######## design 1 ########
## config.mk

```make
export PLATFORM = sky130hd
export DESIGN_NAME = weight_buf_ctrl
export DESIGN_NICKNAME = d
export VERILOG_FILES = /design/src/rtl/weight_buf_ctrl.sv
export SDC_FILE = /design/constraint.sdc
export NUM_CORES = 1
export LEC_CHECK = 0
export ABC_CLOCK_PERIOD_IN_PS = 2100
export CORE_MARGIN = 4
export CORE_UTILIZATION = 45
export CTS_CLUSTER_DIAMETER = 30
export DETAILED_ROUTE_END_ITERATION = 7
export GPL_TIMING_DRIVEN = 0
export PLACE_DENSITY = 0.69
export SETUP_SLACK_MARGIN = 0.02
export SLEW_MARGIN = 40
export SYNTH_ARGS = -nofsm -noshare
export SYNTH_HDL_FRONTEND = slang
export SYNTH_SLANG_ARGS = --single-unit
export TNS_END_PERCENT = 30
```

## constraint.sdc

```tcl
create_clock -name clk -period 2.1 [get_ports clk]
set_clock_uncertainty 0.05 [all_clocks]
set_input_delay 0.315 -clock clk [delete_from_list [all_inputs] [get_ports clk]]
set_output_delay 0.315 -clock clk [all_outputs]
set_load 0.03 [all_outputs]
```

## src/rtl/weight_buf_ctrl.sv

```systemverilog
// weight_buf_ctrl: ping-pong fill/stream controller for the weight DRM bank pair.
// Define WBC_PERF_CNT_EN to add the perf_wr_stall / perf_rd_stall counters.
module weight_buf_ctrl #(
  parameter int WR_ADDR_DEPTH = 10,
  parameter int RD_ADDR_DEPTH = 8,
  parameter int RD_LATENCY    = 2,
  parameter int TILE_CNT_W    = 8,
  parameter int REUSE_W       = 4
) (
  input  logic                     clk,
  input  logic                     rst,
  input  logic                     cfg_load,
  input  logic [WR_ADDR_DEPTH-1:0] cfg_wr_len,
  input  logic [RD_ADDR_DEPTH-1:0] cfg_rd_len,
  input  logic [REUSE_W-1:0]       cfg_reuse,
  input  logic [TILE_CNT_W-1:0]    cfg_tiles,
  input  logic                     wr_valid,
  output logic                     wr_ready,
  output logic                     wr_en,
  output logic                     wr_bank,
  output logic [WR_ADDR_DEPTH-1:0] wr_addr,
  input  logic                     rd_start,
  output logic                     rd_en,
  output logic                     rd_bank,
  output logic [RD_ADDR_DEPTH-1:0] rd_addr,
  output logic                     rd_valid,
  output logic                     rd_last,
  output logic                     busy,
  output logic                     layer_done
`ifdef WBC_PERF_CNT_EN
  ,
  output logic [31:0]              perf_wr_stall,
  output logic [31:0]              perf_rd_stall
`endif
);

  localparam logic [1:0] W_IDLE  = 2'd0;
  localparam logic [1:0] W_FILL  = 2'd1;
  localparam logic [1:0] W_WAIT  = 2'd2;
  localparam logic [1:0] R_IDLE  = 2'd0;
  localparam logic [1:0] R_RUN   = 2'd1;
  localparam logic [1:0] R_DRAIN = 2'd2;

  localparam int DW = (RD_LATENCY > 1) ? $clog2(RD_LATENCY) : 1;

  logic [1:0]               w_state;
  logic [1:0]               r_state;
  logic [WR_ADDR_DEPTH-1:0] wr_len_q;
  logic [RD_ADDR_DEPTH-1:0] rd_len_q;
  logic [REUSE_W-1:0]       reuse_q;
  logic [REUSE_W-1:0]       pass_q;
  logic [TILE_CNT_W-1:0]    tiles_q;
  logic [TILE_CNT_W-1:0]    wr_tile_q;
  logic [TILE_CNT_W-1:0]    rd_tile_q;
  logic                     wr_all_q;
  logic                     rd_fin_q;
  logic                     rd_pend;
  logic [1:0]               bank_full;
  logic [1:0]               bank_full_d;
  logic [DW-1:0]            drain_q;
  logic [RD_LATENCY-1:0]    vpipe;
  logic [RD_LATENCY-1:0]    lpipe;

  logic cfg_ok;
  logic wr_tile_end;
  logic rd_word_end;
  logic rd_tile_end;
  logic rd_req;
  logic rd_go;
  logic drain_end;

  assign cfg_ok      = cfg_load && !busy;
  assign wr_ready    = (w_state == W_FILL);
  assign wr_en       = wr_valid && wr_ready;
  assign wr_tile_end = wr_en && (wr_addr == wr_len_q);
  assign rd_en       = (r_state == R_RUN);
  assign rd_word_end = rd_en && (rd_addr == rd_len_q);
  assign rd_tile_end = rd_word_end && (pass_q == reuse_q);
  assign rd_req      = rd_start || rd_pend;
  assign rd_go       = (r_state == R_IDLE) && busy && rd_req
                     && bank_full[rd_bank] && !rd_fin_q;
  assign drain_end   = (r_state == R_DRAIN)
                     && (drain_q == DW'(RD_LATENCY - 1));
  assign rd_valid    = vpipe[RD_LATENCY-1];
  assign rd_last     = lpipe[RD_LATENCY-1];

  // Fill and free always hit opposite banks, so both may land together.
  always_comb begin
    bank_full_d = bank_full;
    if (wr_tile_end) bank_full_d[wr_bank] = 1'b1;
    if (rd_tile_end) bank_full_d[rd_bank] = 1'b0;
  end

  always_ff @(posedge clk) begin
    if (rst) begin
      busy      <= 1'b0;
      bank_full <= 2'b00;
      wr_len_q  <= '0;
      rd_len_q  <= '0;
      reuse_q   <= '0;
      tiles_q   <= '0;
    end else begin
      bank_full <= bank_full_d;
      if (cfg_ok) begin
        busy     <= 1'b1;
        wr_len_q <= cfg_wr_len;
        rd_len_q <= cfg_rd_len;
        reuse_q  <= cfg_reuse;
        tiles_q  <= cfg_tiles;
      end else if (drain_end && rd_fin_q) begin
        busy <= 1'b0;
      end
    end
  end

  always_ff @(posedge clk) begin
    if (rst) begin
      w_state   <= W_IDLE;
      wr_bank   <= 1'b0;
      wr_addr   <= '0;
      wr_tile_q <= '0;
      wr_all_q  <= 1'b0;
    end else begin
      if (cfg_ok) begin
        wr_tile_q <= '0;
        wr_all_q  <= 1'b0;
      end
      unique case (w_state)
        W_IDLE: begin
          if (busy && !wr_all_q && !bank_full[wr_bank])
            w_state <= W_FILL;
        end
        W_FILL: begin
          if (wr_tile_end) begin
            wr_addr   <= '0;
            wr_bank   <= ~wr_bank;
            wr_tile_q <= wr_tile_q + 1'b1;
            wr_all_q  <= (wr_tile_q == tiles_q);
            w_state   <= W_WAIT;
          end else if (wr_en) begin
            wr_addr <= wr_addr + 1'b1;
          end
        end
        W_WAIT: begin
          if (wr_all_q)
            w_state <= W_IDLE;
          else if (!bank_full[wr_bank])
            w_state <= W_FILL;
        end
        default: w_state <= W_IDLE;
      endcase
    end
  end

  always_ff @(posedge clk) begin
    if (rst) begin
      r_state    <= R_IDLE;
      rd_bank    <= 1'b0;
      rd_addr    <= '0;
      pass_q     <= '0;
      rd_tile_q  <= '0;
      rd_fin_q   <= 1'b0;
      rd_pend    <= 1'b0;
      drain_q    <= '0;
      layer_done <= 1'b0;
    end else begin
      layer_done <= 1'b0;
      if (cfg_ok) begin
        rd_tile_q <= '0;
        rd_fin_q  <= 1'b0;
        rd_pend   <= 1'b0;
      end
      unique case (r_state)
        R_IDLE: begin
          if (rd_go) begin
            r_state <= R_RUN;
            rd_pend <= 1'b0;
            rd_addr <= '0;
            pass_q  <= '0;
          end else if (busy && rd_start && !rd_fin_q) begin
            rd_pend <= 1'b1;
          end
        end
        R_RUN: begin
          if (rd_tile_end) begin
            rd_addr   <= '0;
            pass_q    <= '0;
            rd_bank   <= ~rd_bank;
            rd_tile_q <= rd_tile_q + 1'b1;
            rd_fin_q  <= (rd_tile_q == tiles_q);
            drain_q   <= '0;
            r_state   <= R_DRAIN;
          end else if (rd_word_end) begin
            rd_addr <= '0;
            pass_q  <= pass_q + 1'b1;
          end else begin
            rd_addr <= rd_addr + 1'b1;
          end
        end
        R_DRAIN: begin
          if (drain_end) begin
            r_state    <= R_IDLE;
            layer_done <= rd_fin_q;
          end else begin
            drain_q <= drain_q + 1'b1;
          end
        end
        default: r_state <= R_IDLE;
      endcase
    end
  end

  // Read-valid/last delay line matching the DRM read latency.
  always_ff @(posedge clk) begin
    if (rst) begin
      vpipe <= '0;
      lpipe <= '0;
    end else begin
      vpipe[0] <= rd_en;
      lpipe[0] <= rd_tile_end;
      for (int i = 1; i < RD_LATENCY; i++) begin
        vpipe[i] <= vpipe[i-1];
        lpipe[i] <= lpipe[i-1];
      end
    end
  end

`ifdef WBC_PERF_CNT_EN
  logic rd_stall;
  assign rd_stall = (r_state == R_IDLE) && busy && rd_req
                  && !bank_full[rd_bank] && !rd_fin_q;

  always_ff @(posedge clk) begin
    if (rst || cfg_ok) begin
      perf_wr_stall <= '0;
      perf_rd_stall <= '0;
    end else begin
      if ((w_state == W_WAIT) && wr_valid && (perf_wr_stall != '1))
        perf_wr_stall <= perf_wr_stall + 1'b1;
      if (rd_stall && (perf_rd_stall != '1))
        perf_rd_stall <= perf_rd_stall + 1'b1;
    end
  end
`endif

endmodule

```

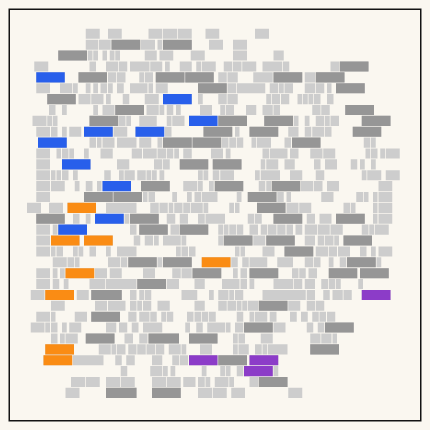
Design 1: where the registers sit
Drawn at 4 px/µm. Other sequential cells in the stronger grey, the rest of the logic in the fainter grey.
legend:
  `wr_len_q`:
    colour: blue
    placed_flops: 10
  `reuse_q`:
    colour: purple
    placed_flops: 4
  `rd_len_q`:
    colour: orange
    placed_flops: 8
not coloured: 64

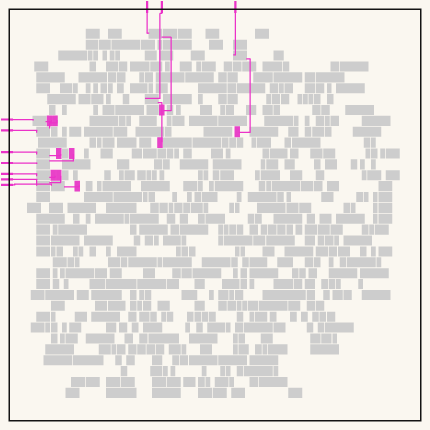
Design 1: nets reached from selected ports
Drawn at 4 px/µm.
legend:
  `cfg_wr_len`:
    colour: magenta
    bits: 10
    direction: input
    edge: 7 left, 3 top
    end_cells: 10
    buffers: 10
    wire: 176 µm

==> impl_metrics.tcl <==
# place-and-route summary
set metrics [dict create \
    status "finished clean" \
    dieHeight_um 103 \
    slew_violations 0 \
    syn_area_per_cell_um2 8.34 \
    n_all_buffers 88 \
    grt_use_met3_pct 3.65 \
    power.leakage_nw 1.94 \
    min_to "vpipe[1]" \
    finalSetupTns_ns 0 \
    fmax_mhz 501 \
    ff2ff_setup_slack_ns 0.15 \
    flop_cell "dfxtp_1" \
    grt_use_met2_pct 32.8 \
    clock_power_share_pct 36.3 \
    antennaDiodeCount 0 \
    mux_share_pct 1.03 \
    post_cts_resized 4 \
    yosys_warnings 0 \
    min_path_cells 1 \
    final-comb-area_um2 2170 \
    drt_iter0_markers 182 \
    grt_pass1_vias 3517 \
    switchingPower_uw 912 \
    grt_overflow 0 \
    postSynthSeqShare_pct 42.8 \
    wl_per_cell_um 15.1 \
]

######## design 2 ########
Design 2, where the registers sit:
Drawn at 10 px/µm. Other sequential cells in the stronger grey, the rest of the logic in the fainter grey.
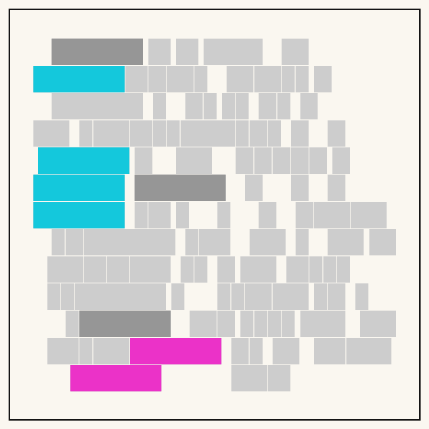
Design 2, cell area per tile:
Drawn at 6 px/µm. 8 x 8 tiles, from dark purple (low) to yellow (high), 0 to 100% covered.
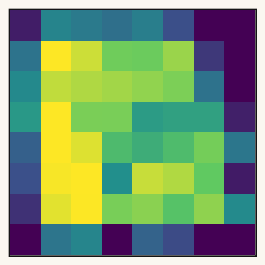
## src/rtl/arb_pkg.sv

```systemverilog
// Shared types and constants for the 4-way round-robin arbiter.
// ARB_HOLD_LIMIT_EN enables the hold-limit preemption in arb.
package arb_pkg;

  localparam int N_REQ      = 4;
  localparam int HOLD_LIMIT = 16;
  localparam int HOLD_W     = $clog2(HOLD_LIMIT);

  typedef logic [1:0] idx_t;

  typedef enum logic {
    IDLE,
    GRANT
  } state_e;

  function automatic logic [N_REQ-1:0] onehot(input idx_t i);
    logic [N_REQ-1:0] v;
    v    = '0;
    v[i] = 1'b1;
    return v;
  endfunction

endpackage

```

## src/rtl/arb_rr_pick.sv

```systemverilog
// Combinational round-robin pick: first set request
// at or after the start pointer, wrapping 3->0.
module arb_rr_pick
  import arb_pkg::*;
(
  input  logic [N_REQ-1:0] req,
  input  idx_t             start,
  output logic             valid,
  output idx_t             idx
);

  logic [2*N_REQ-1:0] dbl;
  logic [N_REQ-1:0]   rot;
  idx_t               off;

  always_comb begin
    dbl = {req, req} >> start;
    rot = dbl[N_REQ-1:0];
    off = '0;
    if (rot[0])      off = 2'd0;
    else if (rot[1]) off = 2'd1;
    else if (rot[2]) off = 2'd2;
    else if (rot[3]) off = 2'd3;
    valid = |req;
    idx   = start + off;
  end

endmodule

```

## src/rtl/arb.sv

```systemverilog
// 4-way round-robin arbiter with locked grants.
// ARB_HOLD_LIMIT_EN: preempt an owner after HOLD_LIMIT cycles.
module arb
  import arb_pkg::*;
(
  input  logic clk,
  input  logic rst,
  input  logic req0,
  input  logic req1,
  input  logic req2,
  input  logic req3,
  output logic ack0,
  output logic ack1,
  output logic ack2,
  output logic ack3
);

  state_e           state_q, state_d;
  idx_t             owner_q, owner_d;
  idx_t             ptr_q, ptr_d;
  logic [N_REQ-1:0] ack_q, ack_d;
  logic [N_REQ-1:0] req_v;
  logic [N_REQ-1:0] cand;
  logic             pick_vld;
  idx_t             pick_idx;
  logic             release_own;
  logic             preempt;
`ifdef ARB_HOLD_LIMIT_EN
  logic [HOLD_W-1:0] hold_q, hold_d;
`endif

  assign req_v = {req3, req2, req1, req0};

  // The owner is masked so a preempted owner cannot re-win at once.
  assign cand = (state_q == GRANT) ?
                (req_v & ~onehot(owner_q)) : req_v;

  arb_rr_pick u_pick (
    .req   (cand),
    .start (ptr_q),
    .valid (pick_vld),
    .idx   (pick_idx)
  );

  always_comb begin
    state_d     = state_q;
    owner_d     = owner_q;
    ptr_d       = ptr_q;
    release_own = ~req_v[owner_q];
    preempt     = 1'b0;
`ifdef ARB_HOLD_LIMIT_EN
    hold_d      = hold_q;
    preempt     = (hold_q == HOLD_W'(HOLD_LIMIT-1)) &&
                  pick_vld;
`endif
    unique case (state_q)
      IDLE: begin
        if (pick_vld) begin
          state_d = GRANT;
          owner_d = pick_idx;
          ptr_d   = pick_idx + 2'd1;
`ifdef ARB_HOLD_LIMIT_EN
          hold_d  = '0;
`endif
        end
      end
      GRANT: begin
        if (release_own || preempt) begin
          if (pick_vld) begin
            owner_d = pick_idx;
            ptr_d   = pick_idx + 2'd1;
`ifdef ARB_HOLD_LIMIT_EN
            hold_d  = '0;
`endif
          end else begin
            state_d = IDLE;
          end
        end
`ifdef ARB_HOLD_LIMIT_EN
        else if (hold_q != HOLD_W'(HOLD_LIMIT-1)) begin
          hold_d = hold_q + 1'b1;
        end
`endif
      end
      default: state_d = IDLE;
    endcase
    ack_d = (state_d == GRANT) ? onehot(owner_d) : '0;
  end

  always_ff @(posedge clk or posedge rst) begin
    if (rst) begin
      state_q <= IDLE;
      owner_q <= '0;
      ptr_q   <= '0;
      ack_q   <= '0;
    end else begin
      state_q <= state_d;
      owner_q <= owner_d;
      ptr_q   <= ptr_d;
      ack_q   <= ack_d;
    end
  end

`ifdef ARB_HOLD_LIMIT_EN
  always_ff @(posedge clk or posedge rst) begin
    if (rst) hold_q <= '0;
    else     hold_q <= hold_d;
  end
`endif

  assign ack0 = ack_q[0];
  assign ack1 = ack_q[1];
  assign ack2 = ack_q[2];
  assign ack3 = ack_q[3];

endmodule

```

## config.mk

```make
export PLATFORM = sky130hd
export DESIGN_NAME = arb
export DESIGN_NICKNAME = d
export VERILOG_FILES = /design/src/rtl/arb_pkg.sv /design/src/rtl/arb_rr_pick.sv /design/src/rtl/arb.sv
export SDC_FILE = /design/constraint.sdc
export NUM_CORES = 1
export LEC_CHECK = 0
export ABC_AREA = 1
export CORE_MARGIN = 2
export CORE_UTILIZATION = 52
export CTS_BUF_LIST = sky130_fd_sc_hd__clkbuf_16
export DETAILED_ROUTE_END_ITERATION = 6
export HOLD_SLACK_MARGIN = 0.1
export PLACE_DENSITY = 0.77
export SLEW_MARGIN = 0
export SYNTH_ARGS = -nofsm -noshare
export SYNTH_HDL_FRONTEND = slang
export SYNTH_SLANG_ARGS = --single-unit
```

## constraint.sdc

```tcl
create_clock -name clk -period 2.7 [get_ports clk]
set_clock_uncertainty 0.2 [all_clocks]
set_input_delay 0.54 -clock clk [delete_from_list [all_inputs] [get_ports clk]]
set_output_delay 0.54 -clock clk [all_outputs]
set_load 0.01 [all_outputs]
```

==> impl_metrics.tcl <==
# place-and-route summary
set metrics [dict create \
    crit_family "simple AND/OR/NAND/NOR gates" \
    flop_cell "dfrtp_1" \
    clock_power_share_pct 17.8 \
    chip_area_um2 1670 \
    dominant_cells "combinational gates" \
    layout_top_cell "nand2_1" \
    taps 15 \
    cp.required_ns 2.62 \
    grt_pass1_wl_um 2570 \
    grt_max_degree 11 \
    largest_area_cell "dfrtp_1" \
    timing.final.crit_period_ns 2.53 \
    ys_cells 97 \
    status "finished clean" \
    die_w_um 40.9 \
    drt_iter0_markers 5 \
    worst-path-stages 14 \
    grt_use_met3_pct 6.52 \
    regArea_um2 225 \
    syn-num-nets 104 \
    power.leakage_nw 0.472 \
    area_leaders "dfrtp_1 (32%), nand3_1 (13%), nand2_1 (11%), inv_1 (6.4%), nand3_2 (5.7%)" \
    hp-class "input pin to async pin" \
    powerSeq_uw 289 \
    wl_met2_um 779 \
    critPathKind "input pin to register" \
]
Notes on 'where the registers sit' of design 2 above:
legend:
  `owner_q`:
    colour: magenta
    placed_flops: 2
  `ack_q`:
    colour: cyan
    placed_flops: 4
    where: left middle

Notes on 'cell area per tile' of design 2 above:
fullest tile: 100%
tiles over 75% full: 41%
mean over tiles: 54%
nearly empty tiles: 13%
emptiest ninth of the die: top right


######## design 3 ########
### src/rtl/weight_cache_reader.sv
// Weight cache read streamer: replays a Matrix_Row x Matrix_Col weight matrix
// Repeat_Times times from a 1-cycle-latency cache RAM onto a valid/ready stream.
module weight_cache_reader #(
  parameter int DATA_W = 64,
  parameter int ADDR_W = 20,
  parameter int CFG_W  = 16
) (
  input  logic              clk,
  input  logic              reset,
  input  logic              start,
  input  logic [CFG_W-1:0]  Matrix_Row,
  input  logic [CFG_W-1:0]  Matrix_Col,
  input  logic [CFG_W-1:0]  Repeat_Times,
  output logic              Cache_Rd_En,
  output logic [ADDR_W-1:0] Cache_Rd_Addr,
  input  logic [DATA_W-1:0] Cache_Rd_Data,
  output logic [DATA_W-1:0] mData,
  output logic              mValid,
  input  logic              mReady,
  output logic              mPass_Last,
  output logic              mLast,
  output logic              busy,
  output logic              done,
  output logic [1:0]        dbg_state
);

  // Stream handshake: a beat moves when mValid && mReady; while mValid is high
  // and mReady low, mData/mPass_Last/mLast are held unchanged.

  typedef enum logic [1:0] {S_IDLE, S_RUN, S_DRAIN, S_FIN} state_t;

  localparam int ENT_W = DATA_W + 2;

  state_t             state_q, state_d;
  logic [31:0]        wpp_q, wpp_d;
  logic [CFG_W-1:0]   rep_q, rep_d;
  logic [31:0]        idx_q, idx_d;
  logic [CFG_W-1:0]   pass_q, pass_d;
  logic               inf_q, inf_pl_q, inf_last_q;
  logic [ENT_W-1:0]   mem_q [2];
  logic               wr_ptr_q, rd_ptr_q;
  logic [1:0]         cnt_q;
  logic               done_q;

  logic               fifo_empty, valid, hs, push, pop, room, rd_en;
  logic               end_of_pass, final_pass, degenerate;
  logic [ENT_W-1:0]   head, inf_entry;

  assign inf_entry  = {inf_last_q, inf_pl_q, Cache_Rd_Data};
  assign fifo_empty = (cnt_q == 2'd0);
  // With an empty buffer the returning read is presented directly, giving
  // mValid one cycle after the read strobe.
  assign head       = fifo_empty ? inf_entry : mem_q[rd_ptr_q];
  assign valid      = !fifo_empty || inf_q;
  assign hs         = valid && mReady;
  assign pop        = hs && !fifo_empty;
  assign push       = inf_q && !(hs && fifo_empty);

  assign end_of_pass = (idx_q == wpp_q - 32'd1);
  assign final_pass  = (pass_q == rep_q - CFG_W'(1));
  assign degenerate  = (Matrix_Row == '0) || (Matrix_Col < CFG_W'(8)) ||
                       (Repeat_Times == '0);
  // occupancy + in_flight - handshake < 2, rearranged to stay unsigned
  assign room  = ({1'b0, cnt_q} + {2'b0, inf_q}) < (3'd2 + {2'b0, hs});
  assign rd_en = (state_q == S_RUN) && room;

  always_comb begin
    state_d = state_q;
    wpp_d   = wpp_q;
    rep_d   = rep_q;
    idx_d   = idx_q;
    pass_d  = pass_q;
    case (state_q)
      S_IDLE: begin
        if (start) begin
          wpp_d   = 32'(Matrix_Row) * 32'(Matrix_Col >> 3);
          rep_d   = Repeat_Times;
          idx_d   = '0;
          pass_d  = '0;
          state_d = degenerate ? S_FIN : S_RUN;
        end
      end
      S_RUN: begin
        if (rd_en) begin
          if (end_of_pass) begin
            idx_d  = '0;
            pass_d = pass_q + CFG_W'(1);
            if (final_pass) state_d = S_DRAIN;
          end else begin
            idx_d = idx_q + 32'd1;
          end
        end
      end
      S_DRAIN: begin
        if ((hs && head[ENT_W-1]) || (fifo_empty && !inf_q)) state_d = S_FIN;
      end
      default: state_d = S_IDLE;
    endcase
  end

  always_ff @(posedge clk or posedge reset) begin
    if (reset) begin
      state_q    <= S_IDLE;
      wpp_q      <= '0;
      rep_q      <= '0;
      idx_q      <= '0;
      pass_q     <= '0;
      inf_q      <= 1'b0;
      inf_pl_q   <= 1'b0;
      inf_last_q <= 1'b0;
      wr_ptr_q   <= 1'b0;
      rd_ptr_q   <= 1'b0;
      cnt_q      <= '0;
      done_q     <= 1'b0;
      for (int i = 0; i < 2; i++) mem_q[i] <= '0;
    end else begin
      state_q    <= state_d;
      wpp_q      <= wpp_d;
      rep_q      <= rep_d;
      idx_q      <= idx_d;
      pass_q     <= pass_d;
      // Sideband flags travel with the read so they line up with its data.
      inf_q      <= rd_en;
      inf_pl_q   <= rd_en && end_of_pass;
      inf_last_q <= rd_en && end_of_pass && final_pass;
      done_q     <= (state_q == S_FIN);
      if (push) begin
        mem_q[wr_ptr_q] <= inf_entry;
        wr_ptr_q        <= !wr_ptr_q;
      end
      if (pop) rd_ptr_q <= !rd_ptr_q;
      cnt_q <= cnt_q + {1'b0, push} - {1'b0, pop};
    end
  end

  assign Cache_Rd_En   = rd_en;
  assign Cache_Rd_Addr = rd_en ? idx_q[ADDR_W-1:0] : '0;
  assign mValid        = valid;
  assign mData         = valid ? head[DATA_W-1:0] : '0;
  assign mPass_Last    = valid && head[DATA_W];
  assign mLast         = valid && head[DATA_W+1];
  assign busy          = (state_q != S_IDLE);
  assign done          = done_q;
  assign dbg_state     = state_q;

endmodule

### config.mk
export PLATFORM = sky130hd
export DESIGN_NAME = weight_cache_reader
export DESIGN_NICKNAME = d
export VERILOG_FILES = /design/src/rtl/weight_cache_reader.sv
export SDC_FILE = /design/constraint.sdc
export NUM_CORES = 1
export LEC_CHECK = 0
export CAP_MARGIN = 40
export CORE_MARGIN = 10
export CORE_UTILIZATION = 59
export DETAILED_ROUTE_END_ITERATION = 10
export PLACE_DENSITY = 0.83
export SKIP_LAST_GASP = 1
export SLEW_MARGIN = 20
export SYNTH_ARGS = -nofsm -noshare
export SYNTH_HDL_FRONTEND = slang
export SYNTH_SLANG_ARGS = --single-unit
### constraint.sdc
create_clock -name clk -period 9.91 [get_ports clk]
set_input_delay 1.982 -clock clk [delete_from_list [all_inputs] [get_ports clk]]
set_output_delay 1.982 -clock clk [all_outputs]
set_load 0.05 [all_outputs]
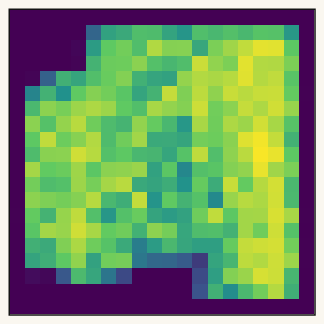
Design 3: cell area per tile
Drawn at 1.5 px/µm. 20 x 20 tiles, from dark purple (low) to yellow (high), 0 to 100% covered.
nearly empty tiles: 26%
tiles over 75% full: 41%
mean over tiles: 55%
fullest tile: 99%
emptiest ninth of the die: top left

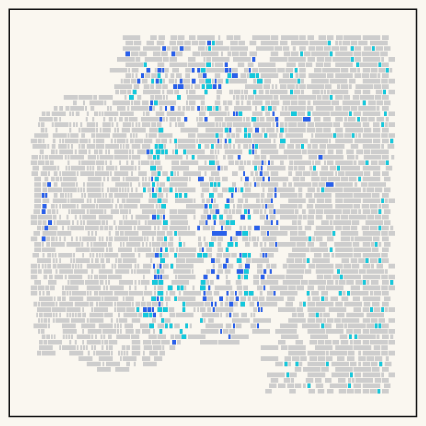
Design 3: selected gate families
Drawn at 2 px/µm.
legend:
  NOR gates:
    colour: blue
    cells: 151
    most_used: nor2_1
  inverting AOI/OAI gates:
    colour: cyan
    cells: 207
    most_used: o21ai_0

==> impl_metrics.tcl <==
# place-and-route summary
set metrics [dict create \
    hold_ws_ns 0.506 \
    clock_net_power_uw 951 \
    power.total_mw 7.85 \
    coreArea_um2 32800 \
    top_logic_kind "adder cells" \
    syn_area_per_cell_um2 9.50 \
    drt_wl_total_um 51100 \
    cts_root_buffer "clkbuf_16" \
    antenna_found_initial 1 \
    largest_reg_flops 132 \
    utilization_pct 70.2 \
    power-top-group "combinational cells" \
    viasPerCell 5.88 \
    initial_utilization_pct 60.2 \
    final_hold_viol_count 0 \
    synthCells 2076 \
    top_register "mem_q" \
    ys_sh_adder_pct 21.1 \
    numSynthFlops 235 \
    switchingPower_mw 3.85 \
    placed_area_um2 22100 \
    grt_use_met2_pct 41.5 \
    status "finished clean" \
    crit_arrival_ns 8.68 \
    max_stage_delay_ns 0.83 \
    period_used_pct 83.6 \
    logic_gates 1497 \
    taps 442 \
    power.leakage_nw 10.4 \
    tritoncts "built" \
]

######## design 4 ########
Design 4, cell area per tile:
Drawn at 2 px/µm. 13 x 13 tiles, from dark purple (low) to yellow (high), 0 to 100% covered.
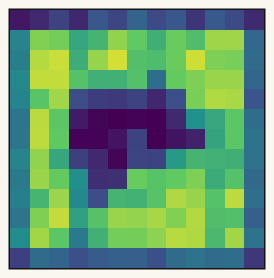
File: config.mk
export PLATFORM = sky130hd
export DESIGN_NAME = apb_master_ctrl
export DESIGN_NICKNAME = d
export VERILOG_FILES = /design/src/rtl/apb_pkg.sv /design/src/rtl/apb_addr_decoder.sv /design/src/rtl/apb_master_ctrl.sv
export SDC_FILE = /design/constraint.sdc
export NUM_CORES = 1
export LEC_CHECK = 0
export CAP_MARGIN = 20
export CORE_AREA = 5 5 122 124
export CTS_CLUSTER_SIZE = 12
export DETAILED_ROUTE_END_ITERATION = 12
export DIE_AREA = 0 0 127 129
export GPL_TIMING_DRIVEN = 1
export PLACE_DENSITY = 0.87
export REMOVE_ABC_BUFFERS = 1
export SETUP_SLACK_MARGIN = 0.5
export SYNTH_ARGS = -nofsm -noshare
export SYNTH_HDL_FRONTEND = slang
export SYNTH_SLANG_ARGS = --single-unit
File: constraint.sdc
create_clock -name PCLK -period 4.15 [get_ports PCLK]
set_input_delay 0.415 -clock PCLK [delete_from_list [all_inputs] [get_ports PCLK]]
set_output_delay 0.415 -clock PCLK [all_outputs]
set_load 0.005 [all_outputs]
File: src/rtl/apb_pkg.sv
// Shared types and sizing helpers for the APB master controller family.
package apb_pkg;

  typedef enum logic [1:0] {
    IDLE   = 2'd0,
    SETUP  = 2'd1,
    ACCESS = 2'd2,
    DECERR = 2'd3
  } apb_state_e;

  localparam int APB_PROT_WIDTH = 3;

  // Width of the slave index; a single slave still gets one index bit.
  function automatic int sel_bits(input int num_slaves);
    return (num_slaves <= 1) ? 1 : $clog2(num_slaves);
  endfunction

  // Width of the ACCESS wait counter; a disabled timeout still gets one bit.
  function automatic int cnt_bits(input int timeout);
    return (timeout <= 0) ? 1 : $clog2(timeout + 1);
  endfunction

endpackage

File: src/rtl/apb_addr_decoder.sv
// Turns a slave index into a one-hot PSEL pattern and flags indexes with no slave behind them.
module apb_addr_decoder
  import apb_pkg::*;
#(
  parameter int NUM_SLAVES = 4,
  parameter int SEL_BITS   = sel_bits(NUM_SLAVES)
) (
  input  logic [SEL_BITS-1:0]   idx,
  output logic [NUM_SLAVES-1:0] sel,
  output logic                  legal
);

  // Match the index against every populated slave slot; no match means a decode error.
  always_comb begin
    sel   = '0;
    legal = 1'b0;
    for (int i = 0; i < NUM_SLAVES; i++) begin
      if (idx == SEL_BITS'(i)) begin
        sel[i] = 1'b1;
        legal  = 1'b1;
      end
    end
  end

endmodule

File: src/rtl/apb_master_ctrl.sv
// APB4 master: valid/ready request side, multi-slave decode, back-to-back transfers,
// decode errors and a PREADY timeout, with a one-cycle response pulse.
module apb_master_ctrl
  import apb_pkg::*;
#(
  parameter  int ADDR_WIDTH = 32,
  parameter  int DATA_WIDTH = 32,
  parameter  int NUM_SLAVES = 4,
  parameter  int TIMEOUT    = 16,
  localparam int STRB_WIDTH = DATA_WIDTH / 8,
  localparam int SEL_BITS   = sel_bits(NUM_SLAVES),
  localparam int CNT_BITS   = cnt_bits(TIMEOUT)
) (
  input  logic                             PCLK,
  input  logic                             PRESET,
  input  logic                             s_valid,
  output logic                             s_ready,
  input  logic                             s_write,
  input  logic [ADDR_WIDTH-1:0]            s_addr,
  input  logic [DATA_WIDTH-1:0]            s_wdata,
  input  logic [STRB_WIDTH-1:0]            s_strb,
  input  logic [APB_PROT_WIDTH-1:0]        s_prot,
  output logic                             r_valid,
  output logic [DATA_WIDTH-1:0]            r_rdata,
  output logic                             r_err,
  output logic [NUM_SLAVES-1:0]            PSEL,
  output logic                             PENABLE,
  output logic                             PWRITE,
  output logic [ADDR_WIDTH-1:0]            PADDR,
  output logic [DATA_WIDTH-1:0]            PWDATA,
  output logic [STRB_WIDTH-1:0]            PSTRB,
  output logic [APB_PROT_WIDTH-1:0]        PPROT,
  input  logic [NUM_SLAVES-1:0]            PREADY,
  input  logic [NUM_SLAVES-1:0]            PSLVERR,
  input  logic [NUM_SLAVES*DATA_WIDTH-1:0] PRDATA
);

  apb_state_e            state;
  logic [CNT_BITS-1:0]   wait_cnt;
  logic [NUM_SLAVES-1:0] dec_sel;
  logic                  dec_legal;
  logic                  sel_ready;
  logic                  sel_err;
  logic [DATA_WIDTH-1:0] sel_rdata;
  logic                  accept;
  logic                  timeout_hit;

  apb_addr_decoder #(
    .NUM_SLAVES (NUM_SLAVES),
    .SEL_BITS   (SEL_BITS)
  ) u_decoder (
    .idx   (s_addr[ADDR_WIDTH-1 -: SEL_BITS]),
    .sel   (dec_sel),
    .legal (dec_legal)
  );

  // The registered one-hot PSEL doubles as the mux select for the addressed slave's response.
  always_comb begin
    sel_ready = |(PREADY & PSEL);
    sel_err   = |(PSLVERR & PSEL);
    sel_rdata = '0;
    for (int i = 0; i < NUM_SLAVES; i++) begin
      if (PSEL[i]) begin
        sel_rdata = sel_rdata | PRDATA[i*DATA_WIDTH +: DATA_WIDTH];
      end
    end
  end

  assign s_ready     = (state == IDLE) || ((state == ACCESS) && sel_ready);
  assign accept      = s_valid && s_ready;
  assign timeout_hit = (TIMEOUT != 0) && (wait_cnt == CNT_BITS'(TIMEOUT - 1));

  // Transfer sequencer; a new request accepted in the completing ACCESS cycle overrides the return to IDLE.
  always_ff @(posedge PCLK) begin
    if (PRESET) begin
      state    <= IDLE;
      wait_cnt <= '0;
      PSEL     <= '0;
      PENABLE  <= 1'b0;
      PWRITE   <= 1'b0;
      PADDR    <= '0;
      PWDATA   <= '0;
      PSTRB    <= '0;
      PPROT    <= '0;
      r_valid  <= 1'b0;
      r_rdata  <= '0;
      r_err    <= 1'b0;
    end else begin
      r_valid <= 1'b0;
      r_rdata <= '0;
      r_err   <= 1'b0;
      case (state)
        IDLE: begin
        end
        SETUP: begin
          state    <= ACCESS;
          PENABLE  <= 1'b1;
          wait_cnt <= '0;
        end
        ACCESS: begin
          if (sel_ready) begin
            r_valid <= 1'b1;
            r_err   <= sel_err;
            r_rdata <= PWRITE ? '0 : sel_rdata;
            state   <= IDLE;
            PSEL    <= '0;
            PENABLE <= 1'b0;
          end else if (timeout_hit) begin
            r_valid <= 1'b1;
            r_err   <= 1'b1;
            state   <= IDLE;
            PSEL    <= '0;
            PENABLE <= 1'b0;
          end else begin
            wait_cnt <= wait_cnt + CNT_BITS'(1);
          end
        end
        DECERR: begin
          r_valid <= 1'b1;
          r_err   <= 1'b1;
          state   <= IDLE;
        end
        default: state <= IDLE;
      endcase
      if (accept) begin
        if (dec_legal) begin
          state   <= SETUP;
          PSEL    <= dec_sel;
          PENABLE <= 1'b0;
          PWRITE  <= s_write;
          PADDR   <= s_addr;
          PWDATA  <= s_wdata;
          PSTRB   <= s_write ? s_strb : '0;
          PPROT   <= s_prot;
        end else begin
          // Bus outputs are left untouched so an undecodable request causes no bus activity.
          state <= DECERR;
        end
      end
    end
  end

endmodule

==> impl_metrics.tcl <==
# place-and-route summary
set metrics [dict create \
    clock_net_power_mw 1.51 \
    clkbuf_count 23 \
    worst_slew_margin_rel_pct 34.1 \
    numSynthFlops 118 \
    irDropWorstVdd_uv 280 \
    drt_iter0_markers 296 \
    period_used_pct 61.7 \
    n_all_buffers 336 \
    r2r-end "PWDATA[6]" \
    die_w_um 127 \
    wl_per_cell_um 19.2 \
    edf_count 0 \
    top_logic_kind "AND-OR/OR-AND gates" \
    largest_area_cell "dfxtp_1" \
    seq_share_pct 26.9 \
    comb_area_share_pct 25.4 \
    antennaDiodeCount 1 \
    post_cts_resized 0 \
    taps 180 \
    top_area_share_pct 48.2 \
    power.density_nw_per_um2 381 \
    max_stage_delay_ns 0.79 \
    power-top-group "the clock network" \
    worstHoldStart "PRESET" \
    firstDrtPassIters 4 \
    powerSeq_mw 1.23 \
    ys_cells 568 \
    dieHeight_um 129 \
    coreArea_um2 13700 \
    status "finished clean" \
    postSynthSeqShare_pct 48.2 \
    logic_gates 383 \
    areaGrowthSynthToFinish_pct 79.5 \
    cp.required_ns 4.48 \
]
## Picture notes: 'cell area per tile' of design 4
fullest tile: 94%
mean over tiles: 52%
emptiest ninth of the die: middle
nearly empty tiles: 4.7%
tiles over 75% full: 30%


######## design 5 ########
Design 5, cell area per tile:
Drawn at 1.5 px/µm. 17 x 14 tiles, from dark purple (low) to yellow (high), 0 to 100% covered.
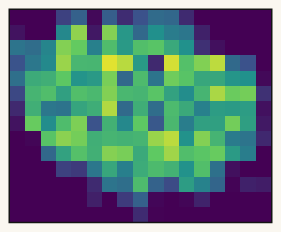
Design 5, nets reached from selected ports:
Drawn at 2 px/µm.
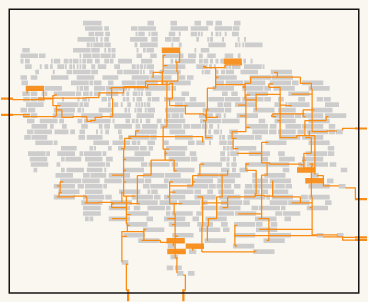
Design 5, where the registers sit:
Drawn at 2 px/µm. Other sequential cells in the stronger grey, the rest of the logic in the fainter grey.
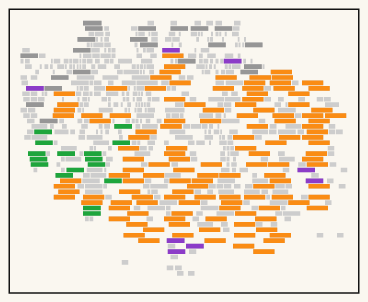
<file path="src/rtl/event_ba_filter.sv">
// Background-activity filter: an address event passes only when a spatial neighbour fired within win ticks.
// Build option EVT_FILT_STATS_EN adds a saturating drop_cnt output.
module event_ba_filter #(
  parameter int X_W = 2,
  parameter int Y_W = 2,
  parameter int P_W = 2,
  parameter int T_W = 8
) (
  input  logic           clk,
  input  logic           rst_n,
  input  logic           in_valid,
  output logic           in_ready,
  input  logic [X_W-1:0] x,
  input  logic [Y_W-1:0] y,
  input  logic [P_W-1:0] p,
  input  logic [T_W-1:0] t,
  input  logic [T_W-1:0] win,
  input  logic           bypass,
  output logic           out_valid,
  input  logic           out_ready,
  output logic [X_W-1:0] x_out,
  output logic [Y_W-1:0] y_out,
  output logic [P_W-1:0] p_out,
  output logic [T_W-1:0] t_out
`ifdef EVT_FILT_STATS_EN
  ,
  output logic [15:0]    drop_cnt
`endif
);

  localparam int NCELL = 1 << (X_W + Y_W);
  localparam logic [X_W:0] X_ONE = 1;
  localparam logic [Y_W:0] Y_ONE = 1;

  typedef enum logic [1:0] {IDLE, SCAN, UPDATE, EMIT} state_t;

  state_t                 state, state_nxt;
  logic [T_W-1:0]         ts_mem [NCELL];
  logic [NCELL-1:0]       vld_mem;
  logic [T_W-1:0]         win_l;
  logic                   byp_l, pass;
  logic [2:0]             idx;
  logic [X_W:0]           nx_e;
  logic [Y_W:0]           ny_e;
  logic [X_W+Y_W-1:0]     n_addr, own_addr;
  logic [T_W-1:0]         age;
  logic                   n_in, hit;

  // Neighbour offset for the current scan index; the extra top bit flags off-array.
  always_comb begin
    nx_e = {1'b0, x_out};
    ny_e = {1'b0, y_out};
    case (idx)
      3'd0, 3'd3, 3'd5: nx_e = {1'b0, x_out} - X_ONE;
      3'd2, 3'd4, 3'd7: nx_e = {1'b0, x_out} + X_ONE;
      default: ;
    endcase
    case (idx)
      3'd0, 3'd1, 3'd2: ny_e = {1'b0, y_out} - Y_ONE;
      3'd5, 3'd6, 3'd7: ny_e = {1'b0, y_out} + Y_ONE;
      default: ;
    endcase
  end

  assign n_addr   = {ny_e[Y_W-1:0], nx_e[X_W-1:0]};
  assign own_addr = {y_out, x_out};
  assign n_in     = !nx_e[X_W] && !ny_e[Y_W];
  assign age      = t_out - ts_mem[n_addr];
  // Bypass is resolved as a forced hit on the first scan slot, keeping its latency equal to an idx-0 hit.
  assign hit      = byp_l || (n_in && vld_mem[n_addr] && (age <= win_l));

  always_comb begin
    state_nxt = state;
    in_ready  = 1'b0;
    out_valid = 1'b0;
    case (state)
      IDLE: begin
        in_ready = 1'b1;
        if (in_valid) state_nxt = SCAN;
      end
      SCAN:   if (hit || idx == 3'd7) state_nxt = UPDATE;
      UPDATE: state_nxt = pass ? EMIT : IDLE;
      EMIT: begin
        out_valid = 1'b1;
        if (out_ready) state_nxt = IDLE;
      end
      default: state_nxt = IDLE;
    endcase
  end

  always_ff @(posedge clk or negedge rst_n) begin
    if (!rst_n) begin
      state   <= IDLE;
      x_out   <= '0;
      y_out   <= '0;
      p_out   <= '0;
      t_out   <= '0;
      win_l   <= '0;
      byp_l   <= 1'b0;
      pass    <= 1'b0;
      idx     <= '0;
      vld_mem <= '0;
    end else begin
      state <= state_nxt;
      case (state)
        IDLE: if (in_valid) begin
          x_out <= x;
          y_out <= y;
          p_out <= p;
          t_out <= t;
          win_l <= win;
          byp_l <= bypass;
          pass  <= 1'b0;
          idx   <= '0;
        end
        SCAN: begin
          pass <= hit;
          idx  <= idx + 3'd1;
        end
        UPDATE: vld_mem[own_addr] <= 1'b1;
        default: ;
      endcase
    end
  end

  // Timestamps need no reset: an entry is only read when its vld bit is set.
  always_ff @(posedge clk) begin
    if (state == UPDATE) ts_mem[own_addr] <= t_out;
  end

`ifdef EVT_FILT_STATS_EN
  always_ff @(posedge clk or negedge rst_n) begin
    if (!rst_n)
      drop_cnt <= '0;
    else if (state == UPDATE && !pass && drop_cnt != 16'hFFFF)
      drop_cnt <= drop_cnt + 16'd1;
  end
`endif

endmodule
</file>
<file path="config.mk">
export PLATFORM = sky130hd
export DESIGN_NAME = event_ba_filter
export DESIGN_NICKNAME = d
export VERILOG_FILES = /design/src/rtl/event_ba_filter.sv
export SDC_FILE = /design/constraint.sdc
export NUM_CORES = 1
export LEC_CHECK = 0
export CAP_MARGIN = 20
export CORE_ASPECT_RATIO = 0.8
export CORE_MARGIN = 5
export CORE_UTILIZATION = 37
export CTS_CLUSTER_DIAMETER = 30
export CTS_CLUSTER_SIZE = 20
export DETAILED_ROUTE_END_ITERATION = 8
export SYNTH_ARGS = -nofsm -noshare
export SYNTH_HDL_FRONTEND = slang
export SYNTH_SLANG_ARGS = --single-unit
</file>
<file path="constraint.sdc">
create_clock -name clk -period 5.7 [get_ports clk]
set_input_delay 1.14 -clock clk [delete_from_list [all_inputs] [get_ports clk]]
set_output_delay 1.14 -clock clk [all_outputs]
set_load 0.02 [all_outputs]
</file>
==> impl_metrics.tcl <==
# place-and-route summary
set metrics [dict create \
    areaGrowthSynthToFinish_pct 19.9 \
    cts_made_buffers 17 \
    top_register "ts_mem" \
    flops 173 \
    gp_congestion 0.808 \
    skew_ns 0.00846 \
    synthCells 521 \
    top_logic_kind "multiplexers" \
    antenna_found_initial 0 \
    dominant_cells "registers" \
    ys_sh_adder_pct 3.90 \
    layout_top_cell "edfxtp_1" \
    utilization_pct 44.6 \
    regArea_um2 4970 \
    postSynthSeqShare_pct 62.4 \
    top_layer "met4" \
    timing.final.crit_period_ns 5.43 \
    min_path_cells 1 \
    grt_use_met2_pct 24.7 \
    n_fill_cell 1892 \
    antennaDiodeCount 0 \
    edf_count 128 \
    dp_cells 848 \
    syn_area_per_cell_um2 15.3 \
    status "finished clean" \
    synthXorXnorAreaFrac_pct 1.19 \
    clock-sinks 173 \
]
Notes on 'cell area per tile' of design 5 above:
fullest tile: 96%
mean over tiles: 38%
nearly empty tiles: 27%

Notes on 'nets reached from selected ports' of design 5 above:
legend:
  `t_out`:
    colour: orange
    bits: 8
    direction: output
    edge: 4 right, 2 left, 2 bottom
    end_cells: 8
    buffers: 8
    wire: 1,760 µm

Notes on 'where the registers sit' of design 5 above:
legend:
  `ts_mem`:
    colour: orange
    placed_flops: 128
  `t_out`:
    colour: purple
    placed_flops: 8
  `vld_mem`:
    colour: green
    placed_flops: 16
    where: left middle


######## design 6 ########
Design 6, selected gate families:
Drawn at 6 px/µm.
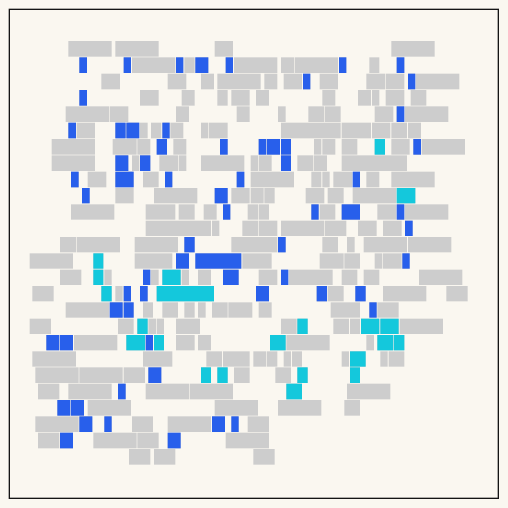
Design 6, cell area per tile:
Drawn at 3 px/µm. 8 x 8 tiles, from dark purple (low) to yellow (high), 0 to 100% covered.
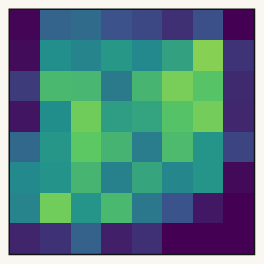
Design 6, where the registers sit:
Drawn at 4 px/µm. Other sequential cells in the stronger grey, the rest of the logic in the fainter grey.
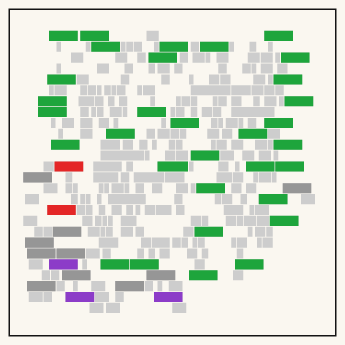
<file path="src/rtl/dcm_prog_ctrl.sv">
// Push-button driven programming controller for a DCM/clock generator: debounces a press and
// emits one update strobe with a rate code. Optional build macro STEP_MODE_EN steps the code.
module dcm_prog_ctrl #(
  parameter int unsigned DEBOUNCE_CYCLES = 1_000_000
) (
  input  logic       clock,
  input  logic       reset,
  input  logic       button,
  input  logic [2:0] switches,
  output logic       update,
  output logic [2:0] prog_sel,
  output logic       busy
);

  typedef enum logic [1:0] {
    StIdle,
    StDebounce,
    StFire,
    StHold
  } state_e;

  localparam logic [31:0] CntMax = 32'(DEBOUNCE_CYCLES - 1);

  state_e      state_q, state_d;
  logic [31:0] cnt_q, cnt_d;
  logic        update_q, update_d;
  logic [2:0]  prog_sel_q, prog_sel_d;
  logic        busy_q, busy_d;

  logic        btn_m_q, btn_s_q;
  logic [2:0]  load_sel;

  // Button synchronizer
  always_ff @(posedge clock) begin
    if (reset) begin
      btn_m_q <= 1'b0;
      btn_s_q <= 1'b0;
    end else begin
      btn_m_q <= button;
      btn_s_q <= btn_m_q;
    end
  end

`ifdef STEP_MODE_EN
  // Switches are ignored in step mode; the port stays for a uniform port list.
  logic unused_switches;
  assign unused_switches = ^switches;
  assign load_sel        = prog_sel_q + 3'd1;
`else
  logic [2:0] sw_m_q, sw_s_q;

  always_ff @(posedge clock) begin
    if (reset) begin
      sw_m_q <= 3'b000;
      sw_s_q <= 3'b000;
    end else begin
      sw_m_q <= switches;
      sw_s_q <= sw_m_q;
    end
  end

  assign load_sel = sw_s_q;
`endif

  always_ff @(posedge clock) begin
    if (reset) begin
      state_q    <= StIdle;
      cnt_q      <= '0;
      update_q   <= 1'b0;
      prog_sel_q <= 3'b000;
      busy_q     <= 1'b0;
    end else begin
      state_q    <= state_d;
      cnt_q      <= cnt_d;
      update_q   <= update_d;
      prog_sel_q <= prog_sel_d;
      busy_q     <= busy_d;
    end
  end

  always_comb begin
    state_d    = state_q;
    cnt_d      = cnt_q;
    update_d   = 1'b0;
    prog_sel_d = prog_sel_q;

    case (state_q)
      StIdle: begin
        if (btn_s_q) begin
          state_d = StDebounce;
          cnt_d   = '0;
        end
      end
      StDebounce: begin
        if (!btn_s_q) begin
          state_d = StIdle;
          cnt_d   = '0;
        end else if (cnt_q == CntMax) begin
          // Strobe and rate code leave the flops on the same edge.
          state_d    = StFire;
          update_d   = 1'b1;
          prog_sel_d = load_sel;
        end else begin
          cnt_d = cnt_q + 32'd1;
        end
      end
      StFire: begin
        state_d = StHold;
        cnt_d   = '0;
      end
      StHold: begin
        // Any high sample restarts the release qualification.
        if (btn_s_q) begin
          cnt_d = '0;
        end else if (cnt_q == CntMax) begin
          state_d = StIdle;
          cnt_d   = '0;
        end else begin
          cnt_d = cnt_q + 32'd1;
        end
      end
      default: begin
        state_d = StIdle;
        cnt_d   = '0;
      end
    endcase

    busy_d = (state_d != StIdle);
  end

  assign update   = update_q;
  assign prog_sel = prog_sel_q;
  assign busy     = busy_q;

endmodule
</file>
<file path="config.mk">
export PLATFORM = sky130hd
export DESIGN_NAME = dcm_prog_ctrl
export DESIGN_NICKNAME = d
export VERILOG_FILES = /design/src/rtl/dcm_prog_ctrl.sv
export SDC_FILE = /design/constraint.sdc
export NUM_CORES = 1
export LEC_CHECK = 0
export CORE_MARGIN = 3
export CORE_UTILIZATION = 38
export DETAILED_ROUTE_END_ITERATION = 16
export GPL_ROUTABILITY_DRIVEN = 1
export PLACE_DENSITY_LB_ADDON = 0.12
export SYNTH_ARGS = -nofsm -noshare
export SYNTH_HDL_FRONTEND = slang
export SYNTH_SLANG_ARGS = --single-unit
</file>
<file path="constraint.sdc">
create_clock -name clock -period 2.4 [get_ports clock]
set_clock_uncertainty 0.2 [all_clocks]
set_input_delay 0.48 -clock clock [delete_from_list [all_inputs] [get_ports clock]]
set_output_delay 0.48 -clock clock [all_outputs]
set_load 0.02 [all_outputs]
</file>
==> impl_metrics.tcl <==
# place-and-route summary
set metrics [dict create \
    path_cells "or4b_1 -> or4_4 -> nor3_1 -> mux2_2 -> a21oi_1" \
    r2r_cells 5 \
    grt_use_met3_pct 3.66 \
    met3_length_um 147 \
    powerSeq_uw 791 \
    chip_area_um2 6610 \
    failed_checks "setup timing" \
    postSynthSeqShare_pct 43.7 \
    flop_cell "dfxtp_1" \
    min_path_cells 1 \
    clock-sinks 47 \
    yosys_warnings 0 \
    cpMaxStageDelayCell "or4b_1" \
    grt_use_met2_pct 21.3 \
    fin_ws_ns -0.0353 \
    nets 285 \
    clockBufferDepth 2 \
    critPathLaunchType "register" \
    hp-class "register to register" \
    finalSetupViolations 16 \
    syn-cell-area_um2 2150 \
    switchingPower_uw 323 \
    comb_cell_power_uw 74.2 \
    p_seq_share_pct 50.7 \
    grt_usage_pct 15.7 \
    io_pins 11 \
    status "finished with violations" \
    drive_above_1_share_pct 15.4 \
    drt_wl_total_um 4670 \
    busiest_layer "met1" \
]
Notes on 'selected gate families' of design 6 above:
legend:
  NOR gates:
    colour: blue
    cells: 65
    most_used: nor2_1
    where: widely spread
  inverting AOI/OAI gates:
    colour: cyan
    cells: 22
    most_used: a21oi_1

Notes on 'cell area per tile' of design 6 above:
nearly empty tiles: 9.4%
emptiest ninth of the die: bottom right
densest ninth of the die: middle
tiles over 75% full: 7.8%
fullest tile: 81%
mean over tiles: 39%

Notes on 'where the registers sit' of design 6 above:
legend:
  `state_q`:
    colour: red
    placed_flops: 2
  `prog_sel`:
    colour: purple
    placed_flops: 3
  `cnt_q`:
    colour: green
    placed_flops: 32
    where: widely spread


######## design 7 ########
<file path="config.mk">
export PLATFORM = sky130hd
export DESIGN_NAME = ahb_slave_decode_mux_flat
export DESIGN_NICKNAME = d
export VERILOG_FILES = /design/src/rtl/ahb_pkg.sv /design/src/rtl/ahb_slave_decode_mux_if.sv /design/src/rtl/ahb_default_slave.sv /design/src/rtl/ahb_slave_decode_mux.sv /design/src/flat_wrapper.sv
export SDC_FILE = /design/constraint.sdc
export NUM_CORES = 1
export LEC_CHECK = 0
export ABC_AREA = 1
export CAP_MARGIN = 10
export CORE_AREA = 2 2 177 179
export CTS_CLUSTER_DIAMETER = 60
export CTS_CLUSTER_SIZE = 30
export DETAILED_ROUTE_END_ITERATION = 6
export DIE_AREA = 0 0 179 181
export MAX_ROUTING_LAYER = met4
export SLEW_MARGIN = 0
export SYNTH_ARGS = -nofsm -noshare
export SYNTH_HDL_FRONTEND = slang
export SYNTH_SLANG_ARGS = --single-unit
export TNS_END_PERCENT = 30
</file>
<file path="constraint.sdc">
create_clock -name HCLK -period 1.6 [get_ports HCLK]
set_input_delay 0.16 -clock HCLK [delete_from_list [all_inputs] [get_ports HCLK]]
set_output_delay 0.16 -clock HCLK [all_outputs]
set_load 0.02 [all_outputs]
</file>
<file path="src/rtl/ahb_pkg.sv">
// Shared AHB-Lite encodings, data-phase select type and default address map.
package ahb_pkg;

    localparam logic [1:0] HTRANS_IDLE   = 2'b00;
    localparam logic [1:0] HTRANS_BUSY   = 2'b01;
    localparam logic [1:0] HTRANS_NONSEQ = 2'b10;
    localparam logic [1:0] HTRANS_SEQ    = 2'b11;

    localparam logic [1:0] HRESP_OKAY  = 2'b00;
    localparam logic [1:0] HRESP_ERROR = 2'b01;

    typedef enum logic [1:0] {
        DSEL_NONE    = 2'd0,
        DSEL_SLAVE   = 2'd1,
        DSEL_DEFAULT = 2'd2
    } dsel_t;

    localparam int DEF_NUM_SLAVES = 3;

    localparam logic [2:0][31:0] DEF_SLAVE_BASE = {
        32'h8001_0000, 32'h8000_0000, 32'h0000_0000
    };
    localparam logic [2:0][31:0] DEF_SLAVE_MASK = {
        32'hFFFF_0000, 32'hFFFF_0000, 32'hF000_0000
    };

    function automatic logic is_active(input logic [1:0] t);
        return !((t == HTRANS_IDLE) || (t == HTRANS_BUSY));
    endfunction

endpackage

</file>
<file path="src/rtl/ahb_slave_decode_mux_if.sv">
// Master-side request/response and per-slave fan-out signals of the decoder.
interface ahb_slave_decode_mux_if #(
    parameter int NUM_SLAVES = 3
);

    logic [1:0]  m_HTRANS;
    logic        m_HWRITE;
    logic [31:0] m_HADDR;
    logic [31:0] m_HWDATA;
    logic [2:0]  m_HSIZE;
    logic [2:0]  m_HBURST;
    logic [3:0]  m_HPROT;
    logic        m_HMASTLOCK;
    logic        m_HREADY;
    logic [1:0]  m_HRESP;
    logic [31:0] m_HRDATA;

    logic [1:0]            s_HTRANS    [NUM_SLAVES];
    logic [NUM_SLAVES-1:0] s_HWRITE;
    logic [31:0]           s_HADDR     [NUM_SLAVES];
    logic [31:0]           s_HWDATA    [NUM_SLAVES];
    logic [2:0]            s_HSIZE     [NUM_SLAVES];
    logic [2:0]            s_HBURST    [NUM_SLAVES];
    logic [3:0]            s_HPROT     [NUM_SLAVES];
    logic [NUM_SLAVES-1:0] s_HMASTLOCK;
    logic [NUM_SLAVES-1:0] s_HSEL;
    logic [NUM_SLAVES-1:0] s_HREADY;
    logic [NUM_SLAVES-1:0] s_HREADYOUT;
    logic [1:0]            s_HRESP     [NUM_SLAVES];
    logic [31:0]           s_HRDATA    [NUM_SLAVES];

    modport slave (
        input  m_HTRANS, m_HWRITE, m_HADDR, m_HWDATA,
        input  m_HSIZE, m_HBURST, m_HPROT, m_HMASTLOCK,
        output m_HREADY, m_HRESP, m_HRDATA,
        output s_HTRANS, s_HWRITE, s_HADDR, s_HWDATA,
        output s_HSIZE, s_HBURST, s_HPROT, s_HMASTLOCK,
        output s_HSEL, s_HREADY,
        input  s_HREADYOUT, s_HRESP, s_HRDATA
    );

    modport master (
        output m_HTRANS, m_HWRITE, m_HADDR, m_HWDATA,
        output m_HSIZE, m_HBURST, m_HPROT, m_HMASTLOCK,
        input  m_HREADY, m_HRESP, m_HRDATA,
        input  s_HTRANS, s_HWRITE, s_HADDR, s_HWDATA,
        input  s_HSIZE, s_HBURST, s_HPROT, s_HMASTLOCK,
        input  s_HSEL, s_HREADY,
        output s_HREADYOUT, s_HRESP, s_HRDATA
    );

endinterface

</file>
<file path="src/rtl/ahb_default_slave.sv">
// Default slave: answers unmapped active transfers with a two-cycle ERROR.
module ahb_default_slave
    import ahb_pkg::*;
(
    input  logic       HCLK,
    input  logic       HRESETn,
    input  logic       i_capture,
    input  logic       i_unmapped_active,
    output logic       o_hreadyout,
    output logic [1:0] o_hresp
);

    localparam logic [1:0] ST_IDLE = 2'd0;
    localparam logic [1:0] ST_ERR1 = 2'd1;
    localparam logic [1:0] ST_ERR2 = 2'd2;

    logic [1:0] r_state;
    logic [1:0] w_next;
    logic       w_start;

    assign w_start = i_capture && i_unmapped_active;

    always_comb begin
        w_next = r_state;
        unique case (1'b1)
            (r_state == ST_IDLE): if (w_start) w_next = ST_ERR1;
            (r_state == ST_ERR1): w_next = ST_ERR2;
            (r_state == ST_ERR2): begin
                if (i_capture) w_next = w_start ? ST_ERR1 : ST_IDLE;
            end
            default: w_next = ST_IDLE;
        endcase
    end

    always_ff @(posedge HCLK or negedge HRESETn) begin
        if (!HRESETn) r_state <= ST_IDLE;
        else          r_state <= w_next;
    end

    assign o_hreadyout = (r_state != ST_ERR1);
    assign o_hresp     = (r_state == ST_IDLE) ? HRESP_OKAY : HRESP_ERROR;

endmodule

</file>
<file path="src/rtl/ahb_slave_decode_mux.sv">
// AHB-Lite address decoder and data-phase response multiplexer for one master.
module ahb_slave_decode_mux
    import ahb_pkg::*;
#(
    parameter int NUM_SLAVES = DEF_NUM_SLAVES,
    parameter logic [NUM_SLAVES-1:0][31:0] SLAVE_BASE = DEF_SLAVE_BASE,
    parameter logic [NUM_SLAVES-1:0][31:0] SLAVE_MASK = DEF_SLAVE_MASK
) (
    input logic HCLK,
    input logic HRESETn,
    ahb_slave_decode_mux_if.slave bus
);

    localparam int IW = (NUM_SLAVES > 1) ? $clog2(NUM_SLAVES) : 1;

    logic          w_hit;
    logic [IW-1:0] w_idx;
    logic          w_cap;
    logic          w_ua;
    logic          w_dflt_rdy;
    logic [1:0]    w_dflt_resp;
    logic          w_rdy;
    logic [1:0]    w_resp;
    logic [31:0]   w_rdata;

    dsel_t         r_dsel;
    logic [IW-1:0] r_idx;
    logic          r_dactive;

    // Scan high to low so the lowest matching index wins.
    always_comb begin
        w_hit = 1'b0;
        w_idx = '0;
        for (int i = NUM_SLAVES - 1; i >= 0; i--) begin
            if ((bus.m_HADDR & SLAVE_MASK[i]) == SLAVE_BASE[i]) begin
                w_hit = 1'b1;
                w_idx = IW'(i);
            end
        end
    end

    for (genvar g = 0; g < NUM_SLAVES; g++) begin : g_fan
        assign bus.s_HTRANS[g]    = bus.m_HTRANS;
        assign bus.s_HWRITE[g]    = bus.m_HWRITE;
        assign bus.s_HADDR[g]     = bus.m_HADDR;
        assign bus.s_HWDATA[g]    = bus.m_HWDATA;
        assign bus.s_HSIZE[g]     = bus.m_HSIZE;
        assign bus.s_HBURST[g]    = bus.m_HBURST;
        assign bus.s_HPROT[g]     = bus.m_HPROT;
        assign bus.s_HMASTLOCK[g] = bus.m_HMASTLOCK;
        assign bus.s_HSEL[g]      = w_hit && (w_idx == IW'(g));
        assign bus.s_HREADY[g]    = w_rdy;
    end

    assign w_cap = w_rdy;
    assign w_ua  = !w_hit && is_active(bus.m_HTRANS);

    always_ff @(posedge HCLK or negedge HRESETn) begin
        if (!HRESETn) begin
            r_dsel    <= DSEL_NONE;
            r_idx     <= '0;
            r_dactive <= 1'b0;
        end else if (w_cap) begin
            r_dsel    <= w_hit ? DSEL_SLAVE : DSEL_DEFAULT;
            r_idx     <= w_idx;
            r_dactive <= is_active(bus.m_HTRANS);
        end
    end

    ahb_default_slave u_dflt (
        .HCLK              (HCLK),
        .HRESETn           (HRESETn),
        .i_capture         (w_cap),
        .i_unmapped_active (w_ua),
        .o_hreadyout       (w_dflt_rdy),
        .o_hresp           (w_dflt_resp)
    );

    // The mux follows the data-phase owner, never the live HSEL.
    always_comb begin
        w_rdy   = 1'b1;
        w_resp  = HRESP_OKAY;
        w_rdata = '0;
        unique case (1'b1)
            (r_dsel == DSEL_SLAVE): begin
                for (int i = 0; i < NUM_SLAVES; i++) begin
                    if (r_idx == IW'(i)) begin
                        w_rdy   = bus.s_HREADYOUT[i];
                        w_resp  = bus.s_HRESP[i];
                        w_rdata = bus.s_HRDATA[i];
                    end
                end
            end
            (r_dsel == DSEL_DEFAULT && r_dactive): begin
                w_rdy  = w_dflt_rdy;
                w_resp = w_dflt_resp;
            end
            default: ;
        endcase
    end

    assign bus.m_HREADY = w_rdy;
    assign bus.m_HRESP  = w_resp;
    assign bus.m_HRDATA = w_rdata;

endmodule

</file>
<file path="src/flat_wrapper.sv">
// flat-port wrapper written by rule: the top's interface ports become plain ports
module ahb_slave_decode_mux_flat import ahb_pkg::*;
#(
    parameter int NUM_SLAVES = DEF_NUM_SLAVES,
    parameter logic [NUM_SLAVES-1:0][31:0] SLAVE_BASE = DEF_SLAVE_BASE,
    parameter logic [NUM_SLAVES-1:0][31:0] SLAVE_MASK = DEF_SLAVE_MASK
)
  (HCLK, HRESETn, bus_m_HTRANS, bus_m_HWRITE, bus_m_HADDR, bus_m_HWDATA, bus_m_HSIZE, bus_m_HBURST, bus_m_HPROT, bus_m_HMASTLOCK, bus_m_HREADY, bus_m_HRESP, bus_m_HRDATA, bus_s_HTRANS, bus_s_HWRITE, bus_s_HADDR, bus_s_HWDATA, bus_s_HSIZE, bus_s_HBURST, bus_s_HPROT, bus_s_HMASTLOCK, bus_s_HSEL, bus_s_HREADY, bus_s_HREADYOUT, bus_s_HRESP, bus_s_HRDATA);
  ahb_slave_decode_mux_if #(.NUM_SLAVES(NUM_SLAVES)) bus_i ();
  input logic HCLK;
  input logic HRESETn;
  input wire logic [$bits(bus_i.m_HTRANS)-1:0] bus_m_HTRANS;
  input wire logic [$bits(bus_i.m_HWRITE)-1:0] bus_m_HWRITE;
  input wire logic [$bits(bus_i.m_HADDR)-1:0] bus_m_HADDR;
  input wire logic [$bits(bus_i.m_HWDATA)-1:0] bus_m_HWDATA;
  input wire logic [$bits(bus_i.m_HSIZE)-1:0] bus_m_HSIZE;
  input wire logic [$bits(bus_i.m_HBURST)-1:0] bus_m_HBURST;
  input wire logic [$bits(bus_i.m_HPROT)-1:0] bus_m_HPROT;
  input wire logic [$bits(bus_i.m_HMASTLOCK)-1:0] bus_m_HMASTLOCK;
  output wire logic [$bits(bus_i.m_HREADY)-1:0] bus_m_HREADY;
  output wire logic [$bits(bus_i.m_HRESP)-1:0] bus_m_HRESP;
  output wire logic [$bits(bus_i.m_HRDATA)-1:0] bus_m_HRDATA;
  output wire logic [$bits(bus_i.s_HTRANS)-1:0] bus_s_HTRANS;
  output wire logic [$bits(bus_i.s_HWRITE)-1:0] bus_s_HWRITE;
  output wire logic [$bits(bus_i.s_HADDR)-1:0] bus_s_HADDR;
  output wire logic [$bits(bus_i.s_HWDATA)-1:0] bus_s_HWDATA;
  output wire logic [$bits(bus_i.s_HSIZE)-1:0] bus_s_HSIZE;
  output wire logic [$bits(bus_i.s_HBURST)-1:0] bus_s_HBURST;
  output wire logic [$bits(bus_i.s_HPROT)-1:0] bus_s_HPROT;
  output wire logic [$bits(bus_i.s_HMASTLOCK)-1:0] bus_s_HMASTLOCK;
  output wire logic [$bits(bus_i.s_HSEL)-1:0] bus_s_HSEL;
  output wire logic [$bits(bus_i.s_HREADY)-1:0] bus_s_HREADY;
  input wire logic [$bits(bus_i.s_HREADYOUT)-1:0] bus_s_HREADYOUT;
  input wire logic [$bits(bus_i.s_HRESP)-1:0] bus_s_HRESP;
  input wire logic [$bits(bus_i.s_HRDATA)-1:0] bus_s_HRDATA;
  assign bus_i.m_HTRANS = bus_m_HTRANS;
  assign bus_i.m_HWRITE = bus_m_HWRITE;
  assign bus_i.m_HADDR = bus_m_HADDR;
  assign bus_i.m_HWDATA = bus_m_HWDATA;
  assign bus_i.m_HSIZE = bus_m_HSIZE;
  assign bus_i.m_HBURST = bus_m_HBURST;
  assign bus_i.m_HPROT = bus_m_HPROT;
  assign bus_i.m_HMASTLOCK = bus_m_HMASTLOCK;
  assign bus_m_HREADY = bus_i.m_HREADY;
  assign bus_m_HRESP = bus_i.m_HRESP;
  assign bus_m_HRDATA = bus_i.m_HRDATA;
  assign bus_s_HTRANS = {>>{bus_i.s_HTRANS}};
  assign bus_s_HWRITE = bus_i.s_HWRITE;
  assign bus_s_HADDR = {>>{bus_i.s_HADDR}};
  assign bus_s_HWDATA = {>>{bus_i.s_HWDATA}};
  assign bus_s_HSIZE = {>>{bus_i.s_HSIZE}};
  assign bus_s_HBURST = {>>{bus_i.s_HBURST}};
  assign bus_s_HPROT = {>>{bus_i.s_HPROT}};
  assign bus_s_HMASTLOCK = bus_i.s_HMASTLOCK;
  assign bus_s_HSEL = bus_i.s_HSEL;
  assign bus_s_HREADY = bus_i.s_HREADY;
  assign bus_i.s_HREADYOUT = bus_s_HREADYOUT;
  assign bus_i.s_HRESP = {>>{bus_s_HRESP}};
  assign bus_i.s_HRDATA = {>>{bus_s_HRDATA}};
  ahb_slave_decode_mux #(.NUM_SLAVES(NUM_SLAVES), .SLAVE_BASE(SLAVE_BASE), .SLAVE_MASK(SLAVE_MASK)) u_core (.HCLK(HCLK), .HRESETn(HRESETn), .bus(bus_i));
endmodule
</file>
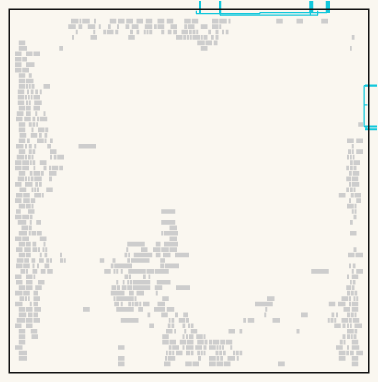
Design 7: nets reached from selected ports
Drawn at 2 px/µm.
legend:
  `bus_s_HBURST`:
    colour: cyan
    bits: 9
    direction: output
    edge: 6 top, 3 right
    end_cells: 0
    buffers: 0
    wire: 153 µm

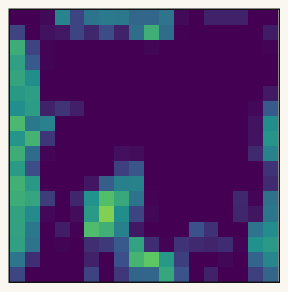
Design 7: cell area per tile
Drawn at 1.5 px/µm. 18 x 18 tiles, from dark purple (low) to yellow (high), 0 to 100% covered.
fullest tile: 81%
densest ninth of the die: bottom middle
nearly empty tiles: 59%
mean over tiles: 13%

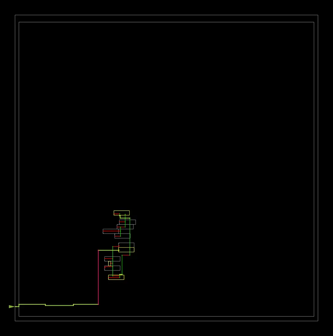
Design 7: the clock network
Num CTS Buffers: 3
Worst-Skew Late Latency: 0.23 ns
clk sinks: 7
Setup Skew: 0.00208 ns
Seq Cell Count: 7

==> impl_metrics.tcl <==
# place-and-route summary
set metrics [dict create \
    status "finished with violations" \
    failed_checks "setup timing" \
    ys_cells 533 \
    wl_per_cell_um 15.1 \
    power.leakage_nw 2.25 \
    fin_ws_ns -0.0994 \
    switchingPower_uw 418 \
    ys_types 19 \
    worst-path-stages 8 \
    power-top-group "combinational cells" \
    seq_share_pct 3.69 \
    finalSetupViolations 40 \
    wl_met1_um 5000 \
    max_stage_delay_ns 0.44 \
    simple_gate_area_share_pct 31.5 \
    n_fill_cell 3450 \
    gp_congestion 0.712 \
]

######## design 8 ########
Design 8, selected gate families:
Drawn at 6 px/µm.
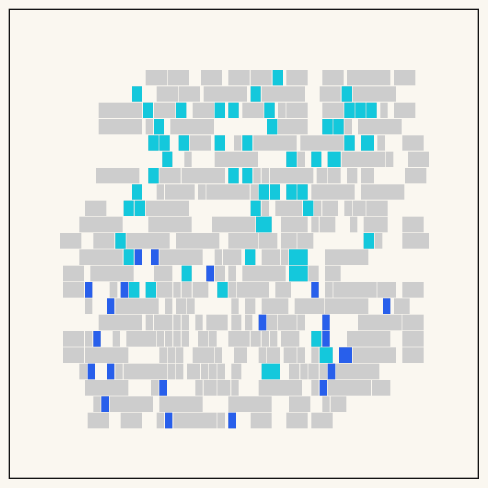
Design 8, the clock network:
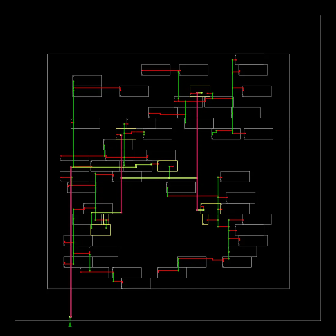
<file path="src/rtl/fifo_pkg.sv">
// Types and helpers shared by the async FIFO pointer controllers.
package fifo_pkg;

  localparam int DEF_ASIZE = 4;
  localparam int PTR_W     = DEF_ASIZE + 1;

  typedef enum logic [1:0] {
    EMPTY = 2'd0,
    ONE   = 2'd1,
    TWO   = 2'd2
  } buf_state_e;

  // Correct for any pointer width up to 32 when the caller truncates the result.
  function automatic logic [31:0] bin2gray(input logic [31:0] ptr);
    return ptr ^ (ptr >> 1);
  endfunction

endpackage

</file>
<file path="src/rtl/gray_to_binary.sv">
// Combinational Gray-to-binary converter: each binary bit is the XOR of all Gray bits at or above it.
module gray_to_binary #(
  parameter int DSIZE = 5
) (
  input  logic [DSIZE-1:0] gray_i,
  output logic [DSIZE-1:0] bin_o
);

  for (genvar gi = 0; gi < DSIZE; gi++) begin : g_bit
    assign bin_o[gi] = ^gray_i[DSIZE-1:gi];
  end

endmodule

</file>
<file path="src/rtl/fifo_rd_ptr_ctrl.sv">
// Read-side controller of the async FIFO: write-pointer sync, read pointer, RAM reads, 2-deep output buffer.
// Define FIFO_RD_LEVEL_EN to add the registered rd_level output (unread RAM words).
module fifo_rd_ptr_ctrl
  import fifo_pkg::*;
#(
  parameter int DSIZE       = 8,
  parameter int ASIZE       = PTR_W - 1,
  parameter int SYNC_STAGES = 2
) (
  input  logic             clk,
  input  logic             rst,
  input  logic [ASIZE:0]   wr_ptr_gray,
  output logic [ASIZE:0]   rd_ptr_gray,
  output logic             ram_rd_en,
  output logic [ASIZE-1:0] ram_rd_addr,
  input  logic [DSIZE-1:0] ram_rd_data,
  output logic [DSIZE-1:0] dout,
  output logic             dout_valid,
  input  logic             dout_ready,
  output logic             empty
`ifdef FIFO_RD_LEVEL_EN
  ,
  output logic [ASIZE:0]   rd_level
`endif
);

  localparam int PW = ASIZE + 1;

  logic [PW-1:0] sync_chain [SYNC_STAGES+1];
  logic [PW-1:0] wr_bin_d, wr_bin_q;
  logic [PW-1:0] rd_bin_d, rd_bin_q;
  logic [PW-1:0] rd_gray_d, rd_gray_q;
  logic          empty_d, empty_q;
  buf_state_e    state_d, state_q;
  logic          inflight_q;
  logic [DSIZE-1:0] dout_d, dout_q, skid_d, skid_q;
  logic          dout_valid_d, dout_valid_q, skid_valid_d, skid_valid_q;
  logic          avail, pop, issue;

  assign sync_chain[0] = wr_ptr_gray;

  for (genvar gi = 0; gi < SYNC_STAGES; gi++) begin : g_sync
    logic [PW-1:0] stage_q;
    always_ff @(posedge clk) begin
      if (rst) stage_q <= '0;
      else     stage_q <= sync_chain[gi];
    end
    assign sync_chain[gi+1] = stage_q;
  end

  gray_to_binary #(.DSIZE(PW)) u_g2b (
    .gray_i (sync_chain[SYNC_STAGES]),
    .bin_o  (wr_bin_d)
  );

  // Occupancy counts the in-flight RAM word too, so the buffer can never overflow.
  always_comb begin
    avail     = (wr_bin_q != rd_bin_q);
    pop       = dout_valid_q && dout_ready;
    issue     = !rst && avail && ((state_q != TWO) || pop);
    rd_bin_d  = rd_bin_q + PW'(issue);
    rd_gray_d = PW'(bin2gray(32'(rd_bin_d)));
    empty_d   = (wr_bin_d == rd_bin_d);

    state_d = state_q;
    if (issue && !pop) begin
      state_d = (state_q == EMPTY) ? ONE : TWO;
    end else if (!issue && pop) begin
      state_d = (state_q == TWO) ? ONE : EMPTY;
    end
  end

  always_comb begin
    dout_d       = dout_q;
    dout_valid_d = dout_valid_q;
    skid_d       = skid_q;
    skid_valid_d = skid_valid_q;
    if (pop) begin
      if (skid_valid_q) begin
        dout_d       = skid_q;
        skid_valid_d = 1'b0;
      end else begin
        dout_valid_d = 1'b0;
      end
    end
    // Returning data goes behind whatever dout will hold after this clock's pop.
    if (inflight_q) begin
      if (!dout_valid_d) begin
        dout_d       = ram_rd_data;
        dout_valid_d = 1'b1;
      end else begin
        skid_d       = ram_rd_data;
        skid_valid_d = 1'b1;
      end
    end
  end

  always_ff @(posedge clk) begin
    if (rst) begin
      wr_bin_q     <= '0;
      rd_bin_q     <= '0;
      rd_gray_q    <= '0;
      empty_q      <= 1'b1;
      state_q      <= EMPTY;
      inflight_q   <= 1'b0;
      dout_q       <= '0;
      dout_valid_q <= 1'b0;
      skid_q       <= '0;
      skid_valid_q <= 1'b0;
    end else begin
      wr_bin_q     <= wr_bin_d;
      rd_bin_q     <= rd_bin_d;
      rd_gray_q    <= rd_gray_d;
      empty_q      <= empty_d;
      state_q      <= state_d;
      inflight_q   <= issue;
      dout_q       <= dout_d;
      dout_valid_q <= dout_valid_d;
      skid_q       <= skid_d;
      skid_valid_q <= skid_valid_d;
    end
  end

`ifdef FIFO_RD_LEVEL_EN
  logic [PW-1:0] rd_level_q;
  always_ff @(posedge clk) begin
    if (rst) rd_level_q <= '0;
    else     rd_level_q <= wr_bin_d - rd_bin_d;
  end
  assign rd_level = rd_level_q;
`endif

  assign rd_ptr_gray = rd_gray_q;
  assign ram_rd_en   = issue;
  assign ram_rd_addr = rd_bin_q[ASIZE-1:0];
  assign dout        = dout_q;
  assign dout_valid  = dout_valid_q;
  assign empty       = empty_q;

endmodule

</file>
<file path="config.mk">
export PLATFORM = sky130hd
export DESIGN_NAME = fifo_rd_ptr_ctrl
export DESIGN_NICKNAME = d
export VERILOG_FILES = /design/src/rtl/fifo_pkg.sv /design/src/rtl/gray_to_binary.sv /design/src/rtl/fifo_rd_ptr_ctrl.sv
export SDC_FILE = /design/constraint.sdc
export NUM_CORES = 1
export LEC_CHECK = 0
export ABC_AREA = 1
export CAP_MARGIN = 20
export CORE_MARGIN = 8
export CORE_UTILIZATION = 51
export CTS_CLUSTER_DIAMETER = 120
export CTS_CLUSTER_SIZE = 28
export DETAILED_ROUTE_END_ITERATION = 12
export MAX_ROUTING_LAYER = met4
export PLACE_DENSITY = 0.82
export SLEW_MARGIN = 10
export SYNTH_ARGS = -nofsm -noshare
export SYNTH_HDL_FRONTEND = slang
export SYNTH_SLANG_ARGS = --single-unit
</file>
<file path="constraint.sdc">
create_clock -name clk -period 2.5 [get_ports clk]
set_input_delay 0.375 -clock clk [delete_from_list [all_inputs] [get_ports clk]]
set_output_delay 0.375 -clock clk [all_outputs]
set_load 0.01 [all_outputs]
</file>
==> impl_metrics.tcl <==
# place-and-route summary
set metrics [dict create \
    utilization_pct 67.1 \
    clock-sinks 46 \
    max_stage_delay_ns 0.44 \
    wl_met1_um 1800 \
    crit_start "dout_ready" \
    lay_top_cells "dfxtp_1 (46), nand2_1 (34), clkdlybuf4s50_1 (34)" \
    final_hold_viol_count 0 \
    status "finished clean" \
    cpMaxStageDelayCell "clkdlybuf4s50_1" \
    inv_count 34 \
    grt_pass1_wl_um 6170 \
    fin_ws_ns 0.157 \
    numSynthFlops 46 \
    antennaDiodeCount 0 \
    sw_frac_of_total_pct 28.7 \
    fmax_mhz 427 \
    synthArstFlopShare_pct 0 \
    drt_wl_total_um 3830 \
    io_buffer_count 35 \
    cts_root_buffer "clkbuf_8" \
    worst_slew_pin_slew_ns 0.316 \
    ff2ff_setup_slack_ns 0.33 \
    grt_max_degree 24 \
    clk_share_pct 3.09 \
    chip_area_um2 6070 \
    tritoncts "built" \
    power.density_nw_per_um2 715 \
    logic_gates 155 \
    hold_ws_ns 0.401 \
    clock_net_power_uw 411 \
    drt_iter0_markers 111 \
    top_register "g_sync.stage_q" \
    clock_power_share_pct 23.3 \
    comb_cell_power_uw 477 \
    area_leaders "dfxtp_1 (47%), nand2_1 (6.5%), a21oi_1 (6.1%), inv_1 (6.0%), o21ai_0 (5.6%)" \
    flops 46 \
    flop_cell "dfxtp_1" \
    final_antenna_net_count 0 \
    dominant_cells "registers" \
    ys_sh_adder_pct 1.92 \
    rows 22 \
    yosys_warnings 0 \
    max-cap-violations 0 \
    timing.final.crit_period_ns 2.34 \
]
About 'selected gate families' of design 8:
legend:
  inverting AOI/OAI gates:
    colour: cyan
    cells: 53
    most_used: a21oi_1
  NOR gates:
    colour: blue
    cells: 21
    most_used: nor2_1

About 'the clock network' of design 8:
Worst-Skew Late Latency: 0.29 ns
Num CTS Buffers: 5
clkbuf count: 7


######## design 9 ########
Design 9, cell area per tile:
Drawn at 3 px/µm. 9 x 9 tiles, from dark purple (low) to yellow (high), 0 to 100% covered.
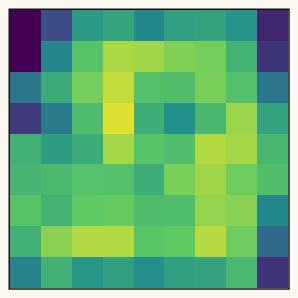
Design 9, the clock network:
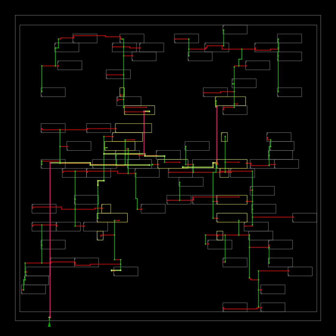
<file path="config.mk">
export PLATFORM = sky130hd
export DESIGN_NAME = mem_wb_stage_flat
export DESIGN_NICKNAME = d
export VERILOG_FILES = /design/src/rtl/mem_wb_stage_if.sv /design/src/rtl/mem_wb_stage.sv /design/src/flat_wrapper.sv
export SDC_FILE = /design/constraint.sdc
export NUM_CORES = 1
export LEC_CHECK = 0
export ABC_AREA = 1
export ABC_CLOCK_PERIOD_IN_PS = 2300
export CORE_UTILIZATION = 45
export CTS_BUF_LIST = sky130_fd_sc_hd__clkbuf_16
export DETAILED_ROUTE_END_ITERATION = 6
export PLACE_DENSITY = 0.83
export RECOVER_POWER = 100
export SYNTH_ARGS = -nofsm -noshare
export SYNTH_HDL_FRONTEND = slang
export SYNTH_SLANG_ARGS = --single-unit
</file>
<file path="constraint.sdc">
create_clock -name CLK -period 2.3 [get_ports CLK]
set_clock_uncertainty 0.1 [all_clocks]
set_input_delay 0.46 -clock CLK [delete_from_list [all_inputs] [get_ports CLK]]
set_output_delay 0.46 -clock CLK [all_outputs]
set_load 0.03 [all_outputs]
</file>
<file path="src/rtl/mem_wb_stage_if.sv">
`default_nettype none
// ============================================================================
// Module      : mem_wb_stage_if
// Description : Bundle between the MEM stage / data memory and the MEM/WB
//               pipeline register, plus the write-back outputs it presents
//               to the register file and forwarding unit.
//   master : drives Stall, Flush, M_* control, M_ALURes, MemDataOut;
//            observes W_Valid, W_RegWr, W_Rd, W_WriteData, W_LoadCount.
//   slave  : the pipeline register itself (mem_wb_stage).
// Revision    : 1.0 - initial release
// ============================================================================
interface mem_wb_stage_if #(
  parameter int DATA_W = 32,
  parameter int RA_W   = 5,
  parameter int CNT_W  = 32
);
  logic              Stall;
  logic              Flush;
  logic              M_Valid;
  logic              M_RegWr;
  logic              M_MemToReg;
  logic [1:0]        M_Digit;
  logic              M_Unsigned;
  logic [RA_W-1:0]   M_Rd;
  logic [DATA_W-1:0] M_ALURes;
  logic [DATA_W-1:0] MemDataOut;
  logic              W_Valid;
  logic              W_RegWr;
  logic [RA_W-1:0]   W_Rd;
  logic [DATA_W-1:0] W_WriteData;
  logic [CNT_W-1:0]  W_LoadCount;

  modport master (
    output Stall, Flush, M_Valid, M_RegWr, M_MemToReg, M_Digit, M_Unsigned,
           M_Rd, M_ALURes, MemDataOut,
    input  W_Valid, W_RegWr, W_Rd, W_WriteData, W_LoadCount
  );

  modport slave (
    input  Stall, Flush, M_Valid, M_RegWr, M_MemToReg, M_Digit, M_Unsigned,
           M_Rd, M_ALURes, MemDataOut,
    output W_Valid, W_RegWr, W_Rd, W_WriteData, W_LoadCount
  );
endinterface
`default_nettype wire

</file>
<file path="src/rtl/mem_wb_stage.sv">
`default_nettype none
// ============================================================================
// Module      : mem_wb_stage
// Description : MEM/WB pipeline register. Captures the MEM-stage control and
//               the data-memory read word, extracts and extends the loaded
//               byte/halfword/word, and presents write-back value, target
//               register and write enable. Keeps a retired-load counter.
// Ports       : CLK   - clock, all state changes on rising edge
//               Reset - synchronous active-high reset
//               bus   - mem_wb_stage_if.slave (MEM inputs, W_* outputs)
//               Interface parameters must match DATA_W/RA_W/CNT_W here.
// Revision    : 1.0 - initial release
// ============================================================================
module mem_wb_stage #(
  parameter int DATA_W = 32,
  parameter int RA_W   = 5,
  parameter int CNT_W  = 32
) (
  input  wire             CLK,
  input  wire             Reset,
  mem_wb_stage_if.slave   bus
);

  localparam logic [RA_W-1:0]  c_R0      = '0;
  localparam logic [CNT_W-1:0] c_CNT_ONE = {{(CNT_W-1){1'b0}}, 1'b1};

  logic              r_valid;
  logic              r_regwr;
  logic [RA_W-1:0]   r_rd;
  logic [DATA_W-1:0] r_wdata;
  logic [CNT_W-1:0]  r_load_cnt;

  logic [DATA_W-1:0] w_load_data;
  logic [DATA_W-1:0] w_wdata;
  logic              w_ext_bit;
  logic              w_is_load;

  // Memory word is big-endian: the addressed byte sits in the top lane,
  // so narrow loads always come from the most-significant bits.
  always_comb begin
    w_ext_bit   = ~bus.M_Unsigned & bus.MemDataOut[DATA_W-1];
    w_load_data = bus.MemDataOut;
    case (bus.M_Digit)
      2'b00:   w_load_data = {{(DATA_W-8){w_ext_bit}},  bus.MemDataOut[DATA_W-1 -: 8]};
      2'b01:   w_load_data = {{(DATA_W-16){w_ext_bit}}, bus.MemDataOut[DATA_W-1 -: 16]};
      default: w_load_data = bus.MemDataOut;
    endcase
    w_wdata = bus.M_MemToReg ? w_load_data : bus.M_ALURes;
  end

  assign w_is_load = bus.M_Valid & bus.M_MemToReg;

  always_ff @(posedge CLK) begin
    if (Reset) begin
      r_valid    <= 1'b0;
      r_regwr    <= 1'b0;
      r_rd       <= '0;
      r_wdata    <= '0;
      r_load_cnt <= '0;
    end else if (bus.Flush) begin
      // Bubble: counter keeps its value, nothing is retired.
      r_valid <= 1'b0;
      r_regwr <= 1'b0;
      r_rd    <= '0;
      r_wdata <= '0;
    end else if (!bus.Stall) begin
      r_valid <= bus.M_Valid;
      // r0 is hard-wired zero; never let a write to it reach the regfile.
      r_regwr <= bus.M_RegWr & bus.M_Valid & (bus.M_Rd != c_R0);
      r_rd    <= bus.M_Rd;
      r_wdata <= w_wdata;
      if (w_is_load) begin
        r_load_cnt <= r_load_cnt + c_CNT_ONE;
      end
    end
  end

  assign bus.W_Valid     = r_valid;
  assign bus.W_RegWr     = r_regwr;
  assign bus.W_Rd        = r_rd;
  assign bus.W_WriteData = r_wdata;
  assign bus.W_LoadCount = r_load_cnt;

endmodule
`default_nettype wire

</file>
<file path="src/flat_wrapper.sv">
// flat-port wrapper written by rule: the top's interface ports become plain ports
module mem_wb_stage_flat 
#(
  parameter int DATA_W = 32,
  parameter int RA_W   = 5,
  parameter int CNT_W  = 32
)
  (CLK, Reset, bus_Stall, bus_Flush, bus_M_Valid, bus_M_RegWr, bus_M_MemToReg, bus_M_Digit, bus_M_Unsigned, bus_M_Rd, bus_M_ALURes, bus_MemDataOut, bus_W_Valid, bus_W_RegWr, bus_W_Rd, bus_W_WriteData, bus_W_LoadCount);
  mem_wb_stage_if #(.DATA_W(DATA_W), .RA_W(RA_W), .CNT_W(CNT_W)) bus_i ();
  input  wire CLK;
  input  wire Reset;
  input wire logic [$bits(bus_i.Stall)-1:0] bus_Stall;
  input wire logic [$bits(bus_i.Flush)-1:0] bus_Flush;
  input wire logic [$bits(bus_i.M_Valid)-1:0] bus_M_Valid;
  input wire logic [$bits(bus_i.M_RegWr)-1:0] bus_M_RegWr;
  input wire logic [$bits(bus_i.M_MemToReg)-1:0] bus_M_MemToReg;
  input wire logic [$bits(bus_i.M_Digit)-1:0] bus_M_Digit;
  input wire logic [$bits(bus_i.M_Unsigned)-1:0] bus_M_Unsigned;
  input wire logic [$bits(bus_i.M_Rd)-1:0] bus_M_Rd;
  input wire logic [$bits(bus_i.M_ALURes)-1:0] bus_M_ALURes;
  input wire logic [$bits(bus_i.MemDataOut)-1:0] bus_MemDataOut;
  output wire logic [$bits(bus_i.W_Valid)-1:0] bus_W_Valid;
  output wire logic [$bits(bus_i.W_RegWr)-1:0] bus_W_RegWr;
  output wire logic [$bits(bus_i.W_Rd)-1:0] bus_W_Rd;
  output wire logic [$bits(bus_i.W_WriteData)-1:0] bus_W_WriteData;
  output wire logic [$bits(bus_i.W_LoadCount)-1:0] bus_W_LoadCount;
  assign bus_i.Stall = bus_Stall;
  assign bus_i.Flush = bus_Flush;
  assign bus_i.M_Valid = bus_M_Valid;
  assign bus_i.M_RegWr = bus_M_RegWr;
  assign bus_i.M_MemToReg = bus_M_MemToReg;
  assign bus_i.M_Digit = bus_M_Digit;
  assign bus_i.M_Unsigned = bus_M_Unsigned;
  assign bus_i.M_Rd = bus_M_Rd;
  assign bus_i.M_ALURes = bus_M_ALURes;
  assign bus_i.MemDataOut = bus_MemDataOut;
  assign bus_W_Valid = bus_i.W_Valid;
  assign bus_W_RegWr = bus_i.W_RegWr;
  assign bus_W_Rd = bus_i.W_Rd;
  assign bus_W_WriteData = bus_i.W_WriteData;
  assign bus_W_LoadCount = bus_i.W_LoadCount;
  mem_wb_stage #(.DATA_W(DATA_W), .RA_W(RA_W), .CNT_W(CNT_W)) u_core (.CLK(CLK), .Reset(Reset), .bus(bus_i));
endmodule
</file>
==> impl_metrics.tcl <==
# place-and-route summary
set metrics [dict create \
    irDropWorstVdd_uv 434 \
    status "finished clean" \
    grt_use_met2_pct 45.9 \
    crit_buf_inv 1 \
    postSynthSeqShare_pct 38.4 \
    areaGrowthSynthToFinish_pct 49.7 \
    simple_gate_area_share_pct 30.6 \
    initial_utilization_pct 47.2 \
    seq_share_pct 25.6 \
    finalSetupTns_ns 0 \
    antenna_found_initial 0 \
    met1_usage_pct 36.3 \
    clockBufferDepth 2 \
    final_cells 817 \
    final_hold_viol_count 0 \
    path_clk_slew_ns 0.06 \
    largest_area_cell "dfxtp_1" \
    drc 0 \
    ys_types 30 \
    syn-cell-area_um2 3700 \
    postCtsSetupBuffers 0 \
    crit_start "u_core.bus.W_LoadCount[3]" \
    crit_path_end "bus_W_LoadCount[3]" \
    switchingPower_uw 780 \
    chip_area_um2 8600 \
    end_kind "primary output" \
    gp_congestion 0.997 \
    sw_frac_of_total_pct 25.2 \
]
## Picture notes: 'cell area per tile' of design 9
nearly empty tiles: 2.5%
fullest tile: 95%
emptiest ninth of the die: top left
tiles over 75% full: 30%
mean over tiles: 63%

## Picture notes: 'the clock network' of design 9
clkbuf count: 9
Worst-Skew Late Latency: 0.32 ns
Clk power: 1.34 mW


######## design 10 ########
`config.mk`:
```
export PLATFORM = sky130hd
export DESIGN_NAME = pipe_stage_chain
export DESIGN_NICKNAME = d
export VERILOG_FILES = /design/src/rtl/pipe_stage_chain.sv
export SDC_FILE = /design/constraint.sdc
export NUM_CORES = 1
export LEC_CHECK = 0
export CAP_MARGIN = 15
export CORE_AREA = 2 2 192 194
export CTS_CLUSTER_SIZE = 24
export DETAILED_ROUTE_END_ITERATION = 12
export DIE_AREA = 0 0 194 196
export PLACE_DENSITY_LB_ADDON = 0.2
export SETUP_SLACK_MARGIN = 0.1
export SLEW_MARGIN = 30
export SYNTH_ARGS = -nofsm -noshare
export SYNTH_HDL_FRONTEND = slang
export SYNTH_HIERARCHICAL = 1
export SYNTH_SLANG_ARGS = --single-unit
```
`constraint.sdc`:
```
create_clock -name Clk -period 4.86 [get_ports Clk]
set_input_delay 0.486 -clock Clk [delete_from_list [all_inputs] [get_ports Clk]]
set_output_delay 0.486 -clock Clk [all_outputs]
set_load 0.05 [all_outputs]
```
`src/rtl/pipe_stage_chain.sv`:
```
// Chain of NUM_STAGES data/ctrl buffers with a global stall, per-stage hold
// (a bubble is inserted just above the highest held stage), per-stage flush and a bubble counter.

module pipe_stage_chain_stage #(
    parameter int                    DATA_WIDTH = 64,
    parameter int                    CTRL_WIDTH = 8,
    parameter logic [CTRL_WIDTH-1:0] RESET_CTRL = '0
) (
    input  logic                  Clk,
    input  logic                  Rst,
    input  logic                  flush,
    input  logic                  freeze,
    input  logic                  bubble,
    input  logic                  prev_valid,
    input  logic [DATA_WIDTH-1:0] prev_data,
    input  logic [CTRL_WIDTH-1:0] prev_ctrl,
    output logic                  valid,
    output logic [DATA_WIDTH-1:0] data,
    output logic [CTRL_WIDTH-1:0] ctrl
);

    // Flush and bubble both keep the data word; only valid and ctrl are scrubbed.
    always_ff @(posedge Clk) begin
        if (Rst) begin
            valid <= 1'b0;
            data  <= '0;
            ctrl  <= RESET_CTRL;
        end else if (flush || (!freeze && bubble)) begin
            valid <= 1'b0;
            ctrl  <= RESET_CTRL;
        end else if (!freeze) begin
            valid <= prev_valid;
            data  <= prev_data;
            ctrl  <= prev_ctrl;
        end
    end

endmodule

module pipe_stage_chain #(
    parameter int                    DATA_WIDTH = 64,
    parameter int                    CTRL_WIDTH = 8,
    parameter int                    NUM_STAGES = 4,
    parameter logic [CTRL_WIDTH-1:0] RESET_CTRL = '0
) (
    input  logic                             Clk,
    input  logic                             Rst,
    input  logic                             in_valid,
    input  logic [DATA_WIDTH-1:0]            in_data,
    input  logic [CTRL_WIDTH-1:0]            in_ctrl,
    input  logic                             in_stall,
    input  logic [NUM_STAGES-1:0]            in_hold_mask,
    input  logic [NUM_STAGES-1:0]            in_flush_mask,
    output logic                             out_ready,
    output logic [NUM_STAGES-1:0]            out_valid,
    output logic [NUM_STAGES*DATA_WIDTH-1:0] out_data,
    output logic [NUM_STAGES*CTRL_WIDTH-1:0] out_ctrl,
    output logic [15:0]                      out_bubble_cnt
);

    logic [NUM_STAGES-1:0]                 freeze;
    logic [NUM_STAGES-1:0]                 bubble;
    logic [NUM_STAGES-1:0]                 bubble_taken;
    logic [NUM_STAGES-1:0]                 vld_pipe;
    logic [NUM_STAGES-1:0][DATA_WIDTH-1:0] data_q;
    logic [NUM_STAGES-1:0][CTRL_WIDTH-1:0] ctrl_q;
    logic [NUM_STAGES-1:0]                 prev_valid;
    logic [NUM_STAGES-1:0][DATA_WIDTH-1:0] prev_data;
    logic [NUM_STAGES-1:0][CTRL_WIDTH-1:0] prev_ctrl;
    logic [15:0]                           bubble_cnt;

    // A hold at stage k freezes everything younger, so freeze is a suffix-OR from the oldest stage down.
    always_comb begin
        freeze = '0;
        freeze[NUM_STAGES-1] = in_stall | in_hold_mask[NUM_STAGES-1];
        for (int i = NUM_STAGES - 2; i >= 0; i--) begin
            freeze[i] = freeze[i+1] | in_hold_mask[i];
        end
    end

    assign bubble       = {freeze[NUM_STAGES-2:0], 1'b0};
    assign bubble_taken = bubble & ~freeze & ~in_flush_mask;
    assign out_ready    = ~freeze[0];

    assign prev_valid[0] = in_valid;
    assign prev_data[0]  = in_data;
    assign prev_ctrl[0]  = in_ctrl;

    for (genvar i = 1; i < NUM_STAGES; i++) begin : g_link
        assign prev_valid[i] = vld_pipe[i-1];
        assign prev_data[i]  = data_q[i-1];
        assign prev_ctrl[i]  = ctrl_q[i-1];
    end

    for (genvar i = 0; i < NUM_STAGES; i++) begin : g_stage
        pipe_stage_chain_stage #(
            .DATA_WIDTH (DATA_WIDTH),
            .CTRL_WIDTH (CTRL_WIDTH),
            .RESET_CTRL (RESET_CTRL)
        ) u_stage (
            .Clk        (Clk),
            .Rst        (Rst),
            .flush      (in_flush_mask[i]),
            .freeze     (freeze[i]),
            .bubble     (bubble[i]),
            .prev_valid (prev_valid[i]),
            .prev_data  (prev_data[i]),
            .prev_ctrl  (prev_ctrl[i]),
            .valid      (vld_pipe[i]),
            .data       (data_q[i]),
            .ctrl       (ctrl_q[i])
        );
    end

    // Counts cycles with any bubble, not the number of bubbled stages.
    always_ff @(posedge Clk) begin
        if (Rst) begin
            bubble_cnt <= '0;
        end else if ((|bubble_taken) && (bubble_cnt != 16'hFFFF)) begin
            bubble_cnt <= bubble_cnt + 16'd1;
        end
    end

    assign out_valid      = vld_pipe;
    assign out_data       = data_q;
    assign out_ctrl       = ctrl_q;
    assign out_bubble_cnt = bubble_cnt;

endmodule
```
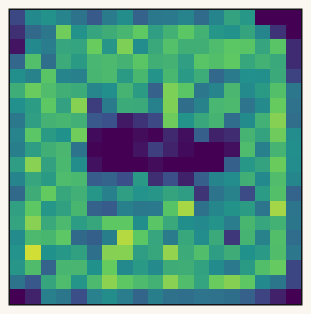
Design 10: cell area per tile
Drawn at 1.5 px/µm. 19 x 20 tiles, from dark purple (low) to yellow (high), 0 to 100% covered.
emptiest ninth of the die: middle
tiles over 75% full: 7.6%
fullest tile: 93%
mean over tiles: 49%
nearly empty tiles: 5.5%

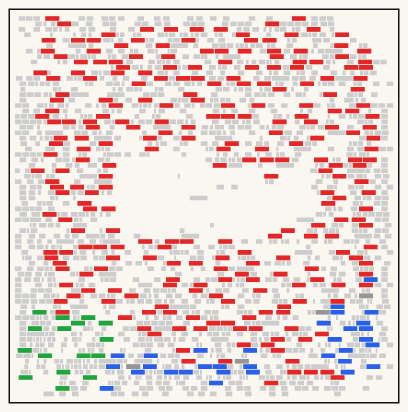
Design 10: where the registers sit
Drawn at 2 px/µm. Other sequential cells in the stronger grey, the rest of the logic in the fainter grey.
legend:
  `g_stage.u_stage/ctrl`:
    colour: blue
    placed_flops: 32
  `out_bubble_cnt`:
    colour: green
    placed_flops: 16
    where: bottom left
  `g_stage.u_stage/data`:
    colour: red
    placed_flops: 256
    where: widely spread
not coloured: 4

==> impl_metrics.tcl <==
# place-and-route summary
set metrics [dict create \
    dieHeight_um 196 \
    final_cells 2226 \
    flop_cell "dfxtp_1" \
    met1_usage_pct 34.9 \
    max_stage_delay_ns 0.81 \
    grt_use_met2_pct 30.3 \
    rsz0062_at_grt "no" \
    placed_area_um2 17900 \
    drt_wl_total_um 45800 \
    skew_ns 0.0108 \
    top_register "g_stage.u_stage/data" \
    r2r_cells 5 \
    synthArstFlopShare_pct 0 \
    clk_share_pct 5.92 \
    crit_arrival_ns 3.25 \
    cp.required_ns 4.37 \
    taps 468 \
    numSynthFlops 308 \
    met3_length_um 2840 \
    ys_area_um2 14200 \
    r2r-end "out_bubble_cnt[14]" \
    period_used_pct 76.8 \
    edf_count 0 \
    rows 70 \
    fmax_mhz 268 \
    cts_hold_buf 0 \
    path_clk_slew_ns 0.06 \
    power.leakage_nw 5.50 \
    flops 308 \
    drt_iter0_markers 973 \
    irDropWorstVdd_uv 194 \
    critPathKind "input pin to primary output" \
    worstHoldStart "Rst" \
    status "finished clean" \
    seq_share_pct 32.3 \
    utilization_pct 52.9 \
]
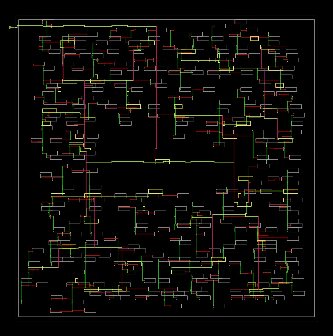
Design 10: the clock network
clk sinks: 308
Num CTS Buffers: 36


######## design 11 ########
Design 11, cell area per tile:
Drawn at 1.5 px/µm. 17 x 17 tiles, from dark purple (low) to yellow (high), 0 to 100% covered.
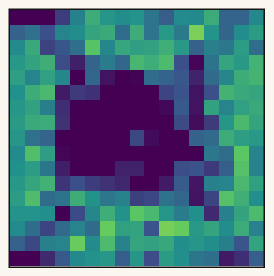
Design 11, the clock network:
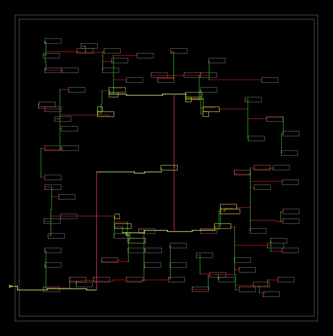
**src/rtl/dbus_arbiter.sv**
```systemverilog
// Round-robin arbiter sharing one downstream data-bus port among NCORES cores.
// One transaction is outstanding at a time; read data is routed back to the granted core.
module dbus_arbiter #(
   parameter int NCORES = 4,
   parameter int ADDR_W = 32,
   parameter int DATA_W = 32
) (
   input  logic                           clk_i,
   input  logic                           rst_ni,
   input  logic [NCORES-1:0]              req_valid_i,
   input  logic [NCORES-1:0]              req_we_i,
   input  logic [NCORES*ADDR_W-1:0]       req_addr_i,
   input  logic [NCORES*DATA_W-1:0]       req_wdata_i,
   input  logic [NCORES*(DATA_W/8)-1:0]   req_wstrb_i,
   output logic [NCORES-1:0]              req_ready_o,
   output logic [NCORES-1:0]              rsp_valid_o,
   output logic [DATA_W-1:0]              rsp_rdata_o,
   output logic                           mem_req_valid_o,
   input  logic                           mem_req_ready_i,
   output logic                           mem_we_o,
   output logic [ADDR_W-1:0]              mem_addr_o,
   output logic [DATA_W-1:0]              mem_wdata_o,
   output logic [DATA_W/8-1:0]            mem_wstrb_o,
   input  logic                           mem_rsp_valid_i,
   input  logic [DATA_W-1:0]              mem_rsp_rdata_i,
   output logic [$clog2(NCORES)-1:0]      grant_o
);

   // state      | meaning
   // S_IDLE     | no transaction held; arbitrate among requesting cores
   // S_ISSUE    | captured request presented downstream, waiting for ready
   // S_WAIT_RSP | read accepted downstream, waiting for response data

   localparam int IW = $clog2(NCORES);
   localparam int SW = DATA_W / 8;

   typedef enum logic [1:0] {
      S_IDLE,
      S_ISSUE,
      S_WAIT_RSP
   } state_e;

   state_e            state_q, state_d;
   logic [IW-1:0]     rr_q, rr_d;
   logic [IW-1:0]     grant_q, grant_d;
   logic              we_q, we_d;
   logic [ADDR_W-1:0] addr_q, addr_d;
   logic [DATA_W-1:0] wdata_q, wdata_d;
   logic [SW-1:0]     wstrb_q, wstrb_d;

   logic              arb_found;
   logic [IW-1:0]     arb_sel;
   logic [IW-1:0]     arb_idx;
   logic [NCORES-1:0] grant_oh;

   // First requester at or after rr, scanning modulo NCORES.
   always_comb begin
      arb_found = 1'b0;
      arb_sel   = '0;
      arb_idx   = '0;
      for (int i = 0; i < NCORES; i++) begin
         arb_idx = IW'((int'(rr_q) + i) % NCORES);
         if (!arb_found && req_valid_i[arb_idx]) begin
            arb_found = 1'b1;
            arb_sel   = arb_idx;
         end
      end
   end

   always_comb begin
      grant_oh          = '0;
      grant_oh[grant_q] = 1'b1;
   end

   always_comb begin
      state_d         = state_q;
      rr_d            = rr_q;
      grant_d         = grant_q;
      we_d            = we_q;
      addr_d          = addr_q;
      wdata_d         = wdata_q;
      wstrb_d         = wstrb_q;
      req_ready_o     = '0;
      rsp_valid_o     = '0;
      rsp_rdata_o     = '0;
      mem_req_valid_o = 1'b0;

      unique case (state_q)
         S_IDLE: begin
            if (arb_found) begin
               grant_d = arb_sel;
               rr_d    = (arb_sel == IW'(NCORES - 1)) ? '0 : arb_sel + 1'b1;
               we_d    = req_we_i[arb_sel];
               addr_d  = req_addr_i[arb_sel*ADDR_W +: ADDR_W];
               wdata_d = req_wdata_i[arb_sel*DATA_W +: DATA_W];
               wstrb_d = req_wstrb_i[arb_sel*SW +: SW];
               state_d = S_ISSUE;
            end
         end
         S_ISSUE: begin
            mem_req_valid_o = 1'b1;
            if (mem_req_ready_i) begin
               req_ready_o = grant_oh;
               state_d     = we_q ? S_IDLE : S_WAIT_RSP;
            end
         end
         S_WAIT_RSP: begin
            if (mem_rsp_valid_i) begin
               rsp_valid_o = grant_oh;
               rsp_rdata_o = mem_rsp_rdata_i;
               state_d     = S_IDLE;
            end
         end
         default: state_d = S_IDLE;
      endcase
   end

   always_ff @(posedge clk_i or negedge rst_ni) begin
      if (!rst_ni) begin
         state_q <= S_IDLE;
         rr_q    <= '0;
         grant_q <= '0;
         we_q    <= 1'b0;
         addr_q  <= '0;
         wdata_q <= '0;
         wstrb_q <= '0;
      end else begin
         state_q <= state_d;
         rr_q    <= rr_d;
         grant_q <= grant_d;
         we_q    <= we_d;
         addr_q  <= addr_d;
         wdata_q <= wdata_d;
         wstrb_q <= wstrb_d;
      end
   end

   // Captured fields drive the downstream port directly so they hold steady under backpressure.
   assign mem_we_o    = we_q;
   assign mem_addr_o  = addr_q;
   assign mem_wdata_o = wdata_q;
   assign mem_wstrb_o = wstrb_q;
   assign grant_o     = grant_q;

endmodule

```
**config.mk**
```make
export PLATFORM = sky130hd
export DESIGN_NAME = dbus_arbiter
export DESIGN_NICKNAME = d
export VERILOG_FILES = /design/src/rtl/dbus_arbiter.sv
export SDC_FILE = /design/constraint.sdc
export NUM_CORES = 1
export LEC_CHECK = 0
export CORE_AREA = 2 2 167 169
export DETAILED_ROUTE_END_ITERATION = 7
export DIE_AREA = 0 0 169 171
export SYNTH_ARGS = -nofsm -noshare
export SYNTH_HDL_FRONTEND = slang
export SYNTH_SLANG_ARGS = --single-unit
```
**constraint.sdc**
```tcl
create_clock -name clk_i -period 5.8 [get_ports clk_i]
set_clock_uncertainty 0.15 [all_clocks]
set_input_delay 1.74 -clock clk_i [delete_from_list [all_inputs] [get_ports clk_i]]
set_output_delay 1.74 -clock clk_i [all_outputs]
set_load 0.05 [all_outputs]
```
==> impl_metrics.tcl <==
# place-and-route summary
set metrics [dict create \
    simple_gate_area_share_pct 11.5 \
    crit_path_end "req_ready_o[1]" \
    r2r_cells 5 \
    rows 61 \
    lay_top_cells "clkdlybuf4s50_1 (389), a211oi_1 (105), nor2_1 (79)" \
    inv_count 73 \
    io_pins 428 \
    finalSetupViolations 0 \
    die_w_um 169 \
    cp.required_ns 3.91 \
    internal_power_mw 2.32 \
    sw_frac_of_total_pct 52.1 \
    min_to "mem_addr_o[21]" \
    ys_sh_adder_pct 0 \
    seq_share_pct 17.6 \
    wl_met1_um 10500 \
    end_kind "primary output" \
    status "finished clean" \
    switchingPower_mw 2.52 \
    n_all_buffers 438 \
    drt_iter0_markers 369 \
    grt_pass1_vias 6327 \
    grt_pass1_wl_um 38100 \
    cpMostUsedCell "clkdlybuf4s50_1" \
    cpMaxStageDelayCell "clkdlybuf4s50_1" \
    stdcell_area_um2 10600 \
    p_comb_share_pct 67.6 \
    critPathKind "input pin to primary output" \
    ys_types 29 \
    dp_cells 1353 \
    ys_area_um2 5490 \
    power.leakage_nw 4.26 \
    power-top-group "combinational cells" \
    max_stage_delay_ns 0.81 \
    antenna_found_initial 0 \
    drive_above_1_share_pct 10.1 \
    path_cells "clkdlybuf4s50_1 -> nand2_1 -> nor2_1 -> clkdlybuf4s50_1" \
    nets 1334 \
    rsz0062_at_grt "no" \
    powerSeq_uw 979 \
    worst-path-stages 4 \
    ys_cells 633 \
    synthXorXnorAreaFrac_pct 0.160 \
    io_buffer_count 427 \
]
## Picture notes: 'cell area per tile' of design 11
mean over tiles: 35%
fullest tile: 80%
emptiest ninth of the die: middle
nearly empty tiles: 18%
tiles over 75% full: 1.7%

## Picture notes: 'the clock network' of design 11
Num CTS Buffers: 9
clkbuf count: 10
Seq Cell Count: 75


######## design 12 ########
<file path="src/rtl/dds_pkg.sv">
// Shared constants for the DDS sample scheduler: Mode limits, segment lengths and FSM encodings.
package dds_pkg;

  localparam int MODE_MIN = 1;
  localparam int MODE_MAX = 5;

  // Segment length N = 10**Mode, kept as a table so no run-time multiply is needed
  localparam int unsigned TC [MODE_MIN:MODE_MAX] = '{10, 100, 1000, 10000, 100000};

  localparam logic [2:0] ST_IDLE   = 3'd0;
  localparam logic [2:0] ST_PRIME0 = 3'd1;
  localparam logic [2:0] ST_PRIME1 = 3'd2;
  localparam logic [2:0] ST_PRIME2 = 3'd3;
  localparam logic [2:0] ST_RUN    = 3'd4;

  function automatic logic mode_legal(input logic [3:0] mode);
    return (int'(mode) >= MODE_MIN) && (int'(mode) <= MODE_MAX);
  endfunction

  function automatic logic [16:0] term_count(input logic [3:0] mode);
    logic [16:0] tc;
    tc = 17'(TC[MODE_MIN] - 1);
    for (int m = MODE_MIN; m <= MODE_MAX; m++)
      if (int'(mode) == m) tc = 17'(TC[m] - 1);
    return tc;
  endfunction

endpackage

</file>
<file path="src/rtl/interp_seg_timer.sv">
// Segment timer: counts clocks within a segment, flags the terminal count and owns Mode,
// deferring Mode changes requested while running to the next segment boundary.
module interp_seg_timer import dds_pkg::*; (
  input  logic        Fg_CLK,
  input  logic        RESET,
  input  logic        run_active,
  input  logic        Run,
  input  logic [3:0]  Mode_in,
  input  logic        Mode_load,
  output logic [16:0] cnt,
  output logic        term,
  output logic        boundary,
  output logic [3:0]  Mode,
  output logic        mode_err
);

  logic [3:0] pend_mode;
  logic       pend_vld;
  logic       load_ok;

  assign term     = run_active && (cnt == term_count(Mode));
  assign boundary = term && Run;
  assign load_ok  = Mode_load && mode_legal(Mode_in);

  // NOTE: every register here uses <= so all updates see the pre-edge values of one another.
  always_ff @(posedge Fg_CLK) begin
    if (RESET) begin
      cnt       <= '0;
      Mode      <= 4'(MODE_MIN);
      pend_mode <= 4'(MODE_MIN);
      pend_vld  <= 1'b0;
      mode_err  <= 1'b0;
    end else begin
      mode_err <= Mode_load && !mode_legal(Mode_in);
      cnt      <= (run_active && !term) ? cnt + 17'd1 : '0;

      if (!run_active) begin
        // Outside RUN there is no segment to protect, so requests apply on the next edge
        if (load_ok)       Mode <= Mode_in;
        else if (pend_vld) Mode <= pend_mode;
        pend_vld <= 1'b0;
      end else begin
        if (boundary && pend_vld) Mode <= pend_mode;
        // A load on the boundary cycle itself waits for the following boundary
        if (load_ok) begin
          pend_mode <= Mode_in;
          pend_vld  <= 1'b1;
        end else if (boundary) begin
          pend_vld <= 1'b0;
        end
      end
    end
  end

endmodule

</file>
<file path="src/rtl/interp_sequencer.sv">
// Sample scheduler for the DDS interpolator: walks the waveform ROM, presents current/next
// samples and pulses Enable at every segment boundary.
module interp_sequencer import dds_pkg::*; #(
  parameter int ADDR_W = 10,
  parameter int DATA_W = 32
) (
  input  logic                     Fg_CLK,
  input  logic                     RESET,
  input  logic                     Run,
  input  logic [ADDR_W-1:0]        Step,
  input  logic [3:0]               Mode_in,
  input  logic                     Mode_load,
  input  logic signed [DATA_W-1:0] rom_data,
  output logic [ADDR_W-1:0]        rom_addr,
  output logic signed [DATA_W-1:0] out1,
  output logic signed [DATA_W-1:0] out2,
  output logic [3:0]               Mode,
  output logic                     Enable,
  output logic                     Busy,
  output logic                     mode_err
);

  logic [2:0]               state;
  logic [ADDR_W-1:0]        ptr;
  logic [ADDR_W-1:0]        step_q;
  logic [ADDR_W-1:0]        ptr_next;
  logic signed [DATA_W-1:0] prefetch;
  logic [16:0]              cnt;
  logic                     term;
  logic                     boundary;

  assign ptr_next = ptr + step_q;
  assign Busy     = (state != ST_IDLE);

  interp_seg_timer u_timer (
    .Fg_CLK     (Fg_CLK),
    .RESET      (RESET),
    .run_active (state == ST_RUN),
    .Run        (Run),
    .Mode_in    (Mode_in),
    .Mode_load  (Mode_load),
    .cnt        (cnt),
    .term       (term),
    .boundary   (boundary),
    .Mode       (Mode),
    .mode_err   (mode_err)
  );

  // The prefetch address is issued on the Enable edge so its data is valid during cnt==1;
  // this is what forces N>=2.
  always_ff @(posedge Fg_CLK) begin
    if (RESET) begin
      state    <= ST_IDLE;
      ptr      <= '0;
      step_q   <= '0;
      prefetch <= '0;
      rom_addr <= '0;
      out1     <= '0;
      out2     <= '0;
      Enable   <= 1'b0;
    end else begin
      Enable <= 1'b0;
      case (state)
        ST_IDLE: begin
          if (Run) begin
            rom_addr <= ptr;
            step_q   <= Step;
            state    <= ST_PRIME0;
          end
        end
        ST_PRIME0: begin
          rom_addr <= ptr_next;
          state    <= ST_PRIME1;
        end
        ST_PRIME1: begin
          prefetch <= rom_data;
          state    <= ST_PRIME2;
        end
        ST_PRIME2: begin
          out2     <= prefetch;
          out1     <= rom_data;
          rom_addr <= ptr + (step_q << 1);
          Enable   <= 1'b1;
          state    <= ST_RUN;
        end
        ST_RUN: begin
          if (cnt == 17'd1) prefetch <= rom_data;
          if (boundary) begin
            ptr      <= ptr_next;
            out2     <= out1;
            out1     <= prefetch;
            step_q   <= Step;
            rom_addr <= ptr_next + (Step << 1);
            Enable   <= 1'b1;
          end else if (term) begin
            state <= ST_IDLE;
          end
        end
        default: state <= ST_IDLE;
      endcase
    end
  end

endmodule

</file>
<file path="config.mk">
export PLATFORM = sky130hd
export DESIGN_NAME = interp_sequencer
export DESIGN_NICKNAME = d
export VERILOG_FILES = /design/src/rtl/dds_pkg.sv /design/src/rtl/interp_seg_timer.sv /design/src/rtl/interp_sequencer.sv
export SDC_FILE = /design/constraint.sdc
export NUM_CORES = 1
export LEC_CHECK = 0
export ABC_AREA = 1
export CAP_MARGIN = 10
export CORE_MARGIN = 2
export CORE_UTILIZATION = 30
export CTS_CLUSTER_SIZE = 12
export DETAILED_ROUTE_END_ITERATION = 8
export PLACE_DENSITY_LB_ADDON = 0.25
export SLEW_MARGIN = 20
export SYNTH_ARGS = -nofsm -noshare
export SYNTH_HDL_FRONTEND = slang
export SYNTH_SLANG_ARGS = --single-unit
</file>
<file path="constraint.sdc">
create_clock -name Fg_CLK -period 2.75 [get_ports Fg_CLK]
set_clock_uncertainty 0.05 [all_clocks]
set_input_delay 0.4125 -clock Fg_CLK [delete_from_list [all_inputs] [get_ports Fg_CLK]]
set_output_delay 0.4125 -clock Fg_CLK [all_outputs]
set_load 0.01 [all_outputs]
</file>
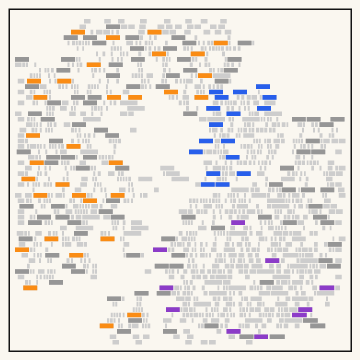
Design 12: where the registers sit
Drawn at 2 px/µm. Other sequential cells in the stronger grey, the rest of the logic in the fainter grey.
legend:
  `out1`:
    colour: orange
    placed_flops: 32
  `u_timer.cnt`:
    colour: blue
    placed_flops: 17
  `ptr`:
    colour: purple
    placed_flops: 10
not coloured: 98

==> impl_metrics.tcl <==
# place-and-route summary
set metrics [dict create \
    status "finished clean" \
    postCtsSetupBuffers 0 \
    tritoncts "built" \
    cpMaxStageDelayCell "fa_2" \
    edf_count 0 \
    antennaDiodeCount 0 \
    finalSetupTns_ns 0 \
    synthCells 1249 \
    dieHeight_um 170 \
    max_stage_delay_ns 0.40 \
    grt_usage_pct 17.4 \
    reg_top3 "out1 (32), out2 (32), prefetch (32)" \
    layout_top_cell "nand2_1" \
    grt_overflow 0 \
    worst_slew_pin_slew_ns 0.683 \
    worstHoldStart "rom_addr[3]" \
    critPathLaunchType "register" \
    drt_wl_total_um 25200 \
]
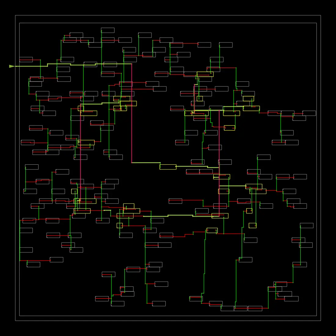
Design 12: the clock network
clk sinks: 157
clkbuf count: 17
Clk power: 2.41 mW
Num CTS Buffers: 17
Worst-Skew Late Latency: 0.44 ns


######## design 13 ########
===== src/rtl/mem_arb_pkg.sv =====
// Shared types and constants for the unified instruction/data memory arbiter.
package mem_arb_pkg;
  typedef enum logic [1:0] {IDLE, ISSUE, WAIT} state_t;
  typedef enum logic {OWN_IF, OWN_DM} owner_t;

  localparam int BE_W = 4;
  localparam logic [BE_W-1:0] BE_ALL = 4'hF;
endpackage


===== src/rtl/arb_pick.sv =====
// Combinational winner select between fetch and data ports; zero latency.
// Fixed dm priority by default, round-robin on ties when MEM_ARB_RR_EN is defined.
module arb_pick
  import mem_arb_pkg::*;
(
  input  logic   if_req,
  input  logic   dm_req,
`ifdef MEM_ARB_RR_EN
  input  owner_t last_owner,
`endif
  output logic   win_vld,
  output owner_t win_owner
);

  always_comb begin
    win_vld   = if_req | dm_req;
    win_owner = OWN_IF;
`ifdef MEM_ARB_RR_EN
    if (if_req && dm_req) begin
      if (last_owner == OWN_IF) win_owner = OWN_DM;
      else                      win_owner = OWN_IF;
    end else if (dm_req) begin
      win_owner = OWN_DM;
    end
`else
    if (dm_req) win_owner = OWN_DM;
`endif
  end

endmodule


===== src/rtl/mem_arbiter.sv =====
// Single-outstanding arbiter sharing one memory port between fetch and data; gnt same cycle when free,
// mem_req one cycle after capture, stalls on mem_ready. Optional MEM_ARB_RR_EN selects round-robin ties.
module mem_arbiter
  import mem_arb_pkg::*;
#(
  parameter int WIDTH   = 32,
  parameter int TIMEOUT = 255
) (
  input  logic             clk,
  input  logic             rst,
  input  logic             if_req,
  input  logic [WIDTH-1:0] if_addr,
  output logic             if_gnt,
  output logic             if_rvalid,
  output logic [WIDTH-1:0] if_rdata,
  input  logic             dm_req,
  input  logic             dm_we,
  input  logic [WIDTH-1:0] dm_addr,
  input  logic [WIDTH-1:0] dm_wdata,
  input  logic [BE_W-1:0]  dm_be,
  output logic             dm_gnt,
  output logic             dm_rvalid,
  output logic [WIDTH-1:0] dm_rdata,
  output logic             mem_req,
  output logic             mem_we,
  output logic [WIDTH-1:0] mem_addr,
  output logic [WIDTH-1:0] mem_wdata,
  output logic [BE_W-1:0]  mem_be,
  input  logic             mem_ready,
  input  logic             mem_rvalid,
  input  logic [WIDTH-1:0] mem_rdata,
  output logic             err_timeout
);

  localparam int CW = (TIMEOUT < 1) ? 1 : $clog2(TIMEOUT + 1);

  state_t           state;
  owner_t           cap_owner;
  logic             cap_we;
  logic [WIDTH-1:0] cap_addr;
  logic [WIDTH-1:0] cap_wdata;
  logic [BE_W-1:0]  cap_be;
  logic [CW-1:0]    wd_cnt;

  logic   win_vld;
  owner_t win_owner;
  logic   rsp_hit;
  logic   wd_fire;
  logic   free;
  logic   capture;
  logic   done;

`ifdef MEM_ARB_RR_EN
  owner_t last_owner;

  arb_pick u_pick (
    .if_req     (if_req),
    .dm_req     (dm_req),
    .last_owner (last_owner),
    .win_vld    (win_vld),
    .win_owner  (win_owner)
  );

  always_ff @(posedge clk) begin
    if (rst)          last_owner <= OWN_IF;
    else if (capture) last_owner <= win_owner;
  end
`else
  arb_pick u_pick (
    .if_req    (if_req),
    .dm_req    (dm_req),
    .win_vld   (win_vld),
    .win_owner (win_owner)
  );
`endif

  // A real response always beats the watchdog in the same cycle.
  always_comb begin
    rsp_hit = (state == WAIT) && mem_rvalid;
    wd_fire = (TIMEOUT != 0) && (state == WAIT) && !mem_rvalid && (wd_cnt == CW'(TIMEOUT));
    free    = (state == IDLE) || ((state == ISSUE) && mem_ready && cap_we) || rsp_hit || wd_fire;
    capture = !rst && free && win_vld;
    done    = !rst && (rsp_hit || wd_fire);
  end

  // Gating with rst keeps every handshake quiet during the reset cycle itself.
  always_comb begin
    if_gnt      = capture && (win_owner == OWN_IF);
    dm_gnt      = capture && (win_owner == OWN_DM);
    if_rvalid   = done && (cap_owner == OWN_IF);
    dm_rvalid   = done && (cap_owner == OWN_DM);
    if_rdata    = (if_rvalid && rsp_hit) ? mem_rdata : '0;
    dm_rdata    = (dm_rvalid && rsp_hit) ? mem_rdata : '0;
    err_timeout = !rst && wd_fire;
    mem_req     = !rst && (state == ISSUE);
    mem_we      = cap_we;
    mem_addr    = cap_addr;
    mem_wdata   = cap_wdata;
    mem_be      = cap_be;
  end

  always_ff @(posedge clk) begin
    if (rst) begin
      state     <= IDLE;
      cap_owner <= OWN_IF;
      cap_we    <= 1'b0;
      cap_addr  <= '0;
      cap_wdata <= '0;
      cap_be    <= '0;
      wd_cnt    <= '0;
    end else if (capture) begin
      state     <= ISSUE;
      cap_owner <= win_owner;
      if (win_owner == OWN_DM) begin
        cap_we    <= dm_we;
        cap_addr  <= dm_addr;
        cap_wdata <= dm_wdata;
        cap_be    <= dm_be;
      end else begin
        cap_we    <= 1'b0;
        cap_addr  <= if_addr;
        cap_wdata <= '0;
        cap_be    <= BE_ALL;
      end
    end else if (free) begin
      state <= IDLE;
    end else if ((state == ISSUE) && mem_ready) begin
      state  <= WAIT;
      wd_cnt <= '0;
    end else if (state == WAIT) begin
      wd_cnt <= wd_cnt + 1'b1;
    end
  end

endmodule


===== config.mk =====
export PLATFORM = sky130hd
export DESIGN_NAME = mem_arbiter
export DESIGN_NICKNAME = d
export VERILOG_FILES = /design/src/rtl/mem_arb_pkg.sv /design/src/rtl/arb_pick.sv /design/src/rtl/mem_arbiter.sv
export SDC_FILE = /design/constraint.sdc
export NUM_CORES = 1
export LEC_CHECK = 0
export ABC_AREA = 1
export CAP_MARGIN = 0
export CORE_MARGIN = 5
export CORE_UTILIZATION = 37
export CTS_BUF_LIST = sky130_fd_sc_hd__clkbuf_2 sky130_fd_sc_hd__clkbuf_4 sky130_fd_sc_hd__clkbuf_8
export DETAILED_ROUTE_END_ITERATION = 8
export PLACE_DENSITY_LB_ADDON = 0.08
export SLEW_MARGIN = 20
export SYNTH_ARGS = -nofsm -noshare
export SYNTH_HDL_FRONTEND = slang
export SYNTH_SLANG_ARGS = --single-unit

===== constraint.sdc =====
create_clock -name clk -period 2 [get_ports clk]
set_input_delay 0.2 -clock clk [delete_from_list [all_inputs] [get_ports clk]]
set_output_delay 0.2 -clock clk [all_outputs]
set_load 0.01 [all_outputs]

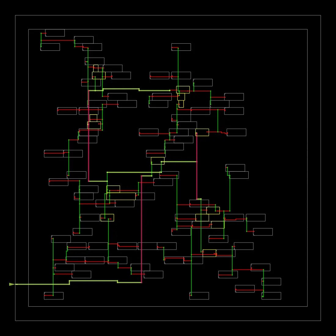
Design 13: the clock network
clk sinks: 80
Clk power: 1.24 mW
Seq Cell Count: 80
Setup Skew: 0.00865 ns
Num CTS Buffers: 9

==> impl_metrics.tcl <==
# place-and-route summary
set metrics [dict create \
    met3_length_um 1560 \
    critPathLaunchType "register" \
    path_cells "inv_2 -> nand2_4 -> nor3_4 -> nand2_1 -> buf_12 -> nor2_1 -> dlygate4sd2_1" \
    clkbuf_count 11 \
    ys_area_um2 4230 \
    met1_usage_pct 23.4 \
    firstDrtPassIters 4 \
    placed_area_um2 7160 \
    ys_cells 668 \
    cts_root_buffer "clkbuf_8" \
    ys_types 28 \
    seq_share_pct 22.4 \
    power.total_mw 4.07 \
    tool_warnings 27 \
    drt_wl_total_um 15700 \
    power.leakage_nw 3.18 \
    power.density_nw_per_um2 571 \
    status "finished clean" \
    grt_max_degree 79 \
    critPathKind "register to primary output" \
    worst_slew_pin_slew_ns 0.446 \
    vias 5144 \
    logic_gates 488 \
    irDropWorstVdd_uv 325 \
    max_stage_delay_ns 0.34 \
    grt_overflow 0 \
    drc 0 \
    p_seq_share_pct 42.7 \
    yosys_warnings 0 \
    pre_cts_slack_ns -0.249 \
    inv_count 53 \
    rows 39 \
    largest_area_cell "dfxtp_1" \
    power-top-group "sequential cells" \
    drt_iter0_markers 274 \
    area_leaders "dfxtp_1 (38%), nand2_1 (21%), a21oi_1 (8.5%), nor2_1 (7.4%), nand3b_1 (5.9%)" \
    finalSetupTns_ns 0 \
    top_logic_kind "simple AND/OR/NAND/NOR gates" \
    syn-num-nets 808 \
]
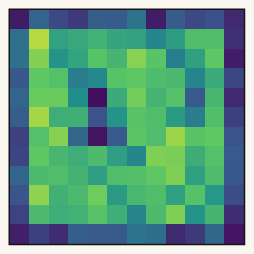
Design 13: cell area per tile
Drawn at 2 px/µm. 12 x 12 tiles, from dark purple (low) to yellow (high), 0 to 100% covered.
fullest tile: 89%
mean over tiles: 51%
tiles over 75% full: 11%



==> screenshots <==
The clock network.
(a)
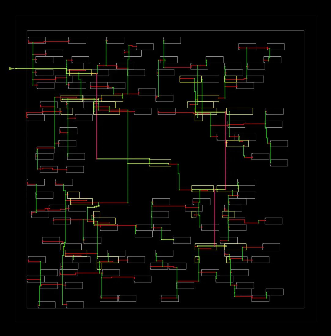
(b)
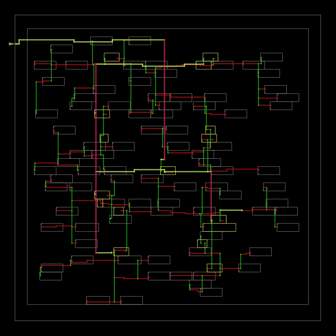
(c)
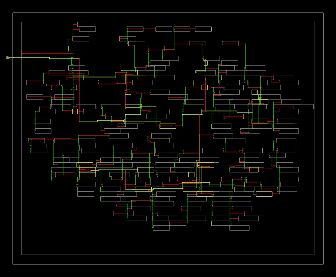
(d)
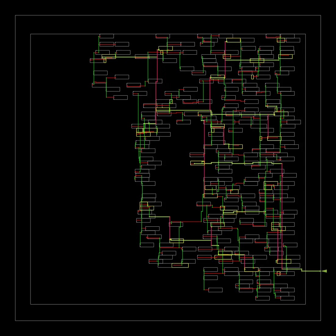
(b) -> design 1
(a) -> design 4
(c) -> design 5
(d) -> design 3
The one with the most sequential cells is (d).


==> notes/layouts.md <==
Pictures saved along the way, in no particular order.

Where the registers sit.
Plate I
Drawn at 4 px/µm. Other sequential cells in the stronger grey, the rest of the logic in the fainter grey.
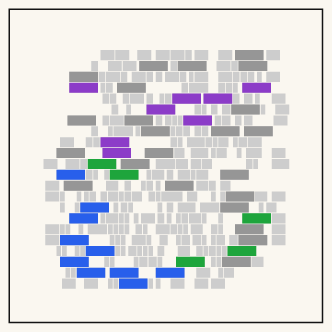
Plate II
Drawn at 4 px/µm. Other sequential cells in the stronger grey, the rest of the logic in the fainter grey.
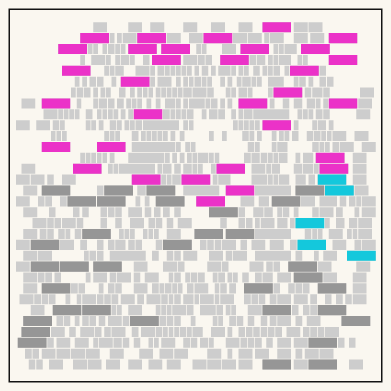
Plate III
Drawn at 3 px/µm. Other sequential cells in the stronger grey, the rest of the logic in the fainter grey.
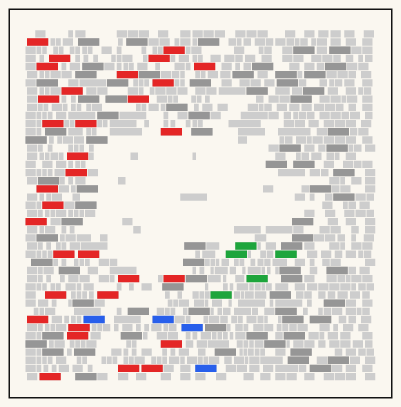
Plate IV
Drawn at 3 px/µm. Other sequential cells in the stronger grey, the rest of the logic in the fainter grey.
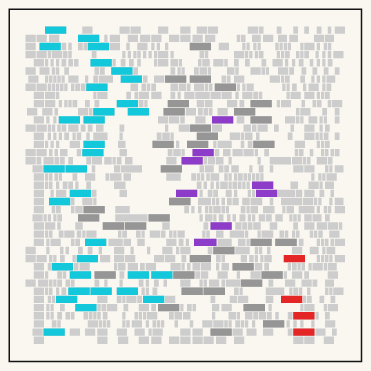
Plate V
Drawn at 2 px/µm. Other sequential cells in the stronger grey, the rest of the logic in the fainter grey.
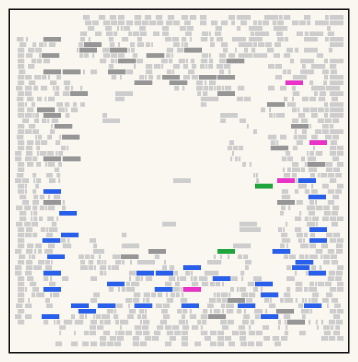
Plate VI
Drawn at 2 px/µm. Other sequential cells in the stronger grey, the rest of the logic in the fainter grey.
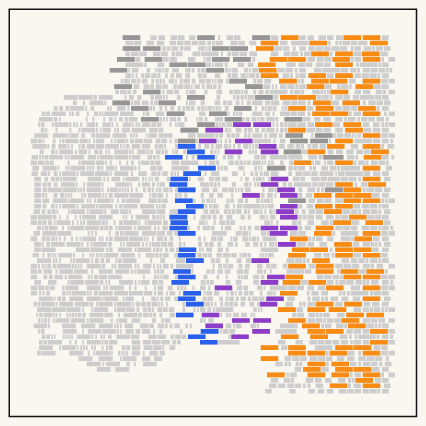
- fewest sequential cells: Plate I
Design 4 is Plate III.
Design 3 is Plate VI.
Design 11 is Plate V.
Design 8 is Plate I.
Design 13 is Plate IV.
Design 9 is Plate II.

Power is estimated from default activity; no workload was simulated.
